# ---- reg_operand_reader_flat ----
reg_operand_reader_flat/m4.png
Scale: 1 px per um.
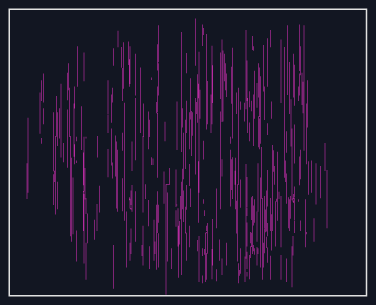

[src/rtl/reg_bank_pkg.sv]
// rtl/reg_bank_pkg.sv - shared states and register-bank constants for the operand reader
package reg_bank_pkg;

  // Operand read sequencing states
  typedef enum logic [1:0] {
    IDLE  = 2'd0,
    CHECK = 2'd1,
    WAIT  = 2'd2,
    ACK   = 2'd3
  } state_t;

  // Architectural register indices with special meaning
  localparam int REG_ZERO     = 0;
  localparam int REG_SP       = 29;
  localparam int REG_RA       = 31;
  localparam int SP_RESET_DEF = 227;

endpackage

[src/rtl/reg_operand_reader_if.sv]
// rtl/reg_operand_reader_if.sv - read request, commit/claim and status signals of the register bank
interface reg_operand_reader_if #(
  parameter int DATA_W = 32,
  parameter int ADDR_W = 5
);

  // Operand read handshake
  logic                 rd_req;
  logic [ADDR_W-1:0]    rs_addr;
  logic [ADDR_W-1:0]    rt_addr;
  logic                 rd_ack;
  logic [DATA_W-1:0]    reg_a;
  logic [DATA_W-1:0]    reg_b;
  logic                 busy;

  // Destination claim and write commit
  logic                 wr_claim;
  logic [ADDR_W-1:0]    claim_addr;
  logic                 wr_en;
  logic [ADDR_W-1:0]    wr_addr;
  logic [DATA_W-1:0]    wr_data;

  // Status
  logic [2**ADDR_W-1:0] pending_mask;
  logic                 err_timeout;

  // Decode/writeback side drives requests and commits
  modport master (
    output rd_req, rs_addr, rt_addr,
    output wr_claim, claim_addr, wr_en, wr_addr, wr_data,
    input  rd_ack, reg_a, reg_b, busy, pending_mask, err_timeout
  );

  // Register bank side
  modport slave (
    input  rd_req, rs_addr, rt_addr,
    input  wr_claim, claim_addr, wr_en, wr_addr, wr_data,
    output rd_ack, reg_a, reg_b, busy, pending_mask, err_timeout
  );

endinterface

[src/rtl/reg_scoreboard.sv]
// rtl/reg_scoreboard.sv - pending-write bit per register with two-port readiness query
module reg_scoreboard
  import reg_bank_pkg::*;
#(
  parameter int ADDR_W = 5
) (
  input  logic                 clk,
  input  logic                 rst,
  input  logic                 wr_claim,
  input  logic [ADDR_W-1:0]    claim_addr,
  input  logic                 wr_en,
  input  logic [ADDR_W-1:0]    wr_addr,
  input  logic [ADDR_W-1:0]    qa_addr,
  input  logic [ADDR_W-1:0]    qb_addr,
  output logic [2**ADDR_W-1:0] pending_mask,
  output logic                 a_ready,
  output logic                 b_ready,
  output logic                 a_hit,
  output logic                 b_hit
);

  localparam logic [ADDR_W-1:0] ZERO_IDX = ADDR_W'(REG_ZERO);

  logic [2**ADDR_W-1:0] pend_q;
  logic                 commit;
  logic                 claim;

  // Register zero is hardwired, so neither claims nor commits to it count
  assign commit = wr_en && (wr_addr != ZERO_IDX);
  assign claim  = wr_claim && (claim_addr != ZERO_IDX);

  // Commit clears first, then claim sets, so a same-cycle claim leaves the bit set
  always_ff @(posedge clk or posedge rst) begin
    if (rst) begin
      pend_q <= '0;
    end else begin
      if (commit) pend_q[wr_addr] <= 1'b0;
      if (claim)  pend_q[claim_addr] <= 1'b1;
    end
  end

  // A commit arriving this cycle to a queried index satisfies it via bypass
  assign a_hit   = commit && (wr_addr == qa_addr);
  assign b_hit   = commit && (wr_addr == qb_addr);
  assign a_ready = (qa_addr == ZERO_IDX) || !pend_q[qa_addr] || a_hit;
  assign b_ready = (qb_addr == ZERO_IDX) || !pend_q[qb_addr] || b_hit;

  assign pending_mask = pend_q;

endmodule

[src/rtl/reg_operand_reader.sv]
// rtl/reg_operand_reader.sv - register array and hazard-aware operand A/B fetch
module reg_operand_reader
  import reg_bank_pkg::*;
#(
  parameter int DATA_W   = 32,
  parameter int ADDR_W   = 5,
  parameter int SP_RESET = SP_RESET_DEF,
  parameter int WAIT_MAX = 255
) (
  input  logic                 clk,
  input  logic                 reset,
  reg_operand_reader_if.slave  bus
);

  localparam int NREGS     = 2**ADDR_W;
  localparam int CNT_NEED  = $clog2(WAIT_MAX + 1);
  localparam int CNT_W     = (CNT_NEED > 8) ? CNT_NEED : 8;
  localparam logic [ADDR_W-1:0] ZERO_IDX = ADDR_W'(REG_ZERO);
  localparam logic [CNT_W-1:0]  CNT_MAX  = CNT_W'(WAIT_MAX);

  state_t               state_q, state_d;
  logic [CNT_W-1:0]     cnt_q, cnt_d;
  logic [ADDR_W-1:0]    rs_q, rt_q;
  logic [DATA_W-1:0]    regs [NREGS];
  logic [DATA_W-1:0]    reg_a_q, reg_b_q;
  logic                 err_q;

  logic                 a_ready, b_ready, a_hit, b_hit;
  logic [NREGS-1:0]     pend;
  logic                 lat_addr, ld_ops, use_array, set_err;
  logic [DATA_W-1:0]    arr_a, arr_b, op_a, op_b;

  reg_scoreboard #(
    .ADDR_W (ADDR_W)
  ) u_scoreboard (
    .clk          (clk),
    .rst          (reset),
    .wr_claim     (bus.wr_claim),
    .claim_addr   (bus.claim_addr),
    .wr_en        (bus.wr_en),
    .wr_addr      (bus.wr_addr),
    .qa_addr      (rs_q),
    .qb_addr      (rt_q),
    .pending_mask (pend),
    .a_ready      (a_ready),
    .b_ready      (b_ready),
    .a_hit        (a_hit),
    .b_hit        (b_hit)
  );

  // Stored values, with register zero forced to read as zero
  assign arr_a = (rs_q == ZERO_IDX) ? '0 : regs[rs_q];
  assign arr_b = (rt_q == ZERO_IDX) ? '0 : regs[rt_q];

  // A timeout takes whatever the array holds; otherwise prefer a same-cycle commit
  assign op_a = (!use_array && a_hit) ? bus.wr_data : arr_a;
  assign op_b = (!use_array && b_hit) ? bus.wr_data : arr_b;

  // Register array: commits land at the edge, register zero stays zero
  always_ff @(posedge clk or posedge reset) begin
    if (reset) begin
      for (int i = 0; i < NREGS; i++) begin
        regs[i] <= (i == REG_SP) ? DATA_W'(SP_RESET) : '0;
      end
    end else if (bus.wr_en && (bus.wr_addr != ZERO_IDX)) begin
      regs[bus.wr_addr] <= bus.wr_data;
    end
  end

  // FSM state, stall counter and latched source indices
  always_ff @(posedge clk or posedge reset) begin
    if (reset) begin
      state_q <= IDLE;
      cnt_q   <= '0;
      rs_q    <= '0;
      rt_q    <= '0;
    end else begin
      state_q <= state_d;
      cnt_q   <= cnt_d;
      if (lat_addr) begin
        rs_q <= bus.rs_addr;
        rt_q <= bus.rt_addr;
      end
    end
  end

  // Next-state: wait until both sources are free of outstanding writes or the stall budget runs out
  always_comb begin
    state_d   = state_q;
    cnt_d     = cnt_q;
    lat_addr  = 1'b0;
    ld_ops    = 1'b0;
    use_array = 1'b0;
    set_err   = 1'b0;
    unique case (state_q)
      IDLE: begin
        if (bus.rd_req) begin
          lat_addr = 1'b1;
          cnt_d    = '0;
          state_d  = CHECK;
        end
      end
      CHECK, WAIT: begin
        if (a_ready && b_ready) begin
          ld_ops  = 1'b1;
          state_d = ACK;
        end else if ((state_q == WAIT) && (cnt_q == CNT_MAX)) begin
          ld_ops    = 1'b1;
          use_array = 1'b1;
          set_err   = 1'b1;
          state_d   = ACK;
        end else begin
          cnt_d   = cnt_q + 1'b1;
          state_d = WAIT;
        end
      end
      ACK: begin
        state_d = IDLE;
      end
      default: begin
        state_d = IDLE;
      end
    endcase
  end

  // Operand registers hold until the next load; the timeout flag is sticky
  always_ff @(posedge clk or posedge reset) begin
    if (reset) begin
      reg_a_q <= '0;
      reg_b_q <= '0;
      err_q   <= 1'b0;
    end else begin
      if (ld_ops) begin
        reg_a_q <= op_a;
        reg_b_q <= op_b;
      end
      if (set_err) err_q <= 1'b1;
    end
  end

  assign bus.rd_ack       = (state_q == ACK);
  assign bus.busy         = (state_q != IDLE);
  assign bus.reg_a        = reg_a_q;
  assign bus.reg_b        = reg_b_q;
  assign bus.pending_mask = pend;
  assign bus.err_timeout  = err_q;

endmodule

[src/flat_wrapper.sv]
// flat-port wrapper written by rule: the top's interface ports become plain ports
module reg_operand_reader_flat import reg_bank_pkg::*;
#(
  parameter int DATA_W   = 32,
  parameter int ADDR_W   = 5,
  parameter int SP_RESET = SP_RESET_DEF,
  parameter int WAIT_MAX = 255
)
  (clk, reset, bus_rd_req, bus_rs_addr, bus_rt_addr, bus_wr_claim, bus_claim_addr, bus_wr_en, bus_wr_addr, bus_wr_data, bus_rd_ack, bus_reg_a, bus_reg_b, bus_busy, bus_pending_mask, bus_err_timeout);
  reg_operand_reader_if #(.DATA_W(DATA_W), .ADDR_W(ADDR_W)) bus_i ();
  input  logic clk;
  input  logic reset;
  input wire logic [$bits(bus_i.rd_req)-1:0] bus_rd_req;
  input wire logic [$bits(bus_i.rs_addr)-1:0] bus_rs_addr;
  input wire logic [$bits(bus_i.rt_addr)-1:0] bus_rt_addr;
  input wire logic [$bits(bus_i.wr_claim)-1:0] bus_wr_claim;
  input wire logic [$bits(bus_i.claim_addr)-1:0] bus_claim_addr;
  input wire logic [$bits(bus_i.wr_en)-1:0] bus_wr_en;
  input wire logic [$bits(bus_i.wr_addr)-1:0] bus_wr_addr;
  input wire logic [$bits(bus_i.wr_data)-1:0] bus_wr_data;
  output wire logic [$bits(bus_i.rd_ack)-1:0] bus_rd_ack;
  output wire logic [$bits(bus_i.reg_a)-1:0] bus_reg_a;
  output wire logic [$bits(bus_i.reg_b)-1:0] bus_reg_b;
  output wire logic [$bits(bus_i.busy)-1:0] bus_busy;
  output wire logic [$bits(bus_i.pending_mask)-1:0] bus_pending_mask;
  output wire logic [$bits(bus_i.err_timeout)-1:0] bus_err_timeout;
  assign bus_i.rd_req = bus_rd_req;
  assign bus_i.rs_addr = bus_rs_addr;
  assign bus_i.rt_addr = bus_rt_addr;
  assign bus_i.wr_claim = bus_wr_claim;
  assign bus_i.claim_addr = bus_claim_addr;
  assign bus_i.wr_en = bus_wr_en;
  assign bus_i.wr_addr = bus_wr_addr;
  assign bus_i.wr_data = bus_wr_data;
  assign bus_rd_ack = bus_i.rd_ack;
  assign bus_reg_a = bus_i.reg_a;
  assign bus_reg_b = bus_i.reg_b;
  assign bus_busy = bus_i.busy;
  assign bus_pending_mask = bus_i.pending_mask;
  assign bus_err_timeout = bus_i.err_timeout;
  reg_operand_reader #(.DATA_W(DATA_W), .ADDR_W(ADDR_W), .SP_RESET(SP_RESET), .WAIT_MAX(WAIT_MAX)) u_core (.clk(clk), .reset(reset), .bus(bus_i));
endmodule
[config.mk]
export PLATFORM = sky130hd
export DESIGN_NAME = reg_operand_reader_flat
export DESIGN_NICKNAME = d
export VERILOG_FILES = /design/src/rtl/reg_bank_pkg.sv /design/src/rtl/reg_operand_reader_if.sv /design/src/rtl/reg_scoreboard.sv /design/src/rtl/reg_operand_reader.sv /design/src/flat_wrapper.sv
export SDC_FILE = /design/constraint.sdc
export NUM_CORES = 2
export LEC_CHECK = 0
export ABC_AREA = 0
export CAP_MARGIN = 20
export CORE_ASPECT_RATIO = 0.8
export CORE_UTILIZATION = 60
export CTS_BUF_LIST = sky130_fd_sc_hd__clkbuf_16
export DETAILED_ROUTE_END_ITERATION = 7
export PLACE_DENSITY = 0.88
export RECOVER_POWER = 25
export SYNTH_ARGS = -nofsm -noshare
export SYNTH_HDL_FRONTEND = slang
export SYNTH_SLANG_ARGS = --single-unit
[constraint.sdc]
create_clock -name clk -period 130.4 [get_ports clk]
set_input_delay 32.6 -clock clk [delete_from_list [all_inputs] [get_ports clk]]
set_output_delay 32.6 -clock clk [all_outputs]
set_load 0.01 [all_outputs]
# ---- ntt_sequencer ----
### src/rtl/ntt_pkg.sv
// Shared constants and FSM state type for the NTT sequencer and its result buffer.
package ntt_pkg;

    localparam int NTT_N  = 16;
    localparam int NTT_Q  = 7681;
    localparam int NTT_DW = 32;

    typedef enum logic [2:0] {
        ST_IDLE   = 3'd0,
        ST_LOAD   = 3'd1,
        ST_STREAM = 3'd2,
        ST_FLUSH  = 3'd3,
        ST_DRAIN  = 3'd4
    } ntt_state_e;

    // Counters reach N-1 and carry one spare bit so a terminal compare never aliases.
    function automatic int cnt_width(input int n);
        return $clog2(n) + 1;
    endfunction

endpackage

### src/rtl/ntt_result_buf.sv
// N x DW result buffer: capture side writes X[k] as the array reports it,
// drain side reads asynchronously so the sequencer can register out_data.
module ntt_result_buf
    import ntt_pkg::*;
#(
    parameter int N  = NTT_N,
    parameter int DW = NTT_DW,
    localparam int AW = $clog2(N)
) (
    input  logic          clk,
    input  logic          wr_en,
    input  logic [AW-1:0] wr_addr,
    input  logic [DW-1:0] wr_data,
    input  logic [AW-1:0] rd_addr,
    output logic [DW-1:0] rd_data
);

    logic [DW-1:0] mem_r [N];

    // Capture write port; contents are not reset.
    always_ff @(posedge clk) begin
        if (wr_en) begin
            mem_r[wr_addr] <= wr_data;
        end
    end

    // Drain read port.
    always_comb begin
        rd_data = mem_r[rd_addr];
    end

endmodule

### src/rtl/ntt_sequencer.sv
// Sequences an N-point NTT PE array: load coefficients, sweep lanes, capture, drain.
// Optional macro NTT_SEQ_RANGE_CHECK_EN reduces coefficients >= Q and raises a sticky err.
module ntt_sequencer
    import ntt_pkg::*;
#(
    parameter int N        = NTT_N,
    parameter int Q        = NTT_Q,
    parameter int DW       = NTT_DW,
    parameter int PIPE_LAT = 1
) (
    input  logic          clk,
    input  logic          rst,
    input  logic          start,
    input  logic          coef_valid,
    output logic          coef_ready,
    input  logic [DW-1:0] coef_data,
    output logic [DW-1:0] pe_en_idx,
    output logic [DW-1:0] pe_val0,
    output logic [DW-1:0] pe_val1,
    output logic [DW-1:0] lane_out,
    input  logic [DW-1:0] pe_sum,
    output logic          out_valid,
    input  logic          out_ready,
    output logic [DW-1:0] out_data,
    output logic [DW-1:0] out_idx,
    output logic          busy,
    output logic          done,
    output logic          err
);

    localparam int CW = cnt_width(N);
    localparam int AW = $clog2(N);
    localparam logic [CW-1:0] ZERO_CW = {CW{1'b0}};
    localparam logic [CW-1:0] ONE_CW  = {{(CW-1){1'b0}}, 1'b1};
    localparam logic [CW-1:0] LAST_CW = CW'(N - 1);
    localparam logic [DW-1:0] ZERO_DW = {DW{1'b0}};
    localparam logic [DW-1:0] ONE_DW  = {{(DW-1){1'b0}}, 1'b1};

    // The buffer bypass-free read and the capture pipe both rely on these bounds.
    if (N < 2 || PIPE_LAT < 1 || Q < 2) begin : g_bad_cfg
        $error("ntt_sequencer: requires N >= 2, PIPE_LAT >= 1, Q >= 2");
    end

    ntt_state_e    state_r;
    ntt_state_e    next_state_s;
    logic [CW-1:0] i_r, k_r, r_r;
    logic [CW-1:0] i_d_s, k_d_s, r_d_s;
    logic          beat_s;
    logic          fire_s;
    logic          cap_last_s;
    logic          coef_oor_s;
    logic [DW-1:0] coef_red_s;
    logic [DW-1:0] rd_data_s;

    logic [PIPE_LAT-1:0] cap_vld_r;
    logic [CW-1:0]       cap_idx_r [PIPE_LAT];

    logic          coef_ready_d_s;
    logic          busy_d_s;
    logic          out_valid_d_s;
    logic          done_d_s;
    logic          err_d_s;
    logic [DW-1:0] lane_out_d_s;
    logic [DW-1:0] out_data_d_s;
    logic [DW-1:0] out_idx_d_s;

    assign beat_s     = coef_valid & coef_ready;
    assign fire_s     = out_valid & out_ready;
    assign cap_last_s = cap_vld_r[PIPE_LAT-1] && (cap_idx_r[PIPE_LAT-1] == LAST_CW);

`ifdef NTT_SEQ_RANGE_CHECK_EN
    localparam logic [DW-1:0] Q_DW = DW'(Q);
    assign coef_oor_s = (coef_data >= Q_DW);
    assign coef_red_s = coef_oor_s ? (coef_data % Q_DW) : coef_data;
`else
    assign coef_oor_s = 1'b0;
    assign coef_red_s = coef_data;
`endif

    // State register.
    always_ff @(posedge clk) begin
        if (rst) begin
            state_r <= ST_IDLE;
        end else begin
            state_r <= next_state_s;
        end
    end

    // Next-state logic.
    always_comb begin
        next_state_s = state_r;
        case (state_r)
            ST_IDLE: begin
                if (start) next_state_s = ST_LOAD;
                else       next_state_s = ST_IDLE;
            end
            ST_LOAD: begin
                if (beat_s && (i_r == LAST_CW)) next_state_s = ST_STREAM;
                else                            next_state_s = ST_LOAD;
            end
            ST_STREAM: begin
                if (k_r == LAST_CW) next_state_s = ST_FLUSH;
                else                next_state_s = ST_STREAM;
            end
            ST_FLUSH: begin
                if (cap_last_s) next_state_s = ST_DRAIN;
                else            next_state_s = ST_FLUSH;
            end
            ST_DRAIN: begin
                if (fire_s && (r_r == LAST_CW)) next_state_s = ST_IDLE;
                else                            next_state_s = ST_DRAIN;
            end
            default: next_state_s = ST_IDLE;
        endcase
    end

    // Counter next values; each counter is zero outside its own state.
    always_comb begin
        i_d_s = ZERO_CW;
        k_d_s = ZERO_CW;
        r_d_s = ZERO_CW;
        if (state_r == ST_LOAD) begin
            if (beat_s) i_d_s = (i_r == LAST_CW) ? ZERO_CW : i_r + ONE_CW;
            else        i_d_s = i_r;
        end else begin
            i_d_s = ZERO_CW;
        end
        if (state_r == ST_STREAM) begin
            k_d_s = (k_r == LAST_CW) ? ZERO_CW : k_r + ONE_CW;
        end else begin
            k_d_s = ZERO_CW;
        end
        if (state_r == ST_DRAIN) begin
            if (fire_s) r_d_s = (r_r == LAST_CW) ? ZERO_CW : r_r + ONE_CW;
            else        r_d_s = r_r;
        end else begin
            r_d_s = ZERO_CW;
        end
    end

    // Output logic: registered outputs are derived from the upcoming state.
    always_comb begin
        coef_ready_d_s = (next_state_s == ST_LOAD);
        busy_d_s       = (next_state_s != ST_IDLE);
        out_valid_d_s  = (next_state_s == ST_DRAIN);
        lane_out_d_s   = (next_state_s == ST_STREAM) ? DW'(k_d_s) : ZERO_DW;
        out_idx_d_s    = (next_state_s == ST_DRAIN)  ? DW'(r_d_s) : ZERO_DW;
        out_data_d_s   = (next_state_s == ST_DRAIN)  ? rd_data_s  : ZERO_DW;
        done_d_s       = (state_r == ST_DRAIN) && fire_s && (r_r == LAST_CW);
        err_d_s        = err | (beat_s & coef_oor_s);
    end

    // PE load strobe is aligned with the accepting handshake cycle itself.
    always_comb begin
        if (beat_s) begin
            pe_en_idx = DW'(i_r) + ONE_DW;
            pe_val0   = DW'(i_r);
            pe_val1   = coef_red_s;
        end else begin
            pe_en_idx = ZERO_DW;
            pe_val0   = ZERO_DW;
            pe_val1   = ZERO_DW;
        end
    end

    // Counters and registered outputs.
    always_ff @(posedge clk) begin
        if (rst) begin
            i_r        <= ZERO_CW;
            k_r        <= ZERO_CW;
            r_r        <= ZERO_CW;
            coef_ready <= 1'b0;
            busy       <= 1'b0;
            out_valid  <= 1'b0;
            done       <= 1'b0;
            err        <= 1'b0;
            lane_out   <= ZERO_DW;
            out_idx    <= ZERO_DW;
            out_data   <= ZERO_DW;
        end else begin
            i_r        <= i_d_s;
            k_r        <= k_d_s;
            r_r        <= r_d_s;
            coef_ready <= coef_ready_d_s;
            busy       <= busy_d_s;
            out_valid  <= out_valid_d_s;
            done       <= done_d_s;
            err        <= err_d_s;
            lane_out   <= lane_out_d_s;
            out_idx    <= out_idx_d_s;
            out_data   <= out_data_d_s;
        end
    end

    // Capture pipe: tracks which lane index pe_sum belongs to PIPE_LAT cycles later.
    always_ff @(posedge clk) begin
        if (rst) begin
            cap_vld_r <= {PIPE_LAT{1'b0}};
            for (int s = 0; s < PIPE_LAT; s++) begin
                cap_idx_r[s] <= ZERO_CW;
            end
        end else begin
            cap_vld_r[0] <= (state_r == ST_STREAM);
            cap_idx_r[0] <= k_r;
            for (int s = 1; s < PIPE_LAT; s++) begin
                cap_vld_r[s] <= cap_vld_r[s-1];
                cap_idx_r[s] <= cap_idx_r[s-1];
            end
        end
    end

    ntt_result_buf #(
        .N  (N),
        .DW (DW)
    ) u_buf (
        .clk     (clk),
        .wr_en   (cap_vld_r[PIPE_LAT-1]),
        .wr_addr (cap_idx_r[PIPE_LAT-1][AW-1:0]),
        .wr_data (pe_sum),
        .rd_addr (r_d_s[AW-1:0]),
        .rd_data (rd_data_s)
    );

endmodule
### config.mk
export PLATFORM = sky130hd
export DESIGN_NAME = ntt_sequencer
export DESIGN_NICKNAME = d
export VERILOG_FILES = /design/src/rtl/ntt_pkg.sv /design/src/rtl/ntt_result_buf.sv /design/src/rtl/ntt_sequencer.sv
export SDC_FILE = /design/constraint.sdc
export NUM_CORES = 1
export LEC_CHECK = 0
export CAP_MARGIN = 15
export CORE_UTILIZATION = 25
export DETAILED_ROUTE_END_ITERATION = 16
export GPL_TIMING_DRIVEN = 0
export HOLD_SLACK_MARGIN = 0.05
export PLACE_DENSITY = 0.39
export REMOVE_ABC_BUFFERS = 1
export SLEW_MARGIN = 10
export SYNTH_ARGS = -nofsm -noshare
export SYNTH_HDL_FRONTEND = slang
export SYNTH_SLANG_ARGS = --single-unit
### constraint.sdc
create_clock -name clk -period 4.95 [get_ports clk]
set_input_delay 0.495 -clock clk [delete_from_list [all_inputs] [get_ports clk]]
set_output_delay 0.495 -clock clk [all_outputs]
set_load 0.005 [all_outputs]
ntt_sequencer/m4.png
Scale: 1 px per um.
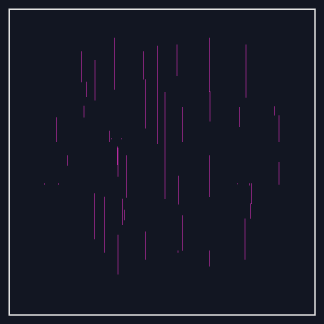
nets with wire on the layer = 18
main direction = vertical
longest straight run = 107 um
wire length on this layer = 1260 um

==> reports/results.ini, ntt_sequencer <==
[routing]
route.vias.total = 13100
route.met3.wl_um = 3760
route.met2.wl_um = 28200

[critical_path]
cp-startpoint = r_r[0]
crit_path_end_kind = flip-flop
critical_path.cell_chain = ha_1 > nand3_1 > xor2_4 > buf_16 > buf_16 > buf_16 > nand2b_4 > buf_12 > a211oi_1 > o32ai_1
critical_path.startpoint_type = flip-flop

[synth]
synth_xor_xnor_area_share = 0.00268
area_leaders = edfxtp_1 (67%), dfxtp_1 (6.1%), mux2i_1 (5.7%)
fa_ha_area_frac = 0.00274
post_synth_main_logic_family = AND-OR/OR-AND gates
yosys_most_used_dff = edfxtp_1

[status]
status = complete, no violations

[floorplanning]
design.die.area_um2 = 92500
die-height_um = 304

[layout]
buf_share = 0.101
inverters = 9
regs_by_ff_count = u_buf.mem_r: 512 flops, out_data: 32 flops
seqAreaFraction = 0.585

[pwr]
power-per-cell-area_nw_per_um2 = 360
power.static_leakage_uw = 0.0102

[sta]
finalHoldViolations = 0

[clock_tree]
path_clk_slew_ns = 0.05
cts_hold_repair.buffers = 0
postCtsSetupRepairBufs = 0
cts-root-buf = clkbuf_16

[grt]
gr-max-usage-layer = met2
groute.usage.overall = 0.137

[ntt_sequencer: cells in the final DEF, fill, tap and decap left out, types with 7 or more instances in the layout]
cell,n
buf_4,15
nand2_1,12
buf_8,7
a21o_1,34
o21ai_0,64
clkbuf_1,27
mux2i_1,131
conb_1,108
dfxtp_1,70
buf_12,18
o2bb2ai_1,32
inv_1,9
nor2_1,27
a222oi_1,64
a2bb2oi_1,32
clkbuf_8,10
a211oi_1,32
and3_1,38
buf_16,25
clkbuf_16,71
nor2_4,13
edfxtp_1,512
o32ai_1,32
nor3_1,9
nand3_1,7
a21oi_1,38
clkdlybuf4s50_1,157
[ntt_sequencer: worst max-delay path: cells and delay by family (launching register included)]
family                     cells  cell delay, ns
buffers and inverters          4            0.89
AOI/OAI and AO/OA              2            0.68
and+or+nand+nor                2            0.67
xor gates and xnor gates       1            0.54
DFF                            1            0.53
adders and majority gates      1            0.23
[ntt_sequencer: power by group]
group	internal [uW]	switching [uW]	total, uW	leakage (uW)
Combinational	71.6	97.4	169	0.00404
Sequential	5340	7.12	5340	0.00516
Clock	2850	1960	4810	0.00104
Total	8260	2070	10300	0.0102
reg_operand_reader_flat/congestion_map.png
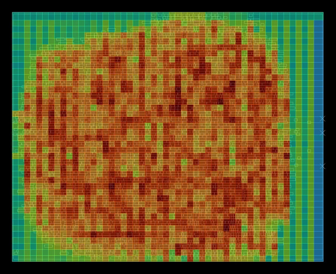
final core utilization: 0.668
met3 track demand over resource in global routing: 0.0936

About reg_operand_reader_flat/m4.png:
share of all routed wire = 6.2%
main direction = vertical
Via Count: 38.8k
final routed wirelength across all metal layers: 173000 um

==> reports/results.ini, reg_operand_reader_flat <==
[routing]
detail_route.wirelength.met1_um = 63300
initialDrtViolationCount = 5199
route.detailed.drc = 3

[grt]
grt_first_pass_wirelength_um = 261000

[sta]
report.final.slew_viol_count = 520
fin_crit_sh = 0.313

[status]
status = finished with violations
failed_checks = DRC, capacitance limit, slew limit

[synth]
synth_dominant_cell_count = dfrtp_1
avgSynthCellArea_um2 = 15.2
ys_area_um2 = 60100
yosysWarnings = 0
most_frequent_cells_after_synthesis = dfrtp_1 (1136), mux2_2 (1038), mux4_2 (567)

[clock_tree]
path_clk_slew_ns = 0.06

[pwr]
worst_ir_drop_vdd_v = 0.0000237

[floorplanning]
design.core.area_um2 = 99000
die_w_um = 356

[flow_run]
drv_cap = 9

[hold_path]
min-delay-path-class = flip-flop to flip-flop

[critical_path]
critical-path-slowest-cell = clkinvlp_2

[place]
io_buffer_count = 155

[reg_operand_reader_flat: state kept, by name (all words and copies together), names as in the netlist]
register / count
u_core.rs_q: 5
u_core.u_scoreboard.pending_mask: 32
u_core.regs: 1024
u_core.cnt_q: 8
u_core.rt_q: 5
u_core.state_q: 2
u_core.bus.reg_b: 32
u_core.bus.reg_a: 32
u_core.bus.err_timeout: 1
[reg_operand_reader_flat: cells by family (layout without fill, tap and decap cells)]
group,count (synthesis),count (layout)
mux,1761,1761
fa+ha+maj,4,4
buf+inv,484,508
flops,1141,1141
simple gates,266,266
compound gates,293,293
xor+xnor,10,10
[reg_operand_reader_flat: cell type report]
class                   count  share of cell area
multi-input cells        2334               0.447
flip-flops and latches   1141               0.432
clock buffers             113              0.0428
repair buffers            253              0.0396
well taps                1312              0.0248
clock inverters            95              0.0111
inverters                  47             0.00269
[reg_operand_reader_flat: power by group]
group	leakage (uW)	internal, uW	total (uW)	switching [uW]
Sequential	0.0146	428	509	81.3
Clock	0.00183	177	320	143
Combinational	0.0120	318	620	302

## Gallery

Routed clock nets over the placement.
image #1
Scale: 1.5 px per um.
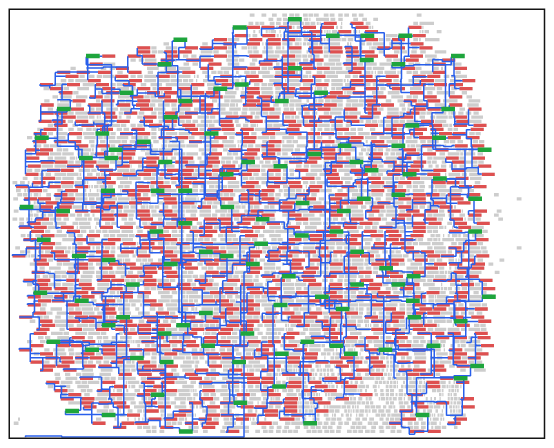
image #2
Scale: 2 px per um.
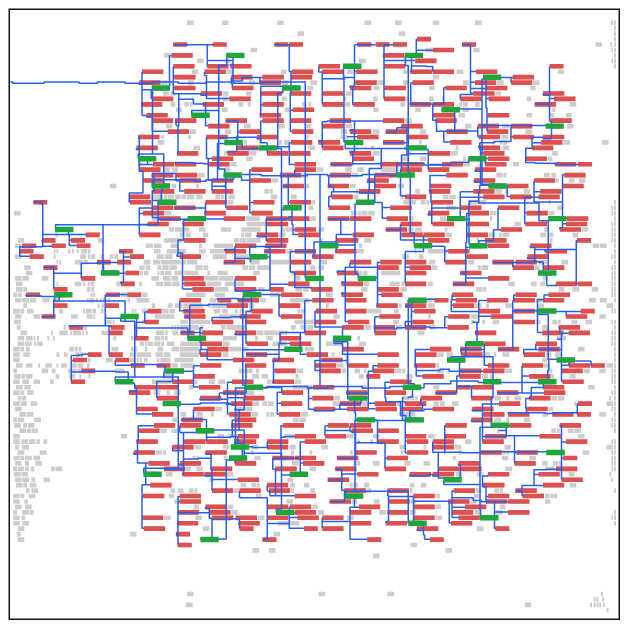
| picture | from |
|---|---|
| image #2 | ntt_sequencer |
| image #1 | reg_operand_reader_flat |
Of these, most sequential cells: image #1

Key to image #2:
green -> clock-net drivers  # count 68
blue -> clock wires  # length 7970 um
red -> flip-flops  # count 582
flops lie = spread over the die


# ---- fetch_ctrl ----
==> src/rtl/fetch_ctrl_pkg.sv <==
// ============================================================================
// Module      : fetch_ctrl_pkg
// Description : Shared Y86-64 fetch constants, state encodings and field slices.
// Revision    : 1.0 - initial release
// ============================================================================
`default_nettype none

package fetch_ctrl_pkg;

    localparam int QWORD = 64;

    localparam logic [3:0] IHALT   = 4'h0;
    localparam logic [3:0] INOP    = 4'h1;
    localparam logic [3:0] IRRMOVQ = 4'h2;
    localparam logic [3:0] IIRMOVQ = 4'h3;
    localparam logic [3:0] IRMMOVQ = 4'h4;
    localparam logic [3:0] IMRMOVQ = 4'h5;
    localparam logic [3:0] IOPQ    = 4'h6;
    localparam logic [3:0] IJXX    = 4'h7;
    localparam logic [3:0] ICALL   = 4'h8;
    localparam logic [3:0] IRET    = 4'h9;
    localparam logic [3:0] IPUSHQ  = 4'hA;
    localparam logic [3:0] IPOPQ   = 4'hB;

    localparam logic [1:0] STAT_AOK = 2'd0;
    localparam logic [1:0] STAT_HLT = 2'd1;
    localparam logic [1:0] STAT_ADR = 2'd2;
    localparam logic [1:0] STAT_INS = 2'd3;

    localparam logic [1:0] S_REQ_WAIT = 2'd0;
    localparam logic [1:0] S_HOLD     = 2'd1;
    localparam logic [1:0] S_RET_WAIT = 2'd2;
    localparam logic [1:0] S_HALTED   = 2'd3;

    function automatic logic [3:0] icode_of(input logic [79:0] ins);
        return ins[7:4];
    endfunction

    function automatic logic [3:0] ifun_of(input logic [79:0] ins);
        return ins[3:0];
    endfunction

    // Constant after the register-specifier byte (irmovq/rmmovq/mrmovq)
    function automatic logic [QWORD-1:0] valc_of(input logic [79:0] ins);
        return ins[79:16];
    endfunction

    // Constant directly after the opcode byte (jxx/call)
    function automatic logic [QWORD-1:0] no_regids_valc_of(input logic [79:0] ins);
        return ins[71:8];
    endfunction

endpackage

`default_nettype wire

==> src/rtl/fetch_predict.sv <==
// ============================================================================
// Module      : fetch_predict
// Description : Combinational length, valP, next-PC prediction and status.
//               FETCH_BTFNT_EN selects backward-taken/forward-not-taken jxx.
// Revision    : 1.0 - initial release
// ============================================================================
`default_nettype none

module fetch_predict
    import fetch_ctrl_pkg::*;
(
    input  logic [3:0]       i_icode,
`ifdef FETCH_BTFNT_EN
    input  logic [3:0]       i_ifun,
`endif
    input  logic [QWORD-1:0] i_valc,
    input  logic [QWORD-1:0] i_pc,
    input  logic             i_err,
    output logic [QWORD-1:0] o_valp,
    output logic [QWORD-1:0] o_pred_pc,
    output logic [1:0]       o_stat
);

    logic [3:0] w_len;

    always_comb begin
        w_len = 4'd1;
        case (i_icode)
            IHALT, INOP, IRET:              w_len = 4'd1;
            IRRMOVQ, IOPQ, IPUSHQ, IPOPQ:   w_len = 4'd2;
            IJXX, ICALL:                    w_len = 4'd9;
            IIRMOVQ, IRMMOVQ, IMRMOVQ:      w_len = 4'd10;
            default:                        w_len = 4'd1;
        endcase
    end

    assign o_valp = i_pc + {{(QWORD-4){1'b0}}, w_len};

    always_comb begin
        o_pred_pc = o_valp;
        if (i_icode == ICALL) begin
            o_pred_pc = i_valc;
        end else if (i_icode == IJXX) begin
`ifdef FETCH_BTFNT_EN
            if ((i_ifun == 4'h0) || (i_valc < i_pc)) begin
                o_pred_pc = i_valc;
            end
`else
            o_pred_pc = i_valc;
`endif
        end
    end

    always_comb begin
        o_stat = STAT_AOK;
        if (i_err) begin
            o_stat = STAT_ADR;
        end else if (i_icode > IPOPQ) begin
            o_stat = STAT_INS;
        end else if (i_icode == IHALT) begin
            o_stat = STAT_HLT;
        end
    end

endmodule

`default_nettype wire

==> src/rtl/fetch_ctrl.sv <==
// ============================================================================
// Module      : fetch_ctrl
// Description : Y86-64 fetch sequencer: PC, imem req/ack, redirects, decode
//               handoff. Optional FETCH_BTFNT_EN changes jxx prediction.
// Revision    : 1.0 - initial release
// ============================================================================
`default_nettype none

module fetch_ctrl
    import fetch_ctrl_pkg::*;
#(
    parameter logic [63:0] RESET_PC    = 64'h0,
    parameter int          ACK_TIMEOUT = 16
)(
    input  logic        clk,
    input  logic        rst,
    output logic        imem_req,
    output logic [63:0] imem_addr,
    input  logic        imem_ack,
    input  logic [79:0] imem_data,
    input  logic        imem_err,
    output logic        f_valid,
    input  logic        f_ready,
    output logic [79:0] f_ins,
    output logic [63:0] f_pc,
    output logic [63:0] f_valP,
    output logic [1:0]  f_stat,
    input  logic        redir_mis,
    input  logic [63:0] redir_mis_pc,
    input  logic        redir_ret,
    input  logic [63:0] redir_ret_pc,
    output logic        halted
);

    localparam logic [79:0] c_NOP_INS = 80'h10;

    logic [1:0]  r_state;
    logic [1:0]  w_next;
    logic [63:0] r_pc;
    logic [63:0] r_fpc;
    logic [79:0] r_ins;
    logic        r_adr;
    logic        r_discard;
    logic [15:0] r_tcnt;

    logic        w_redir;
    logic [63:0] w_redir_pc;
    logic        w_capture;
    logic        w_handoff;
    logic        w_tmo;
    logic [63:0] w_valp;
    logic [63:0] w_pred;
    logic [1:0]  w_stat;

    fetch_predict u_predict (
        .i_icode   (icode_of(r_ins)),
`ifdef FETCH_BTFNT_EN
        .i_ifun    (ifun_of(r_ins)),
`endif
        .i_valc    (no_regids_valc_of(r_ins)),
        .i_pc      (r_fpc),
        .i_err     (r_adr),
        .o_valp    (w_valp),
        .o_pred_pc (w_pred),
        .o_stat    (w_stat)
    );

    // ret outranks mispredict; nothing redirects a halted fetch
    assign w_redir    = (r_state != S_HALTED) && (redir_ret || redir_mis);
    assign w_redir_pc = redir_ret ? redir_ret_pc : redir_mis_pc;
    assign w_capture  = (r_state == S_REQ_WAIT) && imem_ack && !r_discard && !w_redir;
    assign w_handoff  = (r_state == S_HOLD) && f_ready && !w_redir;

    generate
        if (ACK_TIMEOUT > 0) begin : g_tmo
            assign w_tmo = (r_state == S_REQ_WAIT) && !imem_ack && !w_redir &&
                           (r_tcnt == 16'(ACK_TIMEOUT - 1));
        end else begin : g_no_tmo
            assign w_tmo = 1'b0;
        end
    endgenerate

    always_ff @(posedge clk or posedge rst) begin
        if (rst) begin
            r_state <= S_REQ_WAIT;
        end else begin
            r_state <= w_next;
        end
    end

    always_comb begin
        w_next = r_state;
        case (r_state)
            S_REQ_WAIT: begin
                if (w_capture || w_tmo) begin
                    w_next = S_HOLD;
                end
            end
            S_HOLD: begin
                if (w_handoff) begin
                    if (w_stat != STAT_AOK) begin
                        w_next = S_HALTED;
                    end else if (icode_of(r_ins) == IRET) begin
                        w_next = S_RET_WAIT;
                    end else begin
                        w_next = S_REQ_WAIT;
                    end
                end
            end
            default: begin
                w_next = r_state;
            end
        endcase
        if (w_redir) begin
            w_next = S_REQ_WAIT;
        end
    end

    always_comb begin
        imem_req = 1'b0;
        f_valid  = 1'b0;
        halted   = 1'b0;
        case (r_state)
            S_REQ_WAIT: imem_req = 1'b1;
            S_HOLD:     f_valid  = 1'b1;
            S_HALTED:   halted   = 1'b1;
            default:    imem_req = 1'b0;
        endcase
    end

    always_ff @(posedge clk or posedge rst) begin
        if (rst) begin
            r_pc      <= RESET_PC;
            r_fpc     <= RESET_PC;
            r_ins     <= c_NOP_INS;
            r_adr     <= 1'b0;
            r_discard <= 1'b0;
            r_tcnt    <= 16'd0;
        end else begin
            if ((r_state == S_REQ_WAIT) && !imem_ack && !w_redir) begin
                r_tcnt <= r_tcnt + 16'd1;
            end else begin
                r_tcnt <= 16'd0;
            end

            if (w_redir) begin
                r_pc      <= w_redir_pc;
                // An unanswered request will still be acked with stale data
                r_discard <= (r_state == S_REQ_WAIT) && !imem_ack;
            end else begin
                if ((r_state == S_REQ_WAIT) && imem_ack) begin
                    r_discard <= 1'b0;
                end
                if (w_capture) begin
                    r_ins <= imem_data;
                    r_fpc <= r_pc;
                    r_adr <= imem_err;
                end else if (w_tmo) begin
                    r_fpc <= r_pc;
                    r_adr <= 1'b1;
                end
                if (w_handoff) begin
                    r_pc <= w_pred;
                end
            end
        end
    end

    assign imem_addr = r_pc;
    assign f_ins     = r_ins;
    assign f_pc      = r_fpc;
    assign f_valP    = w_valp;
    assign f_stat    = w_stat;

endmodule

`default_nettype wire
==> config.mk <==
export PLATFORM = sky130hd
export DESIGN_NAME = fetch_ctrl
export DESIGN_NICKNAME = d
export VERILOG_FILES = /design/src/rtl/fetch_ctrl_pkg.sv /design/src/rtl/fetch_predict.sv /design/src/rtl/fetch_ctrl.sv
export SDC_FILE = /design/constraint.sdc
export NUM_CORES = 1
export LEC_CHECK = 0
export ABC_AREA = 1
export ABC_CLOCK_PERIOD_IN_PS = 17600
export CAP_MARGIN = 10
export CORE_MARGIN = 10
export CORE_UTILIZATION = 40
export CTS_BUF_LIST = sky130_fd_sc_hd__clkbuf_8
export DETAILED_ROUTE_END_ITERATION = 8
export PLACE_DENSITY = 0.73
export REMOVE_ABC_BUFFERS = 1
export SETUP_SLACK_MARGIN = 0.4
export SLEW_MARGIN = 0
export SYNTH_ARGS = -nofsm -noshare
export SYNTH_HDL_FRONTEND = slang
export SYNTH_SLANG_ARGS = --single-unit
==> constraint.sdc <==
create_clock -name clk -period 17.6 [get_ports clk]
set_clock_uncertainty 0.15 [all_clocks]
set_input_delay 1.76 -clock clk [delete_from_list [all_inputs] [get_ports clk]]
set_output_delay 1.76 -clock clk [all_outputs]
set_load 0.01 [all_outputs]
# ---- hex_image_writer ----
<file path="src/rtl/hex_image_writer.sv">
// hex_image_writer
//   Parses an init-file style ASCII hex stream, one character per rx handshake,
//   into DATA_WIDTH words. Each word is written to an info/data RAM through a
//   registered write strobe at an auto-incrementing address.
//
//   Stream grammar:
//     hex digits       shift into the current word (last ND digits kept)
//     space/TAB/CR/LF  terminate a pending word (runs of whitespace are legal)
//     '@' hex... sep   set the write address for the following words
//     '#'              end of image (a pending word is written first)
//
//   rx handshake: a character transfers on a cycle where rx_valid && rx_ready.
//   rx_ready is high exactly while a load is in progress (DATA or ADDR state).
//   The sender may hold rx_valid/rx_data for any number of cycles; a character
//   offered in the same cycle as start is dropped.
//
//   Optional feature macro: HEX_IMAGE_WRITER_CHECKSUM_EN
//     defined     : checksum accumulates the XOR of every written word
//     not defined : checksum is tied to zero and no checksum logic exists
//
//   state_dbg exposes the FSM state encoding for checkers.

module hex_image_writer #(
  parameter int DATA_WIDTH = 8,
  parameter int ADDR_WIDTH = 10
) (
  input  logic                  clk,
  input  logic                  rst,
  input  logic                  start,
  input  logic                  rx_valid,
  input  logic [7:0]            rx_data,
  output logic                  rx_ready,
  output logic                  we,
  output logic [ADDR_WIDTH-1:0] waddr,
  output logic [DATA_WIDTH-1:0] wdata,
  output logic                  busy,
  output logic                  done,
  output logic                  err,
  output logic [ADDR_WIDTH:0]   word_cnt,
  output logic [DATA_WIDTH-1:0] checksum,
  output logic [1:0]            state_dbg
);

  // Digits per word and the width of the per-word digit counter.
  localparam int ND  = (DATA_WIDTH + 3) / 4;
  localparam int DCW = $clog2(ND + 1) + 1;

  localparam logic [DCW-1:0]        ND_CNT   = DCW'(ND);
  localparam logic [DCW-1:0]        DCNT_ONE = DCW'(1);
  localparam logic [ADDR_WIDTH-1:0] ADDR_ONE = ADDR_WIDTH'(1);
  localparam logic [ADDR_WIDTH-1:0] ADDR_MAX = '1;
  localparam logic [ADDR_WIDTH:0]   WC_ONE   = (ADDR_WIDTH + 1)'(1);

  // FSM encoding.
  localparam logic [1:0] S_IDLE = 2'd0;
  localparam logic [1:0] S_DATA = 2'd1;
  localparam logic [1:0] S_ADDR = 2'd2;
  localparam logic [1:0] S_DONE = 2'd3;

  logic [1:0]            state;
  logic [ADDR_WIDTH-1:0] addr;       // next write address
  logic [DATA_WIDTH-1:0] acc;        // word being assembled
  logic [DCW-1:0]        dcnt;       // digits seen in the current word (saturates at ND)
  logic [ADDR_WIDTH-1:0] aacc;       // address being assembled after '@'
  logic                  adig;       // at least one address digit seen

  // Character classification.
  logic       is_hex;
  logic       is_sep;
  logic       is_at;
  logic       is_end;
  logic [3:0] nib;

  // Handshake and write-request decode.
  logic accept;
  logic wr_req;
  logic wr_last;

  // Classify the offered character and compute its nibble value.
  always_comb begin
    is_hex = 1'b0;
    is_sep = 1'b0;
    is_at  = 1'b0;
    is_end = 1'b0;
    nib    = 4'd0;
    if (rx_data >= 8'h30 && rx_data <= 8'h39) begin
      is_hex = 1'b1;
      nib    = rx_data[3:0];
    end else if ((rx_data >= 8'h61 && rx_data <= 8'h66) ||
                 (rx_data >= 8'h41 && rx_data <= 8'h46)) begin
      // 'a'/'A' have low nibble 1, so adding 9 maps them onto 10..15.
      is_hex = 1'b1;
      nib    = rx_data[3:0] + 4'd9;
    end else if (rx_data == 8'h20 || rx_data == 8'h09 ||
                 rx_data == 8'h0D || rx_data == 8'h0A) begin
      is_sep = 1'b1;
    end else if (rx_data == 8'h40) begin
      is_at = 1'b1;
    end else if (rx_data == 8'h23) begin
      is_end = 1'b1;
    end
  end

  // Status outputs decode directly from the state register.
  always_comb begin
    busy      = (state == S_DATA) || (state == S_ADDR);
    rx_ready  = busy;
    done      = (state == S_DONE);
    state_dbg = state;
  end

  // A character transfers only when no start pulse overrides it. A pending
  // word is flushed by any terminator in DATA; the write into the last RAM
  // location ends the load.
  always_comb begin
    accept  = rx_valid && rx_ready && !start;
    wr_req  = accept && (state == S_DATA) && (dcnt != '0) &&
              (is_sep || is_end || is_at);
    wr_last = wr_req && (addr == ADDR_MAX);
  end

  // Main FSM, word/address assembly, write strobe and counters.
  always_ff @(posedge clk) begin
    if (rst) begin
      state    <= S_IDLE;
      addr     <= '0;
      acc      <= '0;
      dcnt     <= '0;
      aacc     <= '0;
      adig     <= 1'b0;
      we       <= 1'b0;
      waddr    <= '0;
      wdata    <= '0;
      err      <= 1'b0;
      word_cnt <= '0;
    end else if (start) begin
      state    <= S_DATA;
      addr     <= '0;
      acc      <= '0;
      dcnt     <= '0;
      aacc     <= '0;
      adig     <= 1'b0;
      we       <= 1'b0;
      err      <= 1'b0;
      word_cnt <= '0;
    end else begin
      we <= 1'b0;
      case (state)
        S_IDLE: begin
          // Characters are never accepted while idle.
        end

        S_DATA: begin
          if (accept) begin
            if (is_hex) begin
              acc <= DATA_WIDTH'({acc, nib});
              if (dcnt == ND_CNT) begin
                err <= 1'b1;
              end else begin
                dcnt <= dcnt + DCNT_ONE;
              end
            end else if (is_sep || is_end || is_at) begin
              if (wr_req) begin
                we       <= 1'b1;
                waddr    <= addr;
                wdata    <= acc;
                addr     <= addr + ADDR_ONE;
                word_cnt <= word_cnt + WC_ONE;
                acc      <= '0;
                dcnt     <= '0;
              end
              if (wr_last || is_end) begin
                state <= S_DONE;
              end else if (is_at) begin
                state <= S_ADDR;
                aacc  <= '0;
                adig  <= 1'b0;
              end
            end else begin
              // Unknown character: flag it and carry on.
              err <= 1'b1;
            end
          end
        end

        S_ADDR: begin
          if (accept) begin
            if (is_hex) begin
              aacc <= ADDR_WIDTH'({aacc, nib});
              adig <= 1'b1;
            end else if (is_sep) begin
              // An empty address field leaves the write address untouched.
              if (adig) begin
                addr <= aacc;
              end else begin
                err <= 1'b1;
              end
              state <= S_DATA;
            end else if (is_end) begin
              state <= S_DONE;
            end else begin
              err <= 1'b1;
            end
          end
        end

        S_DONE: begin
          state <= S_IDLE;
        end

        default: begin
          state <= S_IDLE;
        end
      endcase
    end
  end

`ifdef HEX_IMAGE_WRITER_CHECKSUM_EN
  // Running XOR of every word presented on the write port.
  always_ff @(posedge clk) begin
    if (rst || start) begin
      checksum <= '0;
    end else if (we) begin
      checksum <= checksum ^ wdata;
    end
  end
`else
  // Checksum feature compiled out.
  always_comb begin
    checksum = '0;
  end
`endif

endmodule

</file>
<file path="config.mk">
export PLATFORM = sky130hd
export DESIGN_NAME = hex_image_writer
export DESIGN_NICKNAME = d
export VERILOG_FILES = /design/src/rtl/hex_image_writer.sv
export SDC_FILE = /design/constraint.sdc
export NUM_CORES = 1
export LEC_CHECK = 0
export CORE_ASPECT_RATIO = 1.2
export CORE_MARGIN = 4
export CORE_UTILIZATION = 55
export CTS_BUF_LIST = sky130_fd_sc_hd__clkbuf_16
export CTS_CLUSTER_DIAMETER = 120
export DETAILED_ROUTE_END_ITERATION = 6
export GPL_TIMING_DRIVEN = 0
export MAX_ROUTING_LAYER = met4
export PLACE_DENSITY = 0.82
export SETUP_SLACK_MARGIN = 0.15
export SYNTH_ARGS = -nofsm -noshare
export SYNTH_HDL_FRONTEND = slang
export SYNTH_SLANG_ARGS = --single-unit
</file>
<file path="constraint.sdc">
create_clock -name clk -period 6.19 [get_ports clk]
set_input_delay 1.238 -clock clk [delete_from_list [all_inputs] [get_ports clk]]
set_output_delay 1.238 -clock clk [all_outputs]
set_load 0.01 [all_outputs]
</file>

==> screenshots <==
The metal 4 layer.
shot_01.png
Scale: 2 px per um.
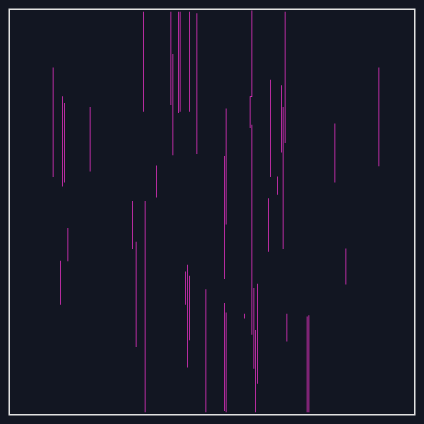
shot_02.png
Scale: 4 px per um.
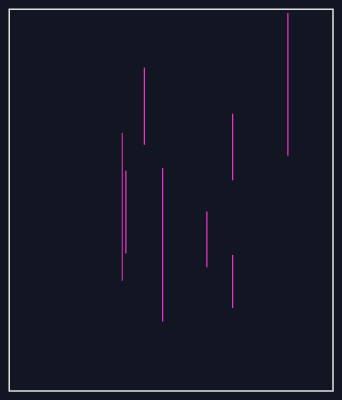
Of these, largest die: shot_01.png
| picture | from |
|---|---|
| shot_02.png | hex_image_writer |
| shot_01.png | fetch_ctrl |

fetch_ctrl/congestion_map.png
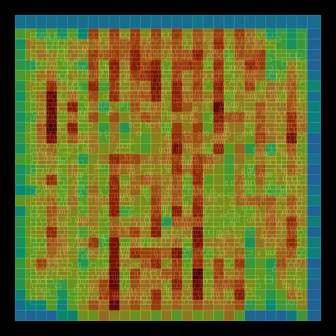
met3 track demand over resource in global routing: 0.0590
detailed-route wire length per cell: 20.9 um
final core utilization: 0.590

==> reports/results.ini, fetch_ctrl <==
[critical_path]
setup.worst_path.class = flip-flop to primary output
critical_path.startpoint_type = flip-flop
critical_path_peak_fanout = 7
crit_path_end_kind = primary output

[clock_tree]
postCtsSetupRepairBufs = 0
cts_resized = 0
cts-root-buf = clkbuf_8

[routing]
route.detailed.vias_per_inst = 5.11
route.detailed.drc = 0
initialDrtViolationCount = 877

[pwr]
power.total_uw = 3120
power-per-cell-area_nw_per_um2 = 162
power.static_leakage_uw = 0.00867

[floorplanning]
pin_count = 492
core.rowCount = 66

[status]
status = complete, no violations

[synth]
synth-edff-count = 0
avgSynthCellArea_um2 = 7.45
top_area_frac = 0.429
yosysWarnings = 0

[place]
io_buffer_count = 491
dpl_cell_area_um2 = 18400

[sta]
worst_margin_pin_slew_ns = 0.922
fin_crit_sh = 0.330

[layout]
nFillCells = 2983
drive_above_1_share = 0.0644
regArea_um2 = 5710

[grt]
grt_max_degree = 98

## fetch_ctrl: logic make-up after synthesis
logic type,count (synthesis),share of synthesized area
AND/OR/NAND/NOR,1003,0.312
flip-flops,228,0.431
buffers and inverters,217,0.0737
AND-OR/OR-AND,210,0.0867
multiplexers,78,0.0663
XOR/XNOR,38,0.0257
adder cells (fa/ha/maj),5,0.00529
## fetch_ctrl: power by group through the flow
stage          Combinational, uW  Clock, uW  Sequential [uW]
3_3_place_gp                1580          0             1000
4_1_cts                     1600        539             1010
6_report                    1580        529             1010
2_1_floorplan                562          0             1030
3_5_place_dp                1590          0             1010
5_1_grt                     1700        564             1040
## fetch_ctrl: metrics by stage
step,hold slack [ns],instances
5_1_grt,0.362,2726
3_3_place_gp,0.296,2648
6_report,0.324,2726
4_1_cts,0.331,2726
2_1_floorplan,0.283,1702
3_5_place_dp,0.323,2648
## fetch_ctrl: cell type report
| class | instances | area share |
|---|---|---|
| clock buffer | 54 | 0.0386 |
| clock inverter | 24 | 0.00650 |
| inverter | 140 | 0.0279 |
| multi-input combinational | 1334 | 0.342 |
| sequential | 228 | 0.296 |
| tap | 442 | 0.0287 |
| timing repair buffer | 504 | 0.260 |
hex_image_writer/floorplan.png
Scale: 4 px per um. Pins as bars on the die edge.
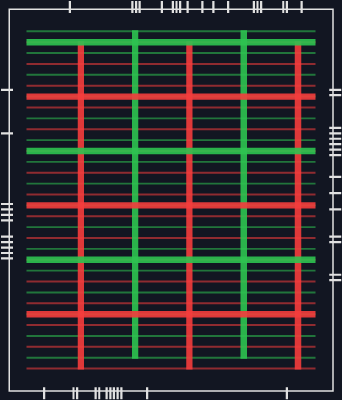
red -> VSS
green -> VDD
met1 rails = 32
met5 straps = 6
signal pins = 56

hex_image_writer/congestion_map.png
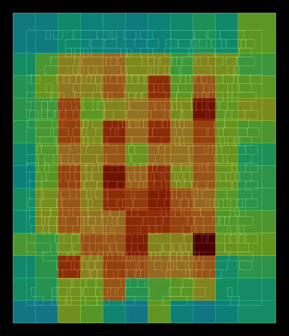
grt met2 use: 0.426
met1 layer usage reported by global route: 0.290
met3 track demand over resource in global routing: 0.0548

==> reports/results.ini, hex_image_writer <==
[layout]
buf_share = 0.147
num_antenna_cells = 0
layout.nets = 520
lay_top_count = dfxtp_1
layout.clock_buffers = 9

[pwr]
combPwrFrac = 0.103
power.clock.fraction = 0.504

[status]
status = complete, no violations

[routing]
route.vias.total = 3376
routedWlPerCell_um = 15.4

[critical_path]
setup.worst_path.class = input port to flip-flop
critical-path-top-delay-family = AND-OR/OR-AND gates
cp_num_buf_inv = 3

[synth]
synth_dominant_cell_count = dfxtp_1

[floorplanning]
tapcell.inserted = 82

-- hex_image_writer: state kept, by name (all words and copies together), names as in the netlist --
signal     cells
waddr         10
wdata          8
acc            8
err            1
dcnt           3
addr          10
word_cnt      11
we             1
adig           1
state_dbg      2
aacc          10
-- hex_image_writer: power groups by stage --
stage | logic, uW | clock network [uW] | registers [uW]
2_1_floorplan | 67.3 | 0 | 433
3_3_place_gp | 106 | 0 | 433
3_5_place_dp | 109 | 0 | 433
4_1_cts | 110 | 546 | 424
5_1_grt | 121 | 563 | 425
6_report | 111 | 545 | 424
-- hex_image_writer: metal layers --
metal,track usage,up-vias,share of wire
met2,0.426,125,0.51
met5,-,-,0
met3,0.0548,17,0.059
li1,-,1643,-
met4,0.0859,0,0.021
met1,0.290,1591,0.41
-- hex_image_writer: metrics by stage --
step                      total power (uW)  area, um^2
final                                 1080        4400
after global routing                  1110        4400
after CTS                             1080        4400
after detailed placement               542        4080
after global placement                 539        4080
after floorplan                        501        3500
-- hex_image_writer: worst min-delay path, cell delays in order, from the launching register on --
cell and delay [ns]:
dfxtp_1 0.30, nand2_1 0.05, a21oi_1 0.05

# ---- sensor_conditioner ----
File: config.mk
export PLATFORM = sky130hd
export DESIGN_NAME = sensor_conditioner
export DESIGN_NICKNAME = d
export VERILOG_FILES = /design/src/rtl/traffic_pkg.sv /design/src/rtl/sensor_debounce.sv /design/src/rtl/sensor_conditioner.sv
export SDC_FILE = /design/constraint.sdc
export NUM_CORES = 1
export LEC_CHECK = 0
export ABC_AREA = 1
export CAP_MARGIN = 20
export CORE_ASPECT_RATIO = 0.6
export CORE_UTILIZATION = 40
export DETAILED_ROUTE_END_ITERATION = 10
export SYNTH_ARGS = -nofsm -noshare
export SYNTH_HDL_FRONTEND = slang
export SYNTH_HIERARCHICAL = 1
export SYNTH_SLANG_ARGS = --single-unit
File: constraint.sdc
create_clock -name clk -period 1.5 [get_ports clk]
set_input_delay 0.3 -clock clk [delete_from_list [all_inputs] [get_ports clk]]
set_output_delay 0.3 -clock clk [all_outputs]
set_load 0.005 [all_outputs]
File: src/rtl/traffic_pkg.sv
// Shared types and defaults for the level-crossing sensor path.
// Holds the train FSM state encoding and counter sizing helper.
package traffic_pkg;

  typedef enum logic [1:0] {
    T_IDLE   = 2'd0,
    T_ACTIVE = 2'd1,
    T_HOLD   = 2'd2
  } train_state_t;

  localparam int DEFAULT_DEBOUNCE   = 4;
  localparam int DEFAULT_TRAIN_HOLD = 8;

  // Bits needed to count 0..n, never less than one bit.
  function automatic int cnt_width(input int n);
    return (n < 1) ? 1 : $clog2(n + 1);
  endfunction

endpackage

File: src/rtl/sensor_debounce.sv
// 2-flop synchronizer plus debounce filter; level follows raw after 2+DEBOUNCE edges.
// No backpressure: free-running, one sample per clk.
module sensor_debounce
  import traffic_pkg::*;
#(
  parameter int DEBOUNCE = DEFAULT_DEBOUNCE
) (
  input  logic i_clk,
  input  logic i_rst_n,
  input  logic i_raw,
  output logic o_level,
  output logic o_toggle
);

  localparam int              CW   = cnt_width(DEBOUNCE);
  localparam logic [CW-1:0]   LAST = CW'(DEBOUNCE - 1);

  logic          r_sync1;
  logic          r_sync2;
  logic          r_level;
  logic [CW-1:0] r_cnt;
  logic          w_differ;
  logic          w_toggle;

  assign w_differ = (r_sync2 != r_level);
  assign w_toggle = w_differ && (r_cnt == LAST);

  always_ff @(posedge i_clk or negedge i_rst_n) begin
    if (!i_rst_n) begin
      r_sync1 <= 1'b0;
      r_sync2 <= 1'b0;
      r_level <= 1'b0;
      r_cnt   <= '0;
    end else begin
      r_sync1 <= i_raw;
      r_sync2 <= r_sync1;
      // Any agreement restarts qualification, so short glitches never accumulate.
      if (!w_differ || w_toggle) begin
        r_cnt <= '0;
      end else begin
        r_cnt <= r_cnt + CW'(1);
      end
      if (w_toggle) begin
        r_level <= ~r_level;
      end
    end
  end

  assign o_level  = r_level;
  assign o_toggle = w_toggle;

endmodule

File: src/rtl/sensor_conditioner.sv
// Conditions raw train/vehicle sensors; train channel adds a TRAIN_HOLD clearance hold.
// Latency 2+DEBOUNCE edges raw->output; no backpressure, outputs registered.
module sensor_conditioner
  import traffic_pkg::*;
#(
  parameter int DEBOUNCE   = DEFAULT_DEBOUNCE,
  parameter int TRAIN_HOLD = DEFAULT_TRAIN_HOLD
) (
  input  logic clk,
  input  logic rst,
  input  logic raw_train,
  input  logic raw_sub_highway,
  output logic sen_train,
  output logic sen_sub_highway,
  output logic hold_active
);

  localparam int            HW        = cnt_width(TRAIN_HOLD);
  localparam logic [HW-1:0] HOLD_LOAD = HW'(TRAIN_HOLD);

  logic         w_train_lvl;
  logic         w_train_tog;
  logic         w_sub_lvl;
  logic         w_sub_tog;
  logic         w_train_rise;
  logic         w_train_fall;
  logic         w_sub_nxt;

  train_state_t  r_state;
  logic [HW-1:0] r_hold_cnt;
  logic          r_sen_train;
  logic          r_sen_sub;
  logic          r_hold_active;

  sensor_debounce #(.DEBOUNCE(DEBOUNCE)) u_db_train (
    .i_clk    (clk),
    .i_rst_n  (rst),
    .i_raw    (raw_train),
    .o_level  (w_train_lvl),
    .o_toggle (w_train_tog)
  );

  sensor_debounce #(.DEBOUNCE(DEBOUNCE)) u_db_sub (
    .i_clk    (clk),
    .i_rst_n  (rst),
    .i_raw    (raw_sub_highway),
    .o_level  (w_sub_lvl),
    .o_toggle (w_sub_tog)
  );

  // FSM reacts to the toggle itself so outputs move on the same edge as the debounced level.
  assign w_train_rise = w_train_tog && !w_train_lvl;
  assign w_train_fall = w_train_tog &&  w_train_lvl;
  assign w_sub_nxt    = w_sub_lvl ^ w_sub_tog;

  always_ff @(posedge clk or negedge rst) begin
    if (!rst) begin
      r_state       <= T_IDLE;
      r_hold_cnt    <= '0;
      r_sen_train   <= 1'b0;
      r_sen_sub     <= 1'b0;
      r_hold_active <= 1'b0;
    end else begin
      r_sen_sub <= w_sub_nxt;
      case (r_state)
        T_IDLE: begin
          if (w_train_rise) begin
            r_state     <= T_ACTIVE;
            r_sen_train <= 1'b1;
          end
        end
        T_ACTIVE: begin
          if (w_train_fall) begin
            if (TRAIN_HOLD > 0) begin
              r_state       <= T_HOLD;
              r_hold_cnt    <= HOLD_LOAD;
              r_hold_active <= 1'b1;
            end else begin
              r_state     <= T_IDLE;
              r_sen_train <= 1'b0;
            end
          end
        end
        T_HOLD: begin
          // A returning train wins over an expiring hold in the same cycle.
          if (w_train_rise) begin
            r_state       <= T_ACTIVE;
            r_hold_cnt    <= '0;
            r_hold_active <= 1'b0;
          end else if (r_hold_cnt == HW'(1)) begin
            r_state       <= T_IDLE;
            r_hold_cnt    <= '0;
            r_sen_train   <= 1'b0;
            r_hold_active <= 1'b0;
          end else begin
            r_hold_cnt <= r_hold_cnt - HW'(1);
          end
        end
        default: begin
          r_state       <= T_IDLE;
          r_hold_cnt    <= '0;
          r_sen_train   <= 1'b0;
          r_hold_active <= 1'b0;
        end
      endcase
    end
  end

  assign sen_train       = r_sen_train;
  assign sen_sub_highway = r_sen_sub;
  assign hold_active     = r_hold_active;

endmodule

# ---- sequence_generator ----
<file path="src/rtl/sequence_generator.sv">
// rtl/sequence_generator.sv - serial MSB-first pattern transmitter with repeat count, idle gap and graceful stop
module sequence_generator #(
    parameter int PAT_W   = 8,
    parameter int LEN_W   = $clog2(PAT_W + 1),
    parameter int GAP_CYC = 0
) (
    input  logic             clk,
    input  logic             rst,
    input  logic             start,
    input  logic [PAT_W-1:0] pattern,
    input  logic [LEN_W-1:0] len,
    input  logic [7:0]       reps,
    input  logic             stop,
    output logic             out,
    output logic             out_valid,
    output logic             busy,
    output logic             done
);
    localparam int IDX_W = (PAT_W > 1) ? $clog2(PAT_W) : 1;
    localparam int GAP_W = $clog2(GAP_CYC + 2);
    localparam logic [LEN_W-1:0] PAT_W_L = LEN_W'(PAT_W);

    typedef enum logic [1:0] {IDLE, SEND, GAP} state_t;

    state_t           state;
    logic [PAT_W-1:0] pat_q;
    logic [IDX_W-1:0] last_q;
    logic [IDX_W-1:0] idx;
    logic [7:0]       reps_q;
    logic [7:0]       rep_cnt;
    logic [GAP_W-1:0] gap_cnt;
    logic             stop_req;

    logic [LEN_W-1:0] len_c;
    logic [IDX_W-1:0] len_m1;
    logic [IDX_W-1:0] idx_dn;
    logic             stop_now;
    logic             last_rep;

    // idx always names the bit currently on out, so the next bit is prepared one edge ahead
    always_comb begin
        len_c    = (len > PAT_W_L) ? PAT_W_L : len;
        len_m1   = IDX_W'(len_c - LEN_W'(1));
        idx_dn   = idx - IDX_W'(1);
        stop_now = stop_req | stop;
        last_rep = stop_now || ((reps_q != 8'd0) && (rep_cnt == reps_q - 8'd1));
    end

    always_ff @(posedge clk or negedge rst) begin
        if (!rst) begin
            state     <= IDLE;
            pat_q     <= '0;
            last_q    <= '0;
            idx       <= '0;
            reps_q    <= '0;
            rep_cnt   <= '0;
            gap_cnt   <= '0;
            stop_req  <= 1'b0;
            out       <= 1'b0;
            out_valid <= 1'b0;
            busy      <= 1'b0;
            done      <= 1'b0;
        end else begin
            done <= 1'b0;
            case (state)
                IDLE: begin
                    out       <= 1'b0;
                    out_valid <= 1'b0;
                    busy      <= 1'b0;
                    if (start && (len != '0)) begin
                        pat_q     <= pattern;
                        last_q    <= len_m1;
                        idx       <= len_m1;
                        reps_q    <= reps;
                        rep_cnt   <= 8'd0;
                        gap_cnt   <= '0;
                        stop_req  <= 1'b0;
                        out       <= pattern[len_m1];
                        out_valid <= 1'b1;
                        busy      <= 1'b1;
                        state     <= SEND;
                    end
                end
                SEND: begin
                    stop_req <= stop_now;
                    if (idx != '0) begin
                        idx <= idx_dn;
                        out <= pat_q[idx_dn];
                    end else if (last_rep) begin
                        state     <= IDLE;
                        done      <= 1'b1;
                        busy      <= 1'b0;
                        out       <= 1'b0;
                        out_valid <= 1'b0;
                    end else begin
                        if (rep_cnt != 8'hFF) begin
                            rep_cnt <= rep_cnt + 8'd1;
                        end
                        idx <= last_q;
                        if (GAP_CYC > 0) begin
                            state     <= GAP;
                            gap_cnt   <= GAP_W'(GAP_CYC - 1);
                            out       <= 1'b0;
                            out_valid <= 1'b0;
                        end else begin
                            out <= pat_q[last_q];
                        end
                    end
                end
                GAP: begin
                    stop_req <= stop_now;
                    if (stop_now) begin
                        state <= IDLE;
                        done  <= 1'b1;
                        busy  <= 1'b0;
                    end else if (gap_cnt == '0) begin
                        state     <= SEND;
                        out       <= pat_q[last_q];
                        out_valid <= 1'b1;
                    end else begin
                        gap_cnt <= gap_cnt - GAP_W'(1);
                    end
                end
                default: state <= IDLE;
            endcase
        end
    end
endmodule

</file>
<file path="config.mk">
export PLATFORM = sky130hd
export DESIGN_NAME = sequence_generator
export DESIGN_NICKNAME = d
export VERILOG_FILES = /design/src/rtl/sequence_generator.sv
export SDC_FILE = /design/constraint.sdc
export NUM_CORES = 1
export LEC_CHECK = 0
export CAP_MARGIN = 20
export CORE_UTILIZATION = 40
export DETAILED_ROUTE_END_ITERATION = 8
export GPL_TIMING_DRIVEN = 0
export PLACE_DENSITY = 0.65
export SLEW_MARGIN = 30
export SYNTH_ARGS = -nofsm -noshare
export SYNTH_HDL_FRONTEND = slang
export SYNTH_SLANG_ARGS = --single-unit
</file>
<file path="constraint.sdc">
create_clock -name clk -period 3.15 [get_ports clk]
set_input_delay 0.63 -clock clk [delete_from_list [all_inputs] [get_ports clk]]
set_output_delay 0.63 -clock clk [all_outputs]
set_load 0.01 [all_outputs]
</file>
# ---- rf_wb_arbiter ----
<file path="src/rtl/rf_wb_arbiter.sv">
// rf_wb_arbiter: two-requester round-robin arbiter in front of the
// register-file write port. Requester 0 is the ALU, requester 1 the load unit.
// One request is accepted per cycle. The accepted write is presented one cycle
// later with a single-cycle wrEn. Writes to R0 and illegal part-select modes
// are accepted but suppressed. An illegal mode also pulses badPpp.
// Optional feature: define RF_WB_CONFLICT_CNT_EN to add the saturating
// conflictCnt output.
module rf_wb_arbiter #(
    parameter int unsigned DATA_WIDTH = 64,
    parameter int unsigned ADDR_WIDTH = 5
) (
    input  logic                  clk,
    input  logic                  reset,
    input  logic                  req0_valid,
    output logic                  req0_ready,
    input  logic [0:ADDR_WIDTH-1] req0_addr,
    input  logic [0:DATA_WIDTH-1] req0_data,
    input  logic [0:2]            req0_ppp,
    input  logic                  req1_valid,
    output logic                  req1_ready,
    input  logic [0:ADDR_WIDTH-1] req1_addr,
    input  logic [0:DATA_WIDTH-1] req1_data,
    input  logic [0:2]            req1_ppp,
    output logic                  wrEn,
    output logic [0:ADDR_WIDTH-1] wrAddr,
    output logic [0:DATA_WIDTH-1] dataIn,
    output logic [0:2]            ppp,
    output logic                  badPpp
`ifdef RF_WB_CONFLICT_CNT_EN
    ,
    output logic [0:15]           conflictCnt
`endif
);

    // Round-robin pointer: records which requester won most recently.
    typedef enum logic {
        LAST_REQ0 = 1'b0,
        LAST_REQ1 = 1'b1
    } last_e;

    last_e                 r_last;
    last_e                 w_last_next;

    logic                  w_gnt0;
    logic                  w_gnt1;
    logic                  w_accept;
    logic [0:ADDR_WIDTH-1] w_sel_addr;
    logic [0:DATA_WIDTH-1] w_sel_data;
    logic [0:2]            w_sel_ppp;
    logic                  w_sel_bad;
    logic                  w_sel_r0;

    logic                  r_wrEn;
    logic                  r_badPpp;
    logic [0:ADDR_WIDTH-1] r_wrAddr;
    logic [0:DATA_WIDTH-1] r_dataIn;
    logic [0:2]            r_ppp;

    // Grant decision: a lone valid wins; on conflict the requester not granted last wins.
    always_comb begin
        w_gnt0 = 1'b0;
        w_gnt1 = 1'b0;
        if (!reset) begin
            if (req0_valid && req1_valid) begin
                w_gnt0 = (r_last == LAST_REQ1);
                w_gnt1 = (r_last == LAST_REQ0);
            end else begin
                w_gnt0 = req0_valid;
                w_gnt1 = req1_valid;
            end
        end
    end

    assign req0_ready = w_gnt0;
    assign req1_ready = w_gnt1;
    assign w_accept   = w_gnt0 | w_gnt1;

    // Payload select for the granted requester.
    always_comb begin
        w_sel_addr = req0_addr;
        w_sel_data = req0_data;
        w_sel_ppp  = req0_ppp;
        if (w_gnt1) begin
            w_sel_addr = req1_addr;
            w_sel_data = req1_data;
            w_sel_ppp  = req1_ppp;
        end
    end

    assign w_sel_bad = (w_sel_ppp > 3'd4);
    assign w_sel_r0  = (w_sel_addr == '0);

    // Pointer next-state: moves only when a grant is made.
    always_comb begin
        w_last_next = r_last;
        if (w_gnt0) begin
            w_last_next = LAST_REQ0;
        end else if (w_gnt1) begin
            w_last_next = LAST_REQ1;
        end
    end

    // Pointer register; reset so that requester 0 wins the first conflict.
    always_ff @(posedge clk) begin
        if (reset) begin
            r_last <= LAST_REQ1;
        end else begin
            r_last <= w_last_next;
        end
    end

    // Write-port stage. The payload loads on every grant, including suppressed
    // ones, and holds otherwise. Reset drops any in-flight write.
    always_ff @(posedge clk) begin
        if (reset) begin
            r_wrEn   <= 1'b0;
            r_badPpp <= 1'b0;
            r_wrAddr <= '0;
            r_dataIn <= '0;
            r_ppp    <= '0;
        end else begin
            r_wrEn   <= w_accept && !w_sel_r0 && !w_sel_bad;
            r_badPpp <= w_accept && w_sel_bad;
            if (w_accept) begin
                r_wrAddr <= w_sel_addr;
                r_dataIn <= w_sel_data;
                r_ppp    <= w_sel_ppp;
            end
        end
    end

    assign wrEn   = r_wrEn;
    assign badPpp = r_badPpp;
    assign wrAddr = r_wrAddr;
    assign dataIn = r_dataIn;
    assign ppp    = r_ppp;

`ifdef RF_WB_CONFLICT_CNT_EN
    logic [0:15] r_conflictCnt;

    // Saturating count of cycles in which both requesters were valid.
    always_ff @(posedge clk) begin
        if (reset) begin
            r_conflictCnt <= '0;
        end else if (req0_valid && req1_valid && (r_conflictCnt != '1)) begin
            r_conflictCnt <= r_conflictCnt + 16'd1;
        end
    end

    assign conflictCnt = r_conflictCnt;
`endif

endmodule
</file>
<file path="config.mk">
export PLATFORM = sky130hd
export DESIGN_NAME = rf_wb_arbiter
export DESIGN_NICKNAME = d
export VERILOG_FILES = /design/src/rtl/rf_wb_arbiter.sv
export SDC_FILE = /design/constraint.sdc
export NUM_CORES = 1
export LEC_CHECK = 0
export CAP_MARGIN = 20
export CORE_ASPECT_RATIO = 1.25
export CORE_MARGIN = 5
export CORE_UTILIZATION = 36
export CTS_CLUSTER_SIZE = 20
export DETAILED_ROUTE_END_ITERATION = 7
export PLACE_DENSITY = 0.95
export REMOVE_ABC_BUFFERS = 1
export SLEW_MARGIN = 15
export SYNTH_ARGS = -nofsm -noshare
export SYNTH_HDL_FRONTEND = slang
export SYNTH_SLANG_ARGS = --single-unit
</file>
<file path="constraint.sdc">
create_clock -name clk -period 2.2 [get_ports clk]
set_input_delay 0.44 -clock clk [delete_from_list [all_inputs] [get_ports clk]]
set_output_delay 0.44 -clock clk [all_outputs]
set_load 0.03 [all_outputs]
</file>
# ---- wb_burst_mst ----
File: src/rtl/wb_pkg.sv
// Shared Wishbone B3 burst encodings and the burst initiator's FSM state type.
package wb_pkg;

    localparam logic [2:0] CTI_CLASSIC = 3'b000;
    localparam logic [2:0] CTI_INCR    = 3'b010;
    localparam logic [2:0] CTI_EOB     = 3'b111;
    localparam logic [1:0] BTE_LINEAR  = 2'b00;

    typedef enum logic [2:0] {
        StIdle,
        StLoad,
        StBus,
        StBackoff,
        StDone
    } wb_state_e;

    // Cycle type for the beat about to be presented on the bus.
    function automatic logic [2:0] cti_for(input logic single, input logic last);
        if (single) begin
            return CTI_CLASSIC;
        end
        return last ? CTI_EOB : CTI_INCR;
    endfunction

endpackage

File: src/rtl/wb_burst_fifo.sv
// Synchronous first-word fall-through FIFO holding one burst of write data.
module wb_burst_fifo #(
    parameter int unsigned DEPTH = 8,
    parameter int unsigned WIDTH = 32
) (
    input  logic                       clk,
    input  logic                       rst,
    input  logic                       push,
    input  logic [WIDTH-1:0]           wdata,
    input  logic                       pop,
    input  logic                       flush,
    output logic [WIDTH-1:0]           rdata,
    output logic [$clog2(DEPTH):0]     count
);

    localparam int unsigned AW = $clog2(DEPTH);
    localparam int unsigned CW = AW + 1;

    logic [WIDTH-1:0] mem [DEPTH];
    logic [AW-1:0]    wr_ptr_q;
    logic [AW-1:0]    rd_ptr_q;
    logic [CW-1:0]    count_q;
    logic             do_push;
    logic             do_pop;

    assign do_push = push && (count_q != CW'(DEPTH));
    assign do_pop  = pop && (count_q != '0);

    always_ff @(posedge clk) begin
        if (rst || flush) begin
            wr_ptr_q <= '0;
            rd_ptr_q <= '0;
            count_q  <= '0;
        end else begin
            if (do_push) begin
                wr_ptr_q <= wr_ptr_q + AW'(1);
            end
            if (do_pop) begin
                rd_ptr_q <= rd_ptr_q + AW'(1);
            end
            count_q <= count_q + CW'(do_push) - CW'(do_pop);
        end
    end

    always_ff @(posedge clk) begin
        if (do_push && !rst && !flush) begin
            mem[wr_ptr_q] <= wdata;
        end
    end

    assign rdata = mem[rd_ptr_q];
    assign count = count_q;

endmodule

File: src/rtl/wb_burst_mst.sv
// Wishbone B3 linear incrementing burst initiator with buffered writes and streamed reads.
// Define WB_BURST_MST_RTY_EN to enable retry/backoff; otherwise rty is treated as err.
module wb_burst_mst
    import wb_pkg::*;
#(
    parameter int unsigned BURST_MAX = 8,
    parameter int unsigned RTY_MAX   = 15
) (
    input  logic                         clk,
    input  logic                         rst,
    input  logic                         cmd_valid,
    output logic                         cmd_ready,
    input  logic [31:0]                  cmd_adr,
    input  logic [$clog2(BURST_MAX)-1:0] cmd_len,
    input  logic                         cmd_we,
    input  logic [3:0]                   cmd_sel,
    input  logic                         wdat_valid,
    output logic                         wdat_ready,
    input  logic [31:0]                  wdat,
    output logic                         rdat_valid,
    output logic [31:0]                  rdat,
    output logic                         done,
    output logic                         err,
    output logic [31:0]                  wbm_adr_o,
    output logic [31:0]                  wbm_dat_o,
    output logic [3:0]                   wbm_sel_o,
    output logic                         wbm_we_o,
    output logic                         wbm_cyc_o,
    output logic                         wbm_stb_o,
    output logic [2:0]                   wbm_cti_o,
    output logic [1:0]                   wbm_bte_o,
    input  logic [31:0]                  wbm_dat_i,
    input  logic                         wbm_ack_i,
    input  logic                         wbm_err_i,
    input  logic                         wbm_rty_i
);

    localparam int unsigned LW = $clog2(BURST_MAX);
    localparam int unsigned CW = LW + 1;

    wb_state_e     state_q, state_d;
    logic [31:0]   adr_q, adr_d;
    logic [LW-1:0] rem_q, rem_d;
    logic [LW-1:0] len_q, len_d;
    logic          we_q, we_d;
    logic [3:0]    sel_q, sel_d;
    logic          cyc_q, cyc_d;
    logic [2:0]    cti_q, cti_d;
    logic [31:0]   rdat_q, rdat_d;
    logic          rdat_valid_q, rdat_valid_d;
    logic          err_q, err_d;

    logic          fifo_push;
    logic          fifo_pop;
    logic          fifo_flush;
    logic [31:0]   fifo_rdata;
    logic [CW-1:0] fifo_count;
    logic          bus_err;
    logic          bus_rty;

`ifdef WB_BURST_MST_RTY_EN
    localparam int unsigned RW = $clog2(RTY_MAX + 2);

    logic [RW-1:0] rty_cnt_q, rty_cnt_d;
    logic          rty_exhausted;

    assign bus_err       = wbm_err_i;
    assign bus_rty       = wbm_rty_i && !wbm_err_i;
    assign rty_exhausted = (32'(rty_cnt_q) + 32'd1) > RTY_MAX;

    always_comb begin
        rty_cnt_d = rty_cnt_q;
        if (state_q == StIdle) begin
            rty_cnt_d = '0;
        end else if (state_q == StBus) begin
            if (bus_rty) begin
                rty_cnt_d = rty_cnt_q + RW'(1);
            end else if (wbm_ack_i && !bus_err) begin
                rty_cnt_d = '0;
            end
        end
    end

    always_ff @(posedge clk) begin
        if (rst) begin
            rty_cnt_q <= '0;
        end else begin
            rty_cnt_q <= rty_cnt_d;
        end
    end
`else
    assign bus_err = wbm_err_i || wbm_rty_i;
    assign bus_rty = 1'b0;
`endif

    wb_burst_fifo #(
        .DEPTH (BURST_MAX),
        .WIDTH (32)
    ) u_fifo (
        .clk   (clk),
        .rst   (rst),
        .push  (fifo_push),
        .wdata (wdat),
        .pop   (fifo_pop),
        .flush (fifo_flush),
        .rdata (fifo_rdata),
        .count (fifo_count)
    );

    assign cmd_ready  = (state_q == StIdle) && !rst;
    assign wdat_ready = (state_q == StLoad) && (fifo_count <= CW'(len_q));
    assign fifo_push  = wdat_valid && wdat_ready;

    always_ff @(posedge clk) begin
        if (rst) begin
            state_q <= StIdle;
        end else begin
            state_q <= state_d;
        end
    end

    always_comb begin
        state_d = state_q;
        unique case (state_q)
            StIdle: begin
                if (cmd_valid) begin
                    state_d = cmd_we ? StLoad : StBus;
                end
            end
            StLoad: begin
                if (fifo_push && (fifo_count == CW'(len_q))) begin
                    state_d = StBus;
                end
            end
            StBus: begin
                if (bus_err) begin
                    state_d = StDone;
                end
`ifdef WB_BURST_MST_RTY_EN
                else if (bus_rty) begin
                    state_d = rty_exhausted ? StDone : StBackoff;
                end
`endif
                else if (wbm_ack_i && (rem_q == '0)) begin
                    state_d = StDone;
                end
            end
`ifdef WB_BURST_MST_RTY_EN
            StBackoff: state_d = StBus;
`endif
            StDone:  state_d = StIdle;
            default: state_d = StIdle;
        endcase
    end

    // Bus-facing values are computed from the next state so they register with it.
    always_comb begin
        adr_d        = adr_q;
        rem_d        = rem_q;
        len_d        = len_q;
        we_d         = we_q;
        sel_d        = sel_q;
        err_d        = err_q;
        rdat_d       = rdat_q;
        rdat_valid_d = 1'b0;
        fifo_pop     = 1'b0;
        fifo_flush   = 1'b0;
        unique case (state_q)
            StIdle: begin
                if (cmd_valid) begin
                    adr_d = cmd_adr & 32'hFFFF_FFFC;
                    rem_d = cmd_len;
                    len_d = cmd_len;
                    we_d  = cmd_we;
                    sel_d = cmd_sel;
                    err_d = 1'b0;
                end
            end
            StBus: begin
                if (bus_err) begin
                    err_d      = 1'b1;
                    fifo_flush = 1'b1;
                end
`ifdef WB_BURST_MST_RTY_EN
                else if (bus_rty) begin
                    if (rty_exhausted) begin
                        err_d      = 1'b1;
                        fifo_flush = 1'b1;
                    end
                end
`endif
                else if (wbm_ack_i) begin
                    adr_d        = adr_q + 32'd4;
                    fifo_pop     = we_q;
                    rdat_valid_d = !we_q;
                    if (!we_q) begin
                        rdat_d = wbm_dat_i;
                    end
                    if (rem_q != '0) begin
                        rem_d = rem_q - LW'(1);
                    end
                end
            end
            default: ;
        endcase
        cyc_d = (state_d == StBus);
        cti_d = cyc_d ? cti_for(len_d == '0, rem_d == '0) : CTI_CLASSIC;
    end

    always_ff @(posedge clk) begin
        if (rst) begin
            adr_q        <= '0;
            rem_q        <= '0;
            len_q        <= '0;
            we_q         <= 1'b0;
            sel_q        <= '0;
            cyc_q        <= 1'b0;
            cti_q        <= CTI_CLASSIC;
            rdat_q       <= '0;
            rdat_valid_q <= 1'b0;
            err_q        <= 1'b0;
        end else begin
            adr_q        <= adr_d;
            rem_q        <= rem_d;
            len_q        <= len_d;
            we_q         <= we_d;
            sel_q        <= sel_d;
            cyc_q        <= cyc_d;
            cti_q        <= cti_d;
            rdat_q       <= rdat_d;
            rdat_valid_q <= rdat_valid_d;
            err_q        <= err_d;
        end
    end

    assign wbm_adr_o  = adr_q;
    assign wbm_dat_o  = (cyc_q && we_q) ? fifo_rdata : '0;
    assign wbm_sel_o  = sel_q;
    assign wbm_we_o   = we_q;
    assign wbm_cyc_o  = cyc_q;
    assign wbm_stb_o  = cyc_q;
    assign wbm_cti_o  = cti_q;
    assign wbm_bte_o  = BTE_LINEAR;
    assign rdat       = rdat_q;
    assign rdat_valid = rdat_valid_q;
    assign done       = (state_q == StDone);
    assign err        = (state_q == StDone) && err_q;

endmodule

File: config.mk
export PLATFORM = sky130hd
export DESIGN_NAME = wb_burst_mst
export DESIGN_NICKNAME = d
export VERILOG_FILES = /design/src/rtl/wb_pkg.sv /design/src/rtl/wb_burst_fifo.sv /design/src/rtl/wb_burst_mst.sv
export SDC_FILE = /design/constraint.sdc
export NUM_CORES = 1
export LEC_CHECK = 0
export ABC_AREA = 1
export CORE_MARGIN = 4
export CORE_UTILIZATION = 35
export CTS_CLUSTER_SIZE = 20
export DETAILED_ROUTE_END_ITERATION = 10
export GPL_TIMING_DRIVEN = 1
export PLACE_DENSITY = 0.57
export SLEW_MARGIN = 20
export SYNTH_ARGS = -nofsm -noshare
export SYNTH_HDL_FRONTEND = slang
export SYNTH_HIERARCHICAL = 1
export SYNTH_SLANG_ARGS = --single-unit
File: constraint.sdc
create_clock -name clk -period 3.86 [get_ports clk]
set_input_delay 0.772 -clock clk [delete_from_list [all_inputs] [get_ports clk]]
set_output_delay 0.772 -clock clk [all_outputs]
set_load 0.02 [all_outputs]

==> layout pictures side by side <==
Power grid.
picture 1
Scale: 4 px per um. Pins as bars on the die edge.
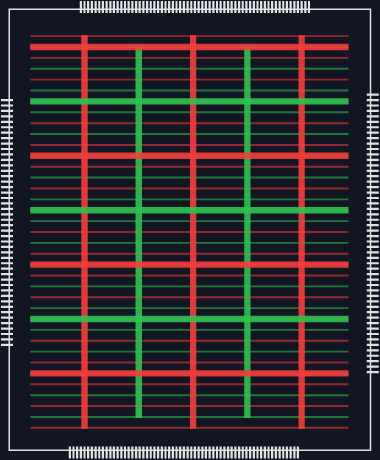
picture 2
Scale: 6 px per um. Pins as bars on the die edge.
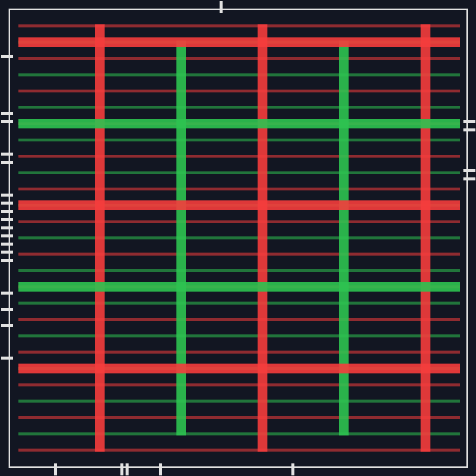
picture 3
Scale: 2 px per um. Pins as bars on the die edge.
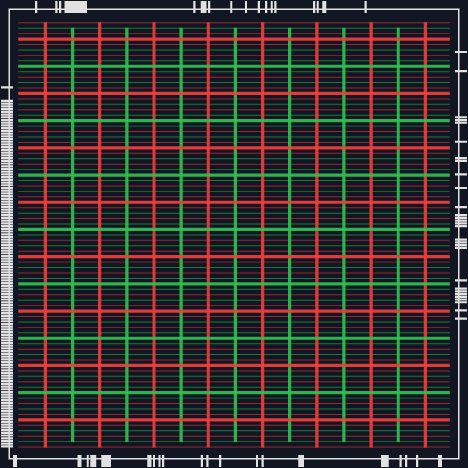
picture 4
Scale: 10 px per um. Pins as bars on the die edge.
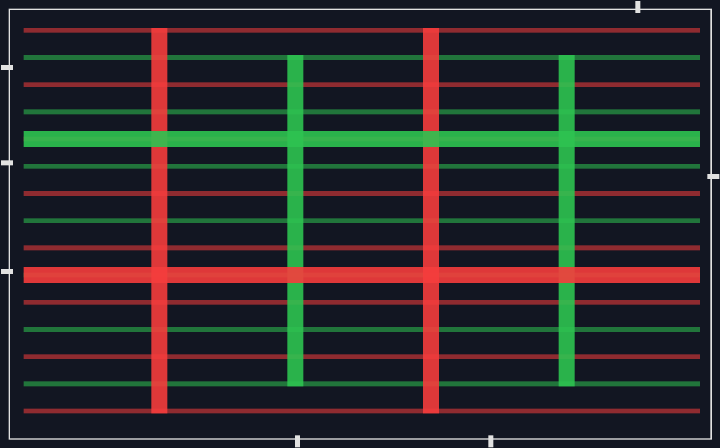
Picture 4 is sensor_conditioner.
Picture 2 is sequence_generator.
Picture 3 is wb_burst_mst.
Picture 1 is rf_wb_arbiter.
The one with the smallest die is picture 4.
The one with the largest die is picture 3.

Key to picture 1:
green -> VDD
red -> VSS
met5 straps = 7
met1 rails = 37
met4 straps = 5
rows = 36

sensor_conditioner/congestion_map.png
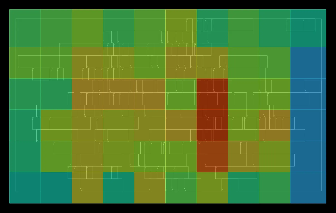
met3 track demand over resource in global routing: 0.0523
met1 layer usage reported by global route: 0.216
GR Util All Layers: 0.141
peak-usage layer in the global routing report: met1
final core utilization: 0.525

==> reports/results.ini, sensor_conditioner <==
[hold_path]
min-delay-path-class = flip-flop to flip-flop

[layout]
mostFrequentLayoutCells = nand2_1 (29), dfrtp_1 (21), inv_1 (19)
final_area_um2 = 1350
drive_above_1_share = 0.236
num_antenna_cells = 0
n_all_buffers = 11

[sta]
worst_margin_pin_slew_ns = 0.326
fin_crit_sh = 0.962

[routing]
routedWlPerCell_um = 10.7
route.vias.total = 776
route.detailed.drc = 0

[clock_tree]
tritoncts = yes
cts_sinks = 21

[synth]
top_area_frac = 0.473
netlist_instances = 129

[place]
number_of_placed_instances_with_taps_included = 170

[critical_path]
regToRegSetupSlack_ns = 0.06
cp-startpoint = u_db_train/r_cnt[0]
setup.worst_path.class = flip-flop to flip-flop
r2r_start = u_db_train/r_cnt[0]

[pwr]
power.total_uw = 2650
power.static_leakage_uw = 0.000711

[status]
status = complete, no violations

-- sensor_conditioner: power breakdown --
group / switching (uW) / internal (uW)
Combinational: 816 / 580
Sequential: 130 / 765
Clock: 172 / 189
-- sensor_conditioner: worst register-to-register path, delay by kind of cell (launching register included) --
kind	cells	cell delay, ns
adders and majority gates	2	0.30
buffers and inverters	2	0.11
DFF	1	0.39
and+or+nand+nor	7	0.55
-- sensor_conditioner: synth_stat cells --
cell type   n
nand2_1    33
dfrtp_1    21
inv_1      20
nor2_1     11
ha_1       10
nand3_1     8
inv_2       5
nand2_2     5
nand3_2     4
nand4_1     3
nand2_4     2
o21ai_0     2
a21oi_1     1
a21oi_2     1
nor2_4      1
o21ai_1     1
xor2_1      1
-- sensor_conditioner: state kept, by name, indices dropped and copies added, names as in the netlist, 2 cells and up --
name              flops
r_hold_cnt            4
u_db_sub/r_cnt        3
u_db_train/r_cnt      3
r_state               2
-- sensor_conditioner: logic make-up after synthesis --
logic type	Yosys count	share of synthesized area
adder cells (fa/ha/maj)	10	0.113
AND/OR/NAND/NOR	67	0.296
flip-flops	21	0.473
AND-OR/OR-AND	5	0.0259
XOR/XNOR	1	0.00788
buffers and inverters	25	0.0845
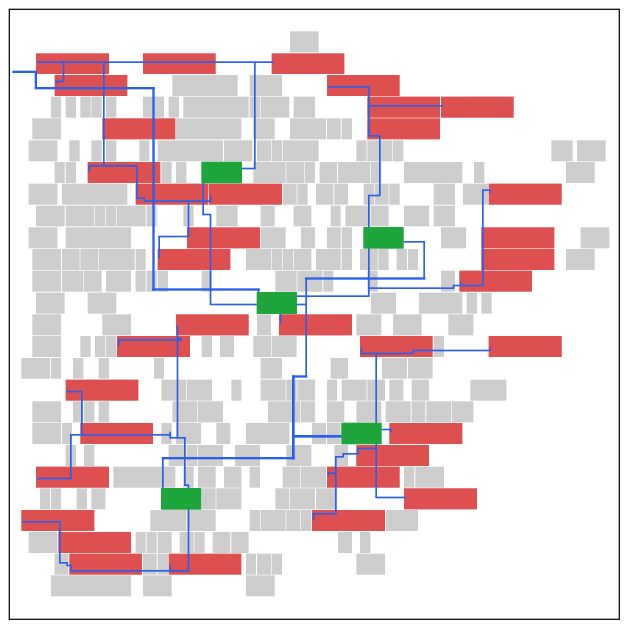
sequence_generator/clock_wires.png
Scale: 8 px per um.
red -> flip-flops  # count 35
green -> clock-net drivers  # count 5
blue -> clock wires  # length 511 um
flops lie = spread over the die

sequence_generator/layers.png
Scale: 8 px per um. Only two layers are drawn.
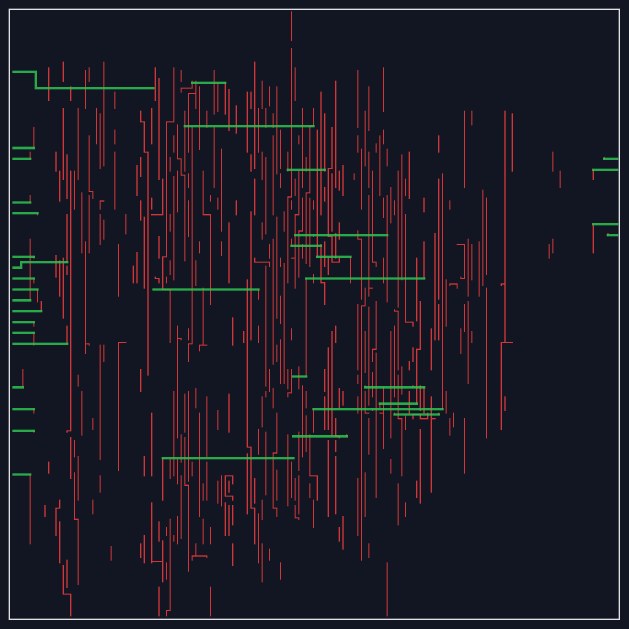
red -> M2  # wire length 2180 um
green -> M3  # wire length 209 um

==> reports/results.ini, sequence_generator <==
[grt]
grt_antenna_before_repair = 0
number_of_global_route_vias_before_repair = 1686

[synth]
area_leaders = dfrtp_1 (40%), nand2_1 (9.6%), mux4_2 (6.2%)
synth.lib_cells_used.distinct = 58
ys_area_um2 = 2190
synth_sequential_area_ratio = 0.399

[status]
status = complete, no violations

[sta]
max_freq_mhz = 353
final.setup.tns_ns = 0
rsz_0062_raised_after_global_routing = no

[layout]
num_antenna_cells = 0
mostFrequentLayoutCells = nand2_1 (56), dfrtp_1 (35), clkdlybuf4s50_1 (26)
inverters = 8
lay_top_count = nand2_1
finish.utilization = 0.510
multi_input_combinational_cell_count = 177

[flow_run]
drv_cap = 0

[clock_tree]
tritoncts = yes
cts_resized = 0

[place]
hpwlAfterDp_um = 3650

[routing]
route.detailed.drc = 0

[critical_path]
setup.worst_path.class = flip-flop to flip-flop
critical_path.startpoint_type = flip-flop

[pwr]
seq-power_uw = 794
power-per-cell-area_nw_per_um2 = 836

==> sequence_generator: registers in the layout (all words and copies together) (netlist names), 3 cells and up <==
name	count
rep_cnt	8
last_q	3
pat_q	8
reps_q	8
idx	3
==> sequence_generator: path summary, 6_finish.rpt <==
check                      slack [ns]         end  startpoint
min                              0.26   reps_q[0]         rst
min reg2reg                      0.50    stop_req    stop_req
max reg2reg                      0.32  rep_cnt[7]      idx[0]
min in group clk                 0.50    stop_req    stop_req
max                              0.32  rep_cnt[7]      idx[0]
max in group asynchronous        2.45  rep_cnt[6]         rst
==> sequence_generator: per-layer routing <==
metal | GRT usage | vias up | routed length, um
li1 | - | 910 | -
met1 | 0.263 | 853 | 2450
met2 | 0.275 | 51 | 2180
met3 | 0.0419 | 5 | 209
met4 | 0.0577 | 0 | 35
met5 | 0 | - | 0
==> sequence_generator: worst max-delay path, cell delays in order, from the launching register on <==
cell and delay, ns:
dfrtp_1 0.45, inv_1 0.19, ha_1 0.23, nor2b_1 0.38
nand2_1 0.24, or3_1 0.46, or3_1 0.34, or3_1 0.31
a21oi_1 0.15
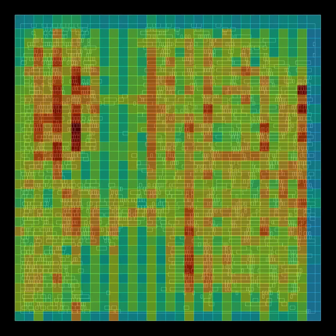
wb_burst_mst/congestion_map.png
detailed-route wire length per cell: 15.5 um
met3 track demand over resource in global routing: 0.0587

==> reports/results.ini, wb_burst_mst <==
[synth]
synth_xor_xnor_area_share = 0.00107
synth_sequential_area_ratio = 0.586
synth_dominant_cell_count = nand2_1
area_leaders = edfxtp_1 (47%), nand2_1 (15%), dfxtp_1 (12%)
fa_ha_area_frac = 0.0112
yosys_most_used_dff = edfxtp_1

[pwr]
pwr-share-seq = 0.480
pg_comb_uw = 754
worst_ir_drop_vdd_v = 0.000291
power.clock.fraction = 0.434

[grt]
grt_first_pass_wirelength_um = 67100
number_of_global_route_vias_before_repair = 12500

[clock_tree]
tritoncts = yes

[critical_path]
crit_path_end_kind = primary output
cp_data_required_time_ns = 3.09
r2r_start = u_fifo/count[1]
arrival_ns = 2.89

[layout]
layout-area-overhead-vs-synth_pct = 26.1
n_all_buffers = 246
lay_top_count = nand2_1

[routing]
route.detailed.vias_per_inst = 4.63

[sta]
timing.final.crit_period_ns = 3.66
finalHoldViolations = 0

[floorplanning]
die-height_um = 224

[status]
status = complete, no violations

[wb_burst_mst: worst min-delay path by stage]
stage,startpoint,end,slack (ns),cells after the start
finish,rdat[27],rdat[27],0.48,2
global route,rdat[7],rdat[7],0.51,2
CTS,rdat[27],rdat[27],0.48,2
detailed placement,rdat[27],rdat[27],0.47,2
global placement,rdat[21],rdat[21],0.46,2
floorplan,u_fifo/rd_ptr_q[1],flip-flop,0.47,2
[wb_burst_mst: per-stage QoR]
step | total power, uW | worst slack, ns | cell area, um^2
after floorplan | 4660 | 0.662 | 16300
after global routing | 9110 | 0.00164 | 20600
after detailed placement | 5030 | 0.405 | 19200
final | 8760 | 0.203 | 20600
after CTS | 8870 | 0.00992 | 20600
after global placement | 5020 | 0.459 | 19200
[wb_burst_mst: worst max-delay path, cell delays in order (launching register included)]
cell,delay (ns)
dfxtp_4,0.56
buf_12,0.34
nand2_1,0.09
nand2_1,0.08
nand2_1,0.05
nand2_1,0.06
nand2_1,0.04
nand2_1,0.06
inv_1,0.04
nor2_1,0.24
clkdlybuf4s50_1,0.67
[wb_burst_mst: routing by layer]
metal	up-vias	wire length (um)
li1	6492	-
met1	5930	18200
met2	413	20100
met3	69	4040
met4	6	872
met5	-	34
rf_wb_arbiter/congestion_map.png
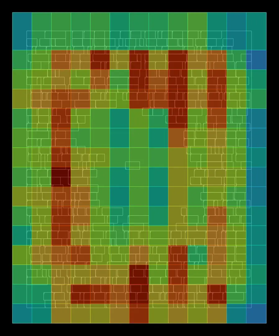
peak-usage layer in the global routing report: met2
final core utilization: 0.680
detailed-route wire length per cell: 19.2 um

==> reports/results.ini, rf_wb_arbiter <==
[synth]
synth_xor_xnor_area_share = 0
most_frequent_cells_after_synthesis = dfxtp_1 (75), nor2_1 (75), a222oi_1 (64)
synth_area_in_compound_gates = 0.262
asyncSetResetFlopFracSynth = 0
avgSynthCellArea_um2 = 10.3

[critical_path]
worstReg2RegEnd = wrAddr[1]

[grt]
grt_max_degree = 67
grt-ovfl-total = 0

[place]
hpwlAfterDp_um = 8320
number_of_placed_instances_with_taps_included = 573
dpl_cell_area_um2 = 5100

[routing]
drt_wl_total_um = 11300
route.detailed.vias_per_inst = 5.69

[floorplanning]
die_w_um = 89.9
tapcell.inserted = 95

[layout]
num_antenna_cells = 0
regArea_um2 = 1500
seqAreaFraction = 0.283
comb_area_share = 0.227

[flow_run]
warnings = 25

[sta]
finalClockSkew_ns = 0.0121

[clock_tree]
cts_sinks = 75

[status]
status = complete, no violations

==> rf_wb_arbiter: power groups by stage <==
stage	Sequential [uW]	Clock [uW]	Combinational, uW
after floorplan	1780	0	244
after global placement	1560	0	1040
after detailed placement	1560	0	1060
after CTS	1530	1070	1070
after global routing	1550	1120	1130
final	1530	1040	1060
==> rf_wb_arbiter: cells in the final DEF (no fill, tap or decap) <==
cell type	count
a211oi_1	8
a21boi_4	2
a21oi_1	1
a222oi_1	64
buf_2	1
buf_4	9
bufinv_16	1
clkbuf_1	1
clkbuf_8	10
clkdlybuf4s50_1	220
clkinv_2	3
clkinvlp_4	1
dfxtp_1	75
inv_1	1
mux2_2	1
mux2i_1	8
nand2_1	1
nand2b_1	1
nor2_1	75
nor2b_1	1
nor2b_4	1
o211ai_1	1
o21ai_0	4
or2_1	1
or2_4	1
or4_1	2
==> rf_wb_arbiter: per-layer routing <==
layer  global-route usage  vias up  share of wire
met5                    0        -              0
met4                0.126        0          0.038
met3               0.0657       39          0.089
met2                0.382      200           0.52
met1                0.219     1578           0.35
li1                     -     1532              -
==> rf_wb_arbiter: state kept, by name, indices dropped and copies added (netlist names) <==
name	count
r_last	1
ppp	3
badPpp	1
wrEn	1
wrAddr	5
dataIn	64


==> layout pictures side by side <==
Local utilization.
panel A
36 x 29 tiles, from white (low) to dark blue (high), 0 to 100% covered.
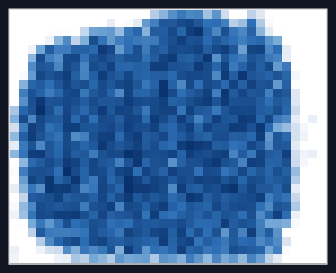
panel B
Scale: 1 px per um. 30 x 30 tiles, from white (low) to dark blue (high), 0 to 100% covered.
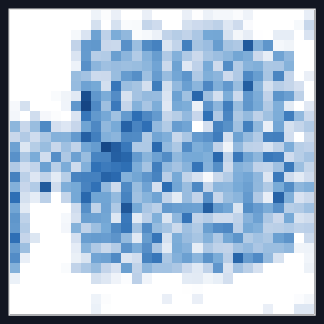
panel C
Scale: 4 px per um. 8 x 8 tiles, from white (low) to dark blue (high), 0 to 100% covered.
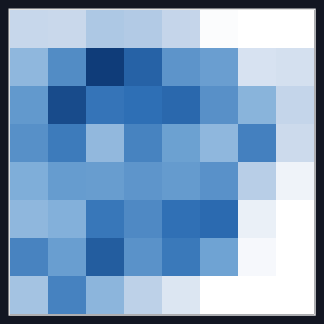
panel D
Scale: 2 px per um. 9 x 11 tiles, from white (low) to dark blue (high), 0 to 100% covered.
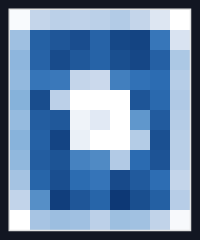
panel E
Scale: 1 px per um. 22 x 22 tiles, from white (low) to dark blue (high), 0 to 100% covered.
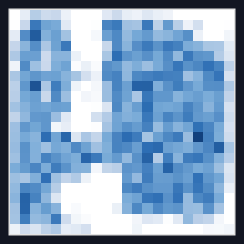
panel F
Scale: 3 px per um. 8 x 10 tiles, from white (low) to dark blue (high), 0 to 100% covered.
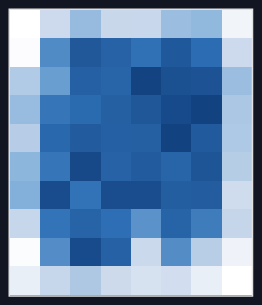
| from | picture |
|---|---|
| rf_wb_arbiter | panel D |
| ntt_sequencer | panel B |
| sequence_generator | panel C |
| hex_image_writer | panel F |
| reg_operand_reader_flat | panel A |
| wb_burst_mst | panel E |
- lowest utilization: panel B


==> gallery <==
Power grid.
Plate I
Scale: 2 px per um. Pins as bars on the die edge.
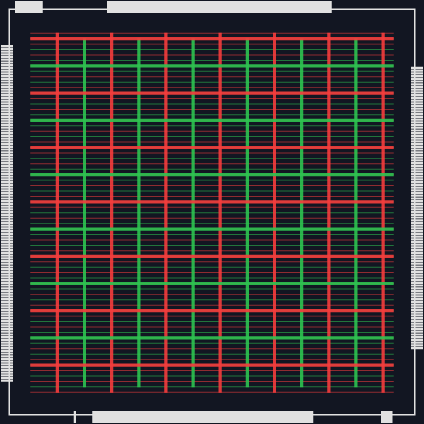
Plate II
Scale: 1.5 px per um. Pins as bars on the die edge.
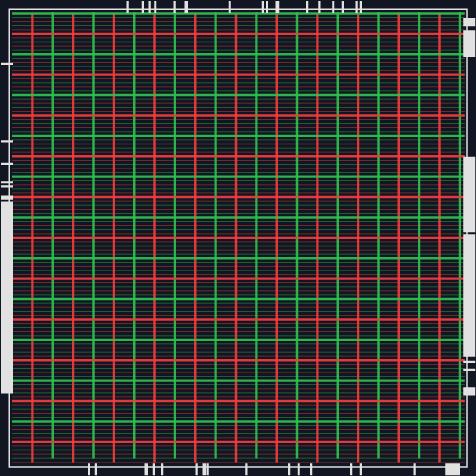
Plate III
Scale: 1.5 px per um. Pins as bars on the die edge.
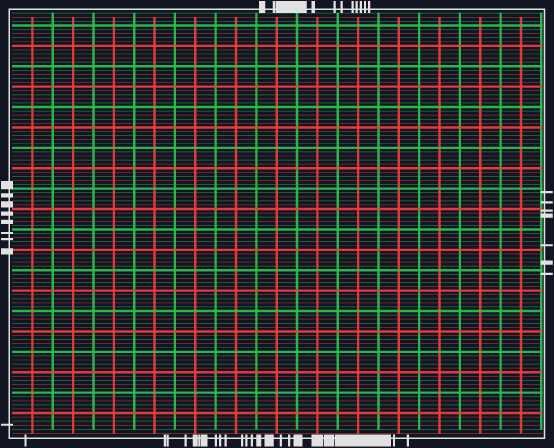
fetch_ctrl is Plate I.
ntt_sequencer is Plate II.
reg_operand_reader_flat is Plate III.
Of these, fewest pins: Plate III
Of these, most pins: Plate I

Key to Plate II:
green -> VDD
red -> VSS
met1 rails = 111
met5 straps = 22
met4 straps = 22

Power figures rest on the tool's default switching activity, not on a simulated workload.
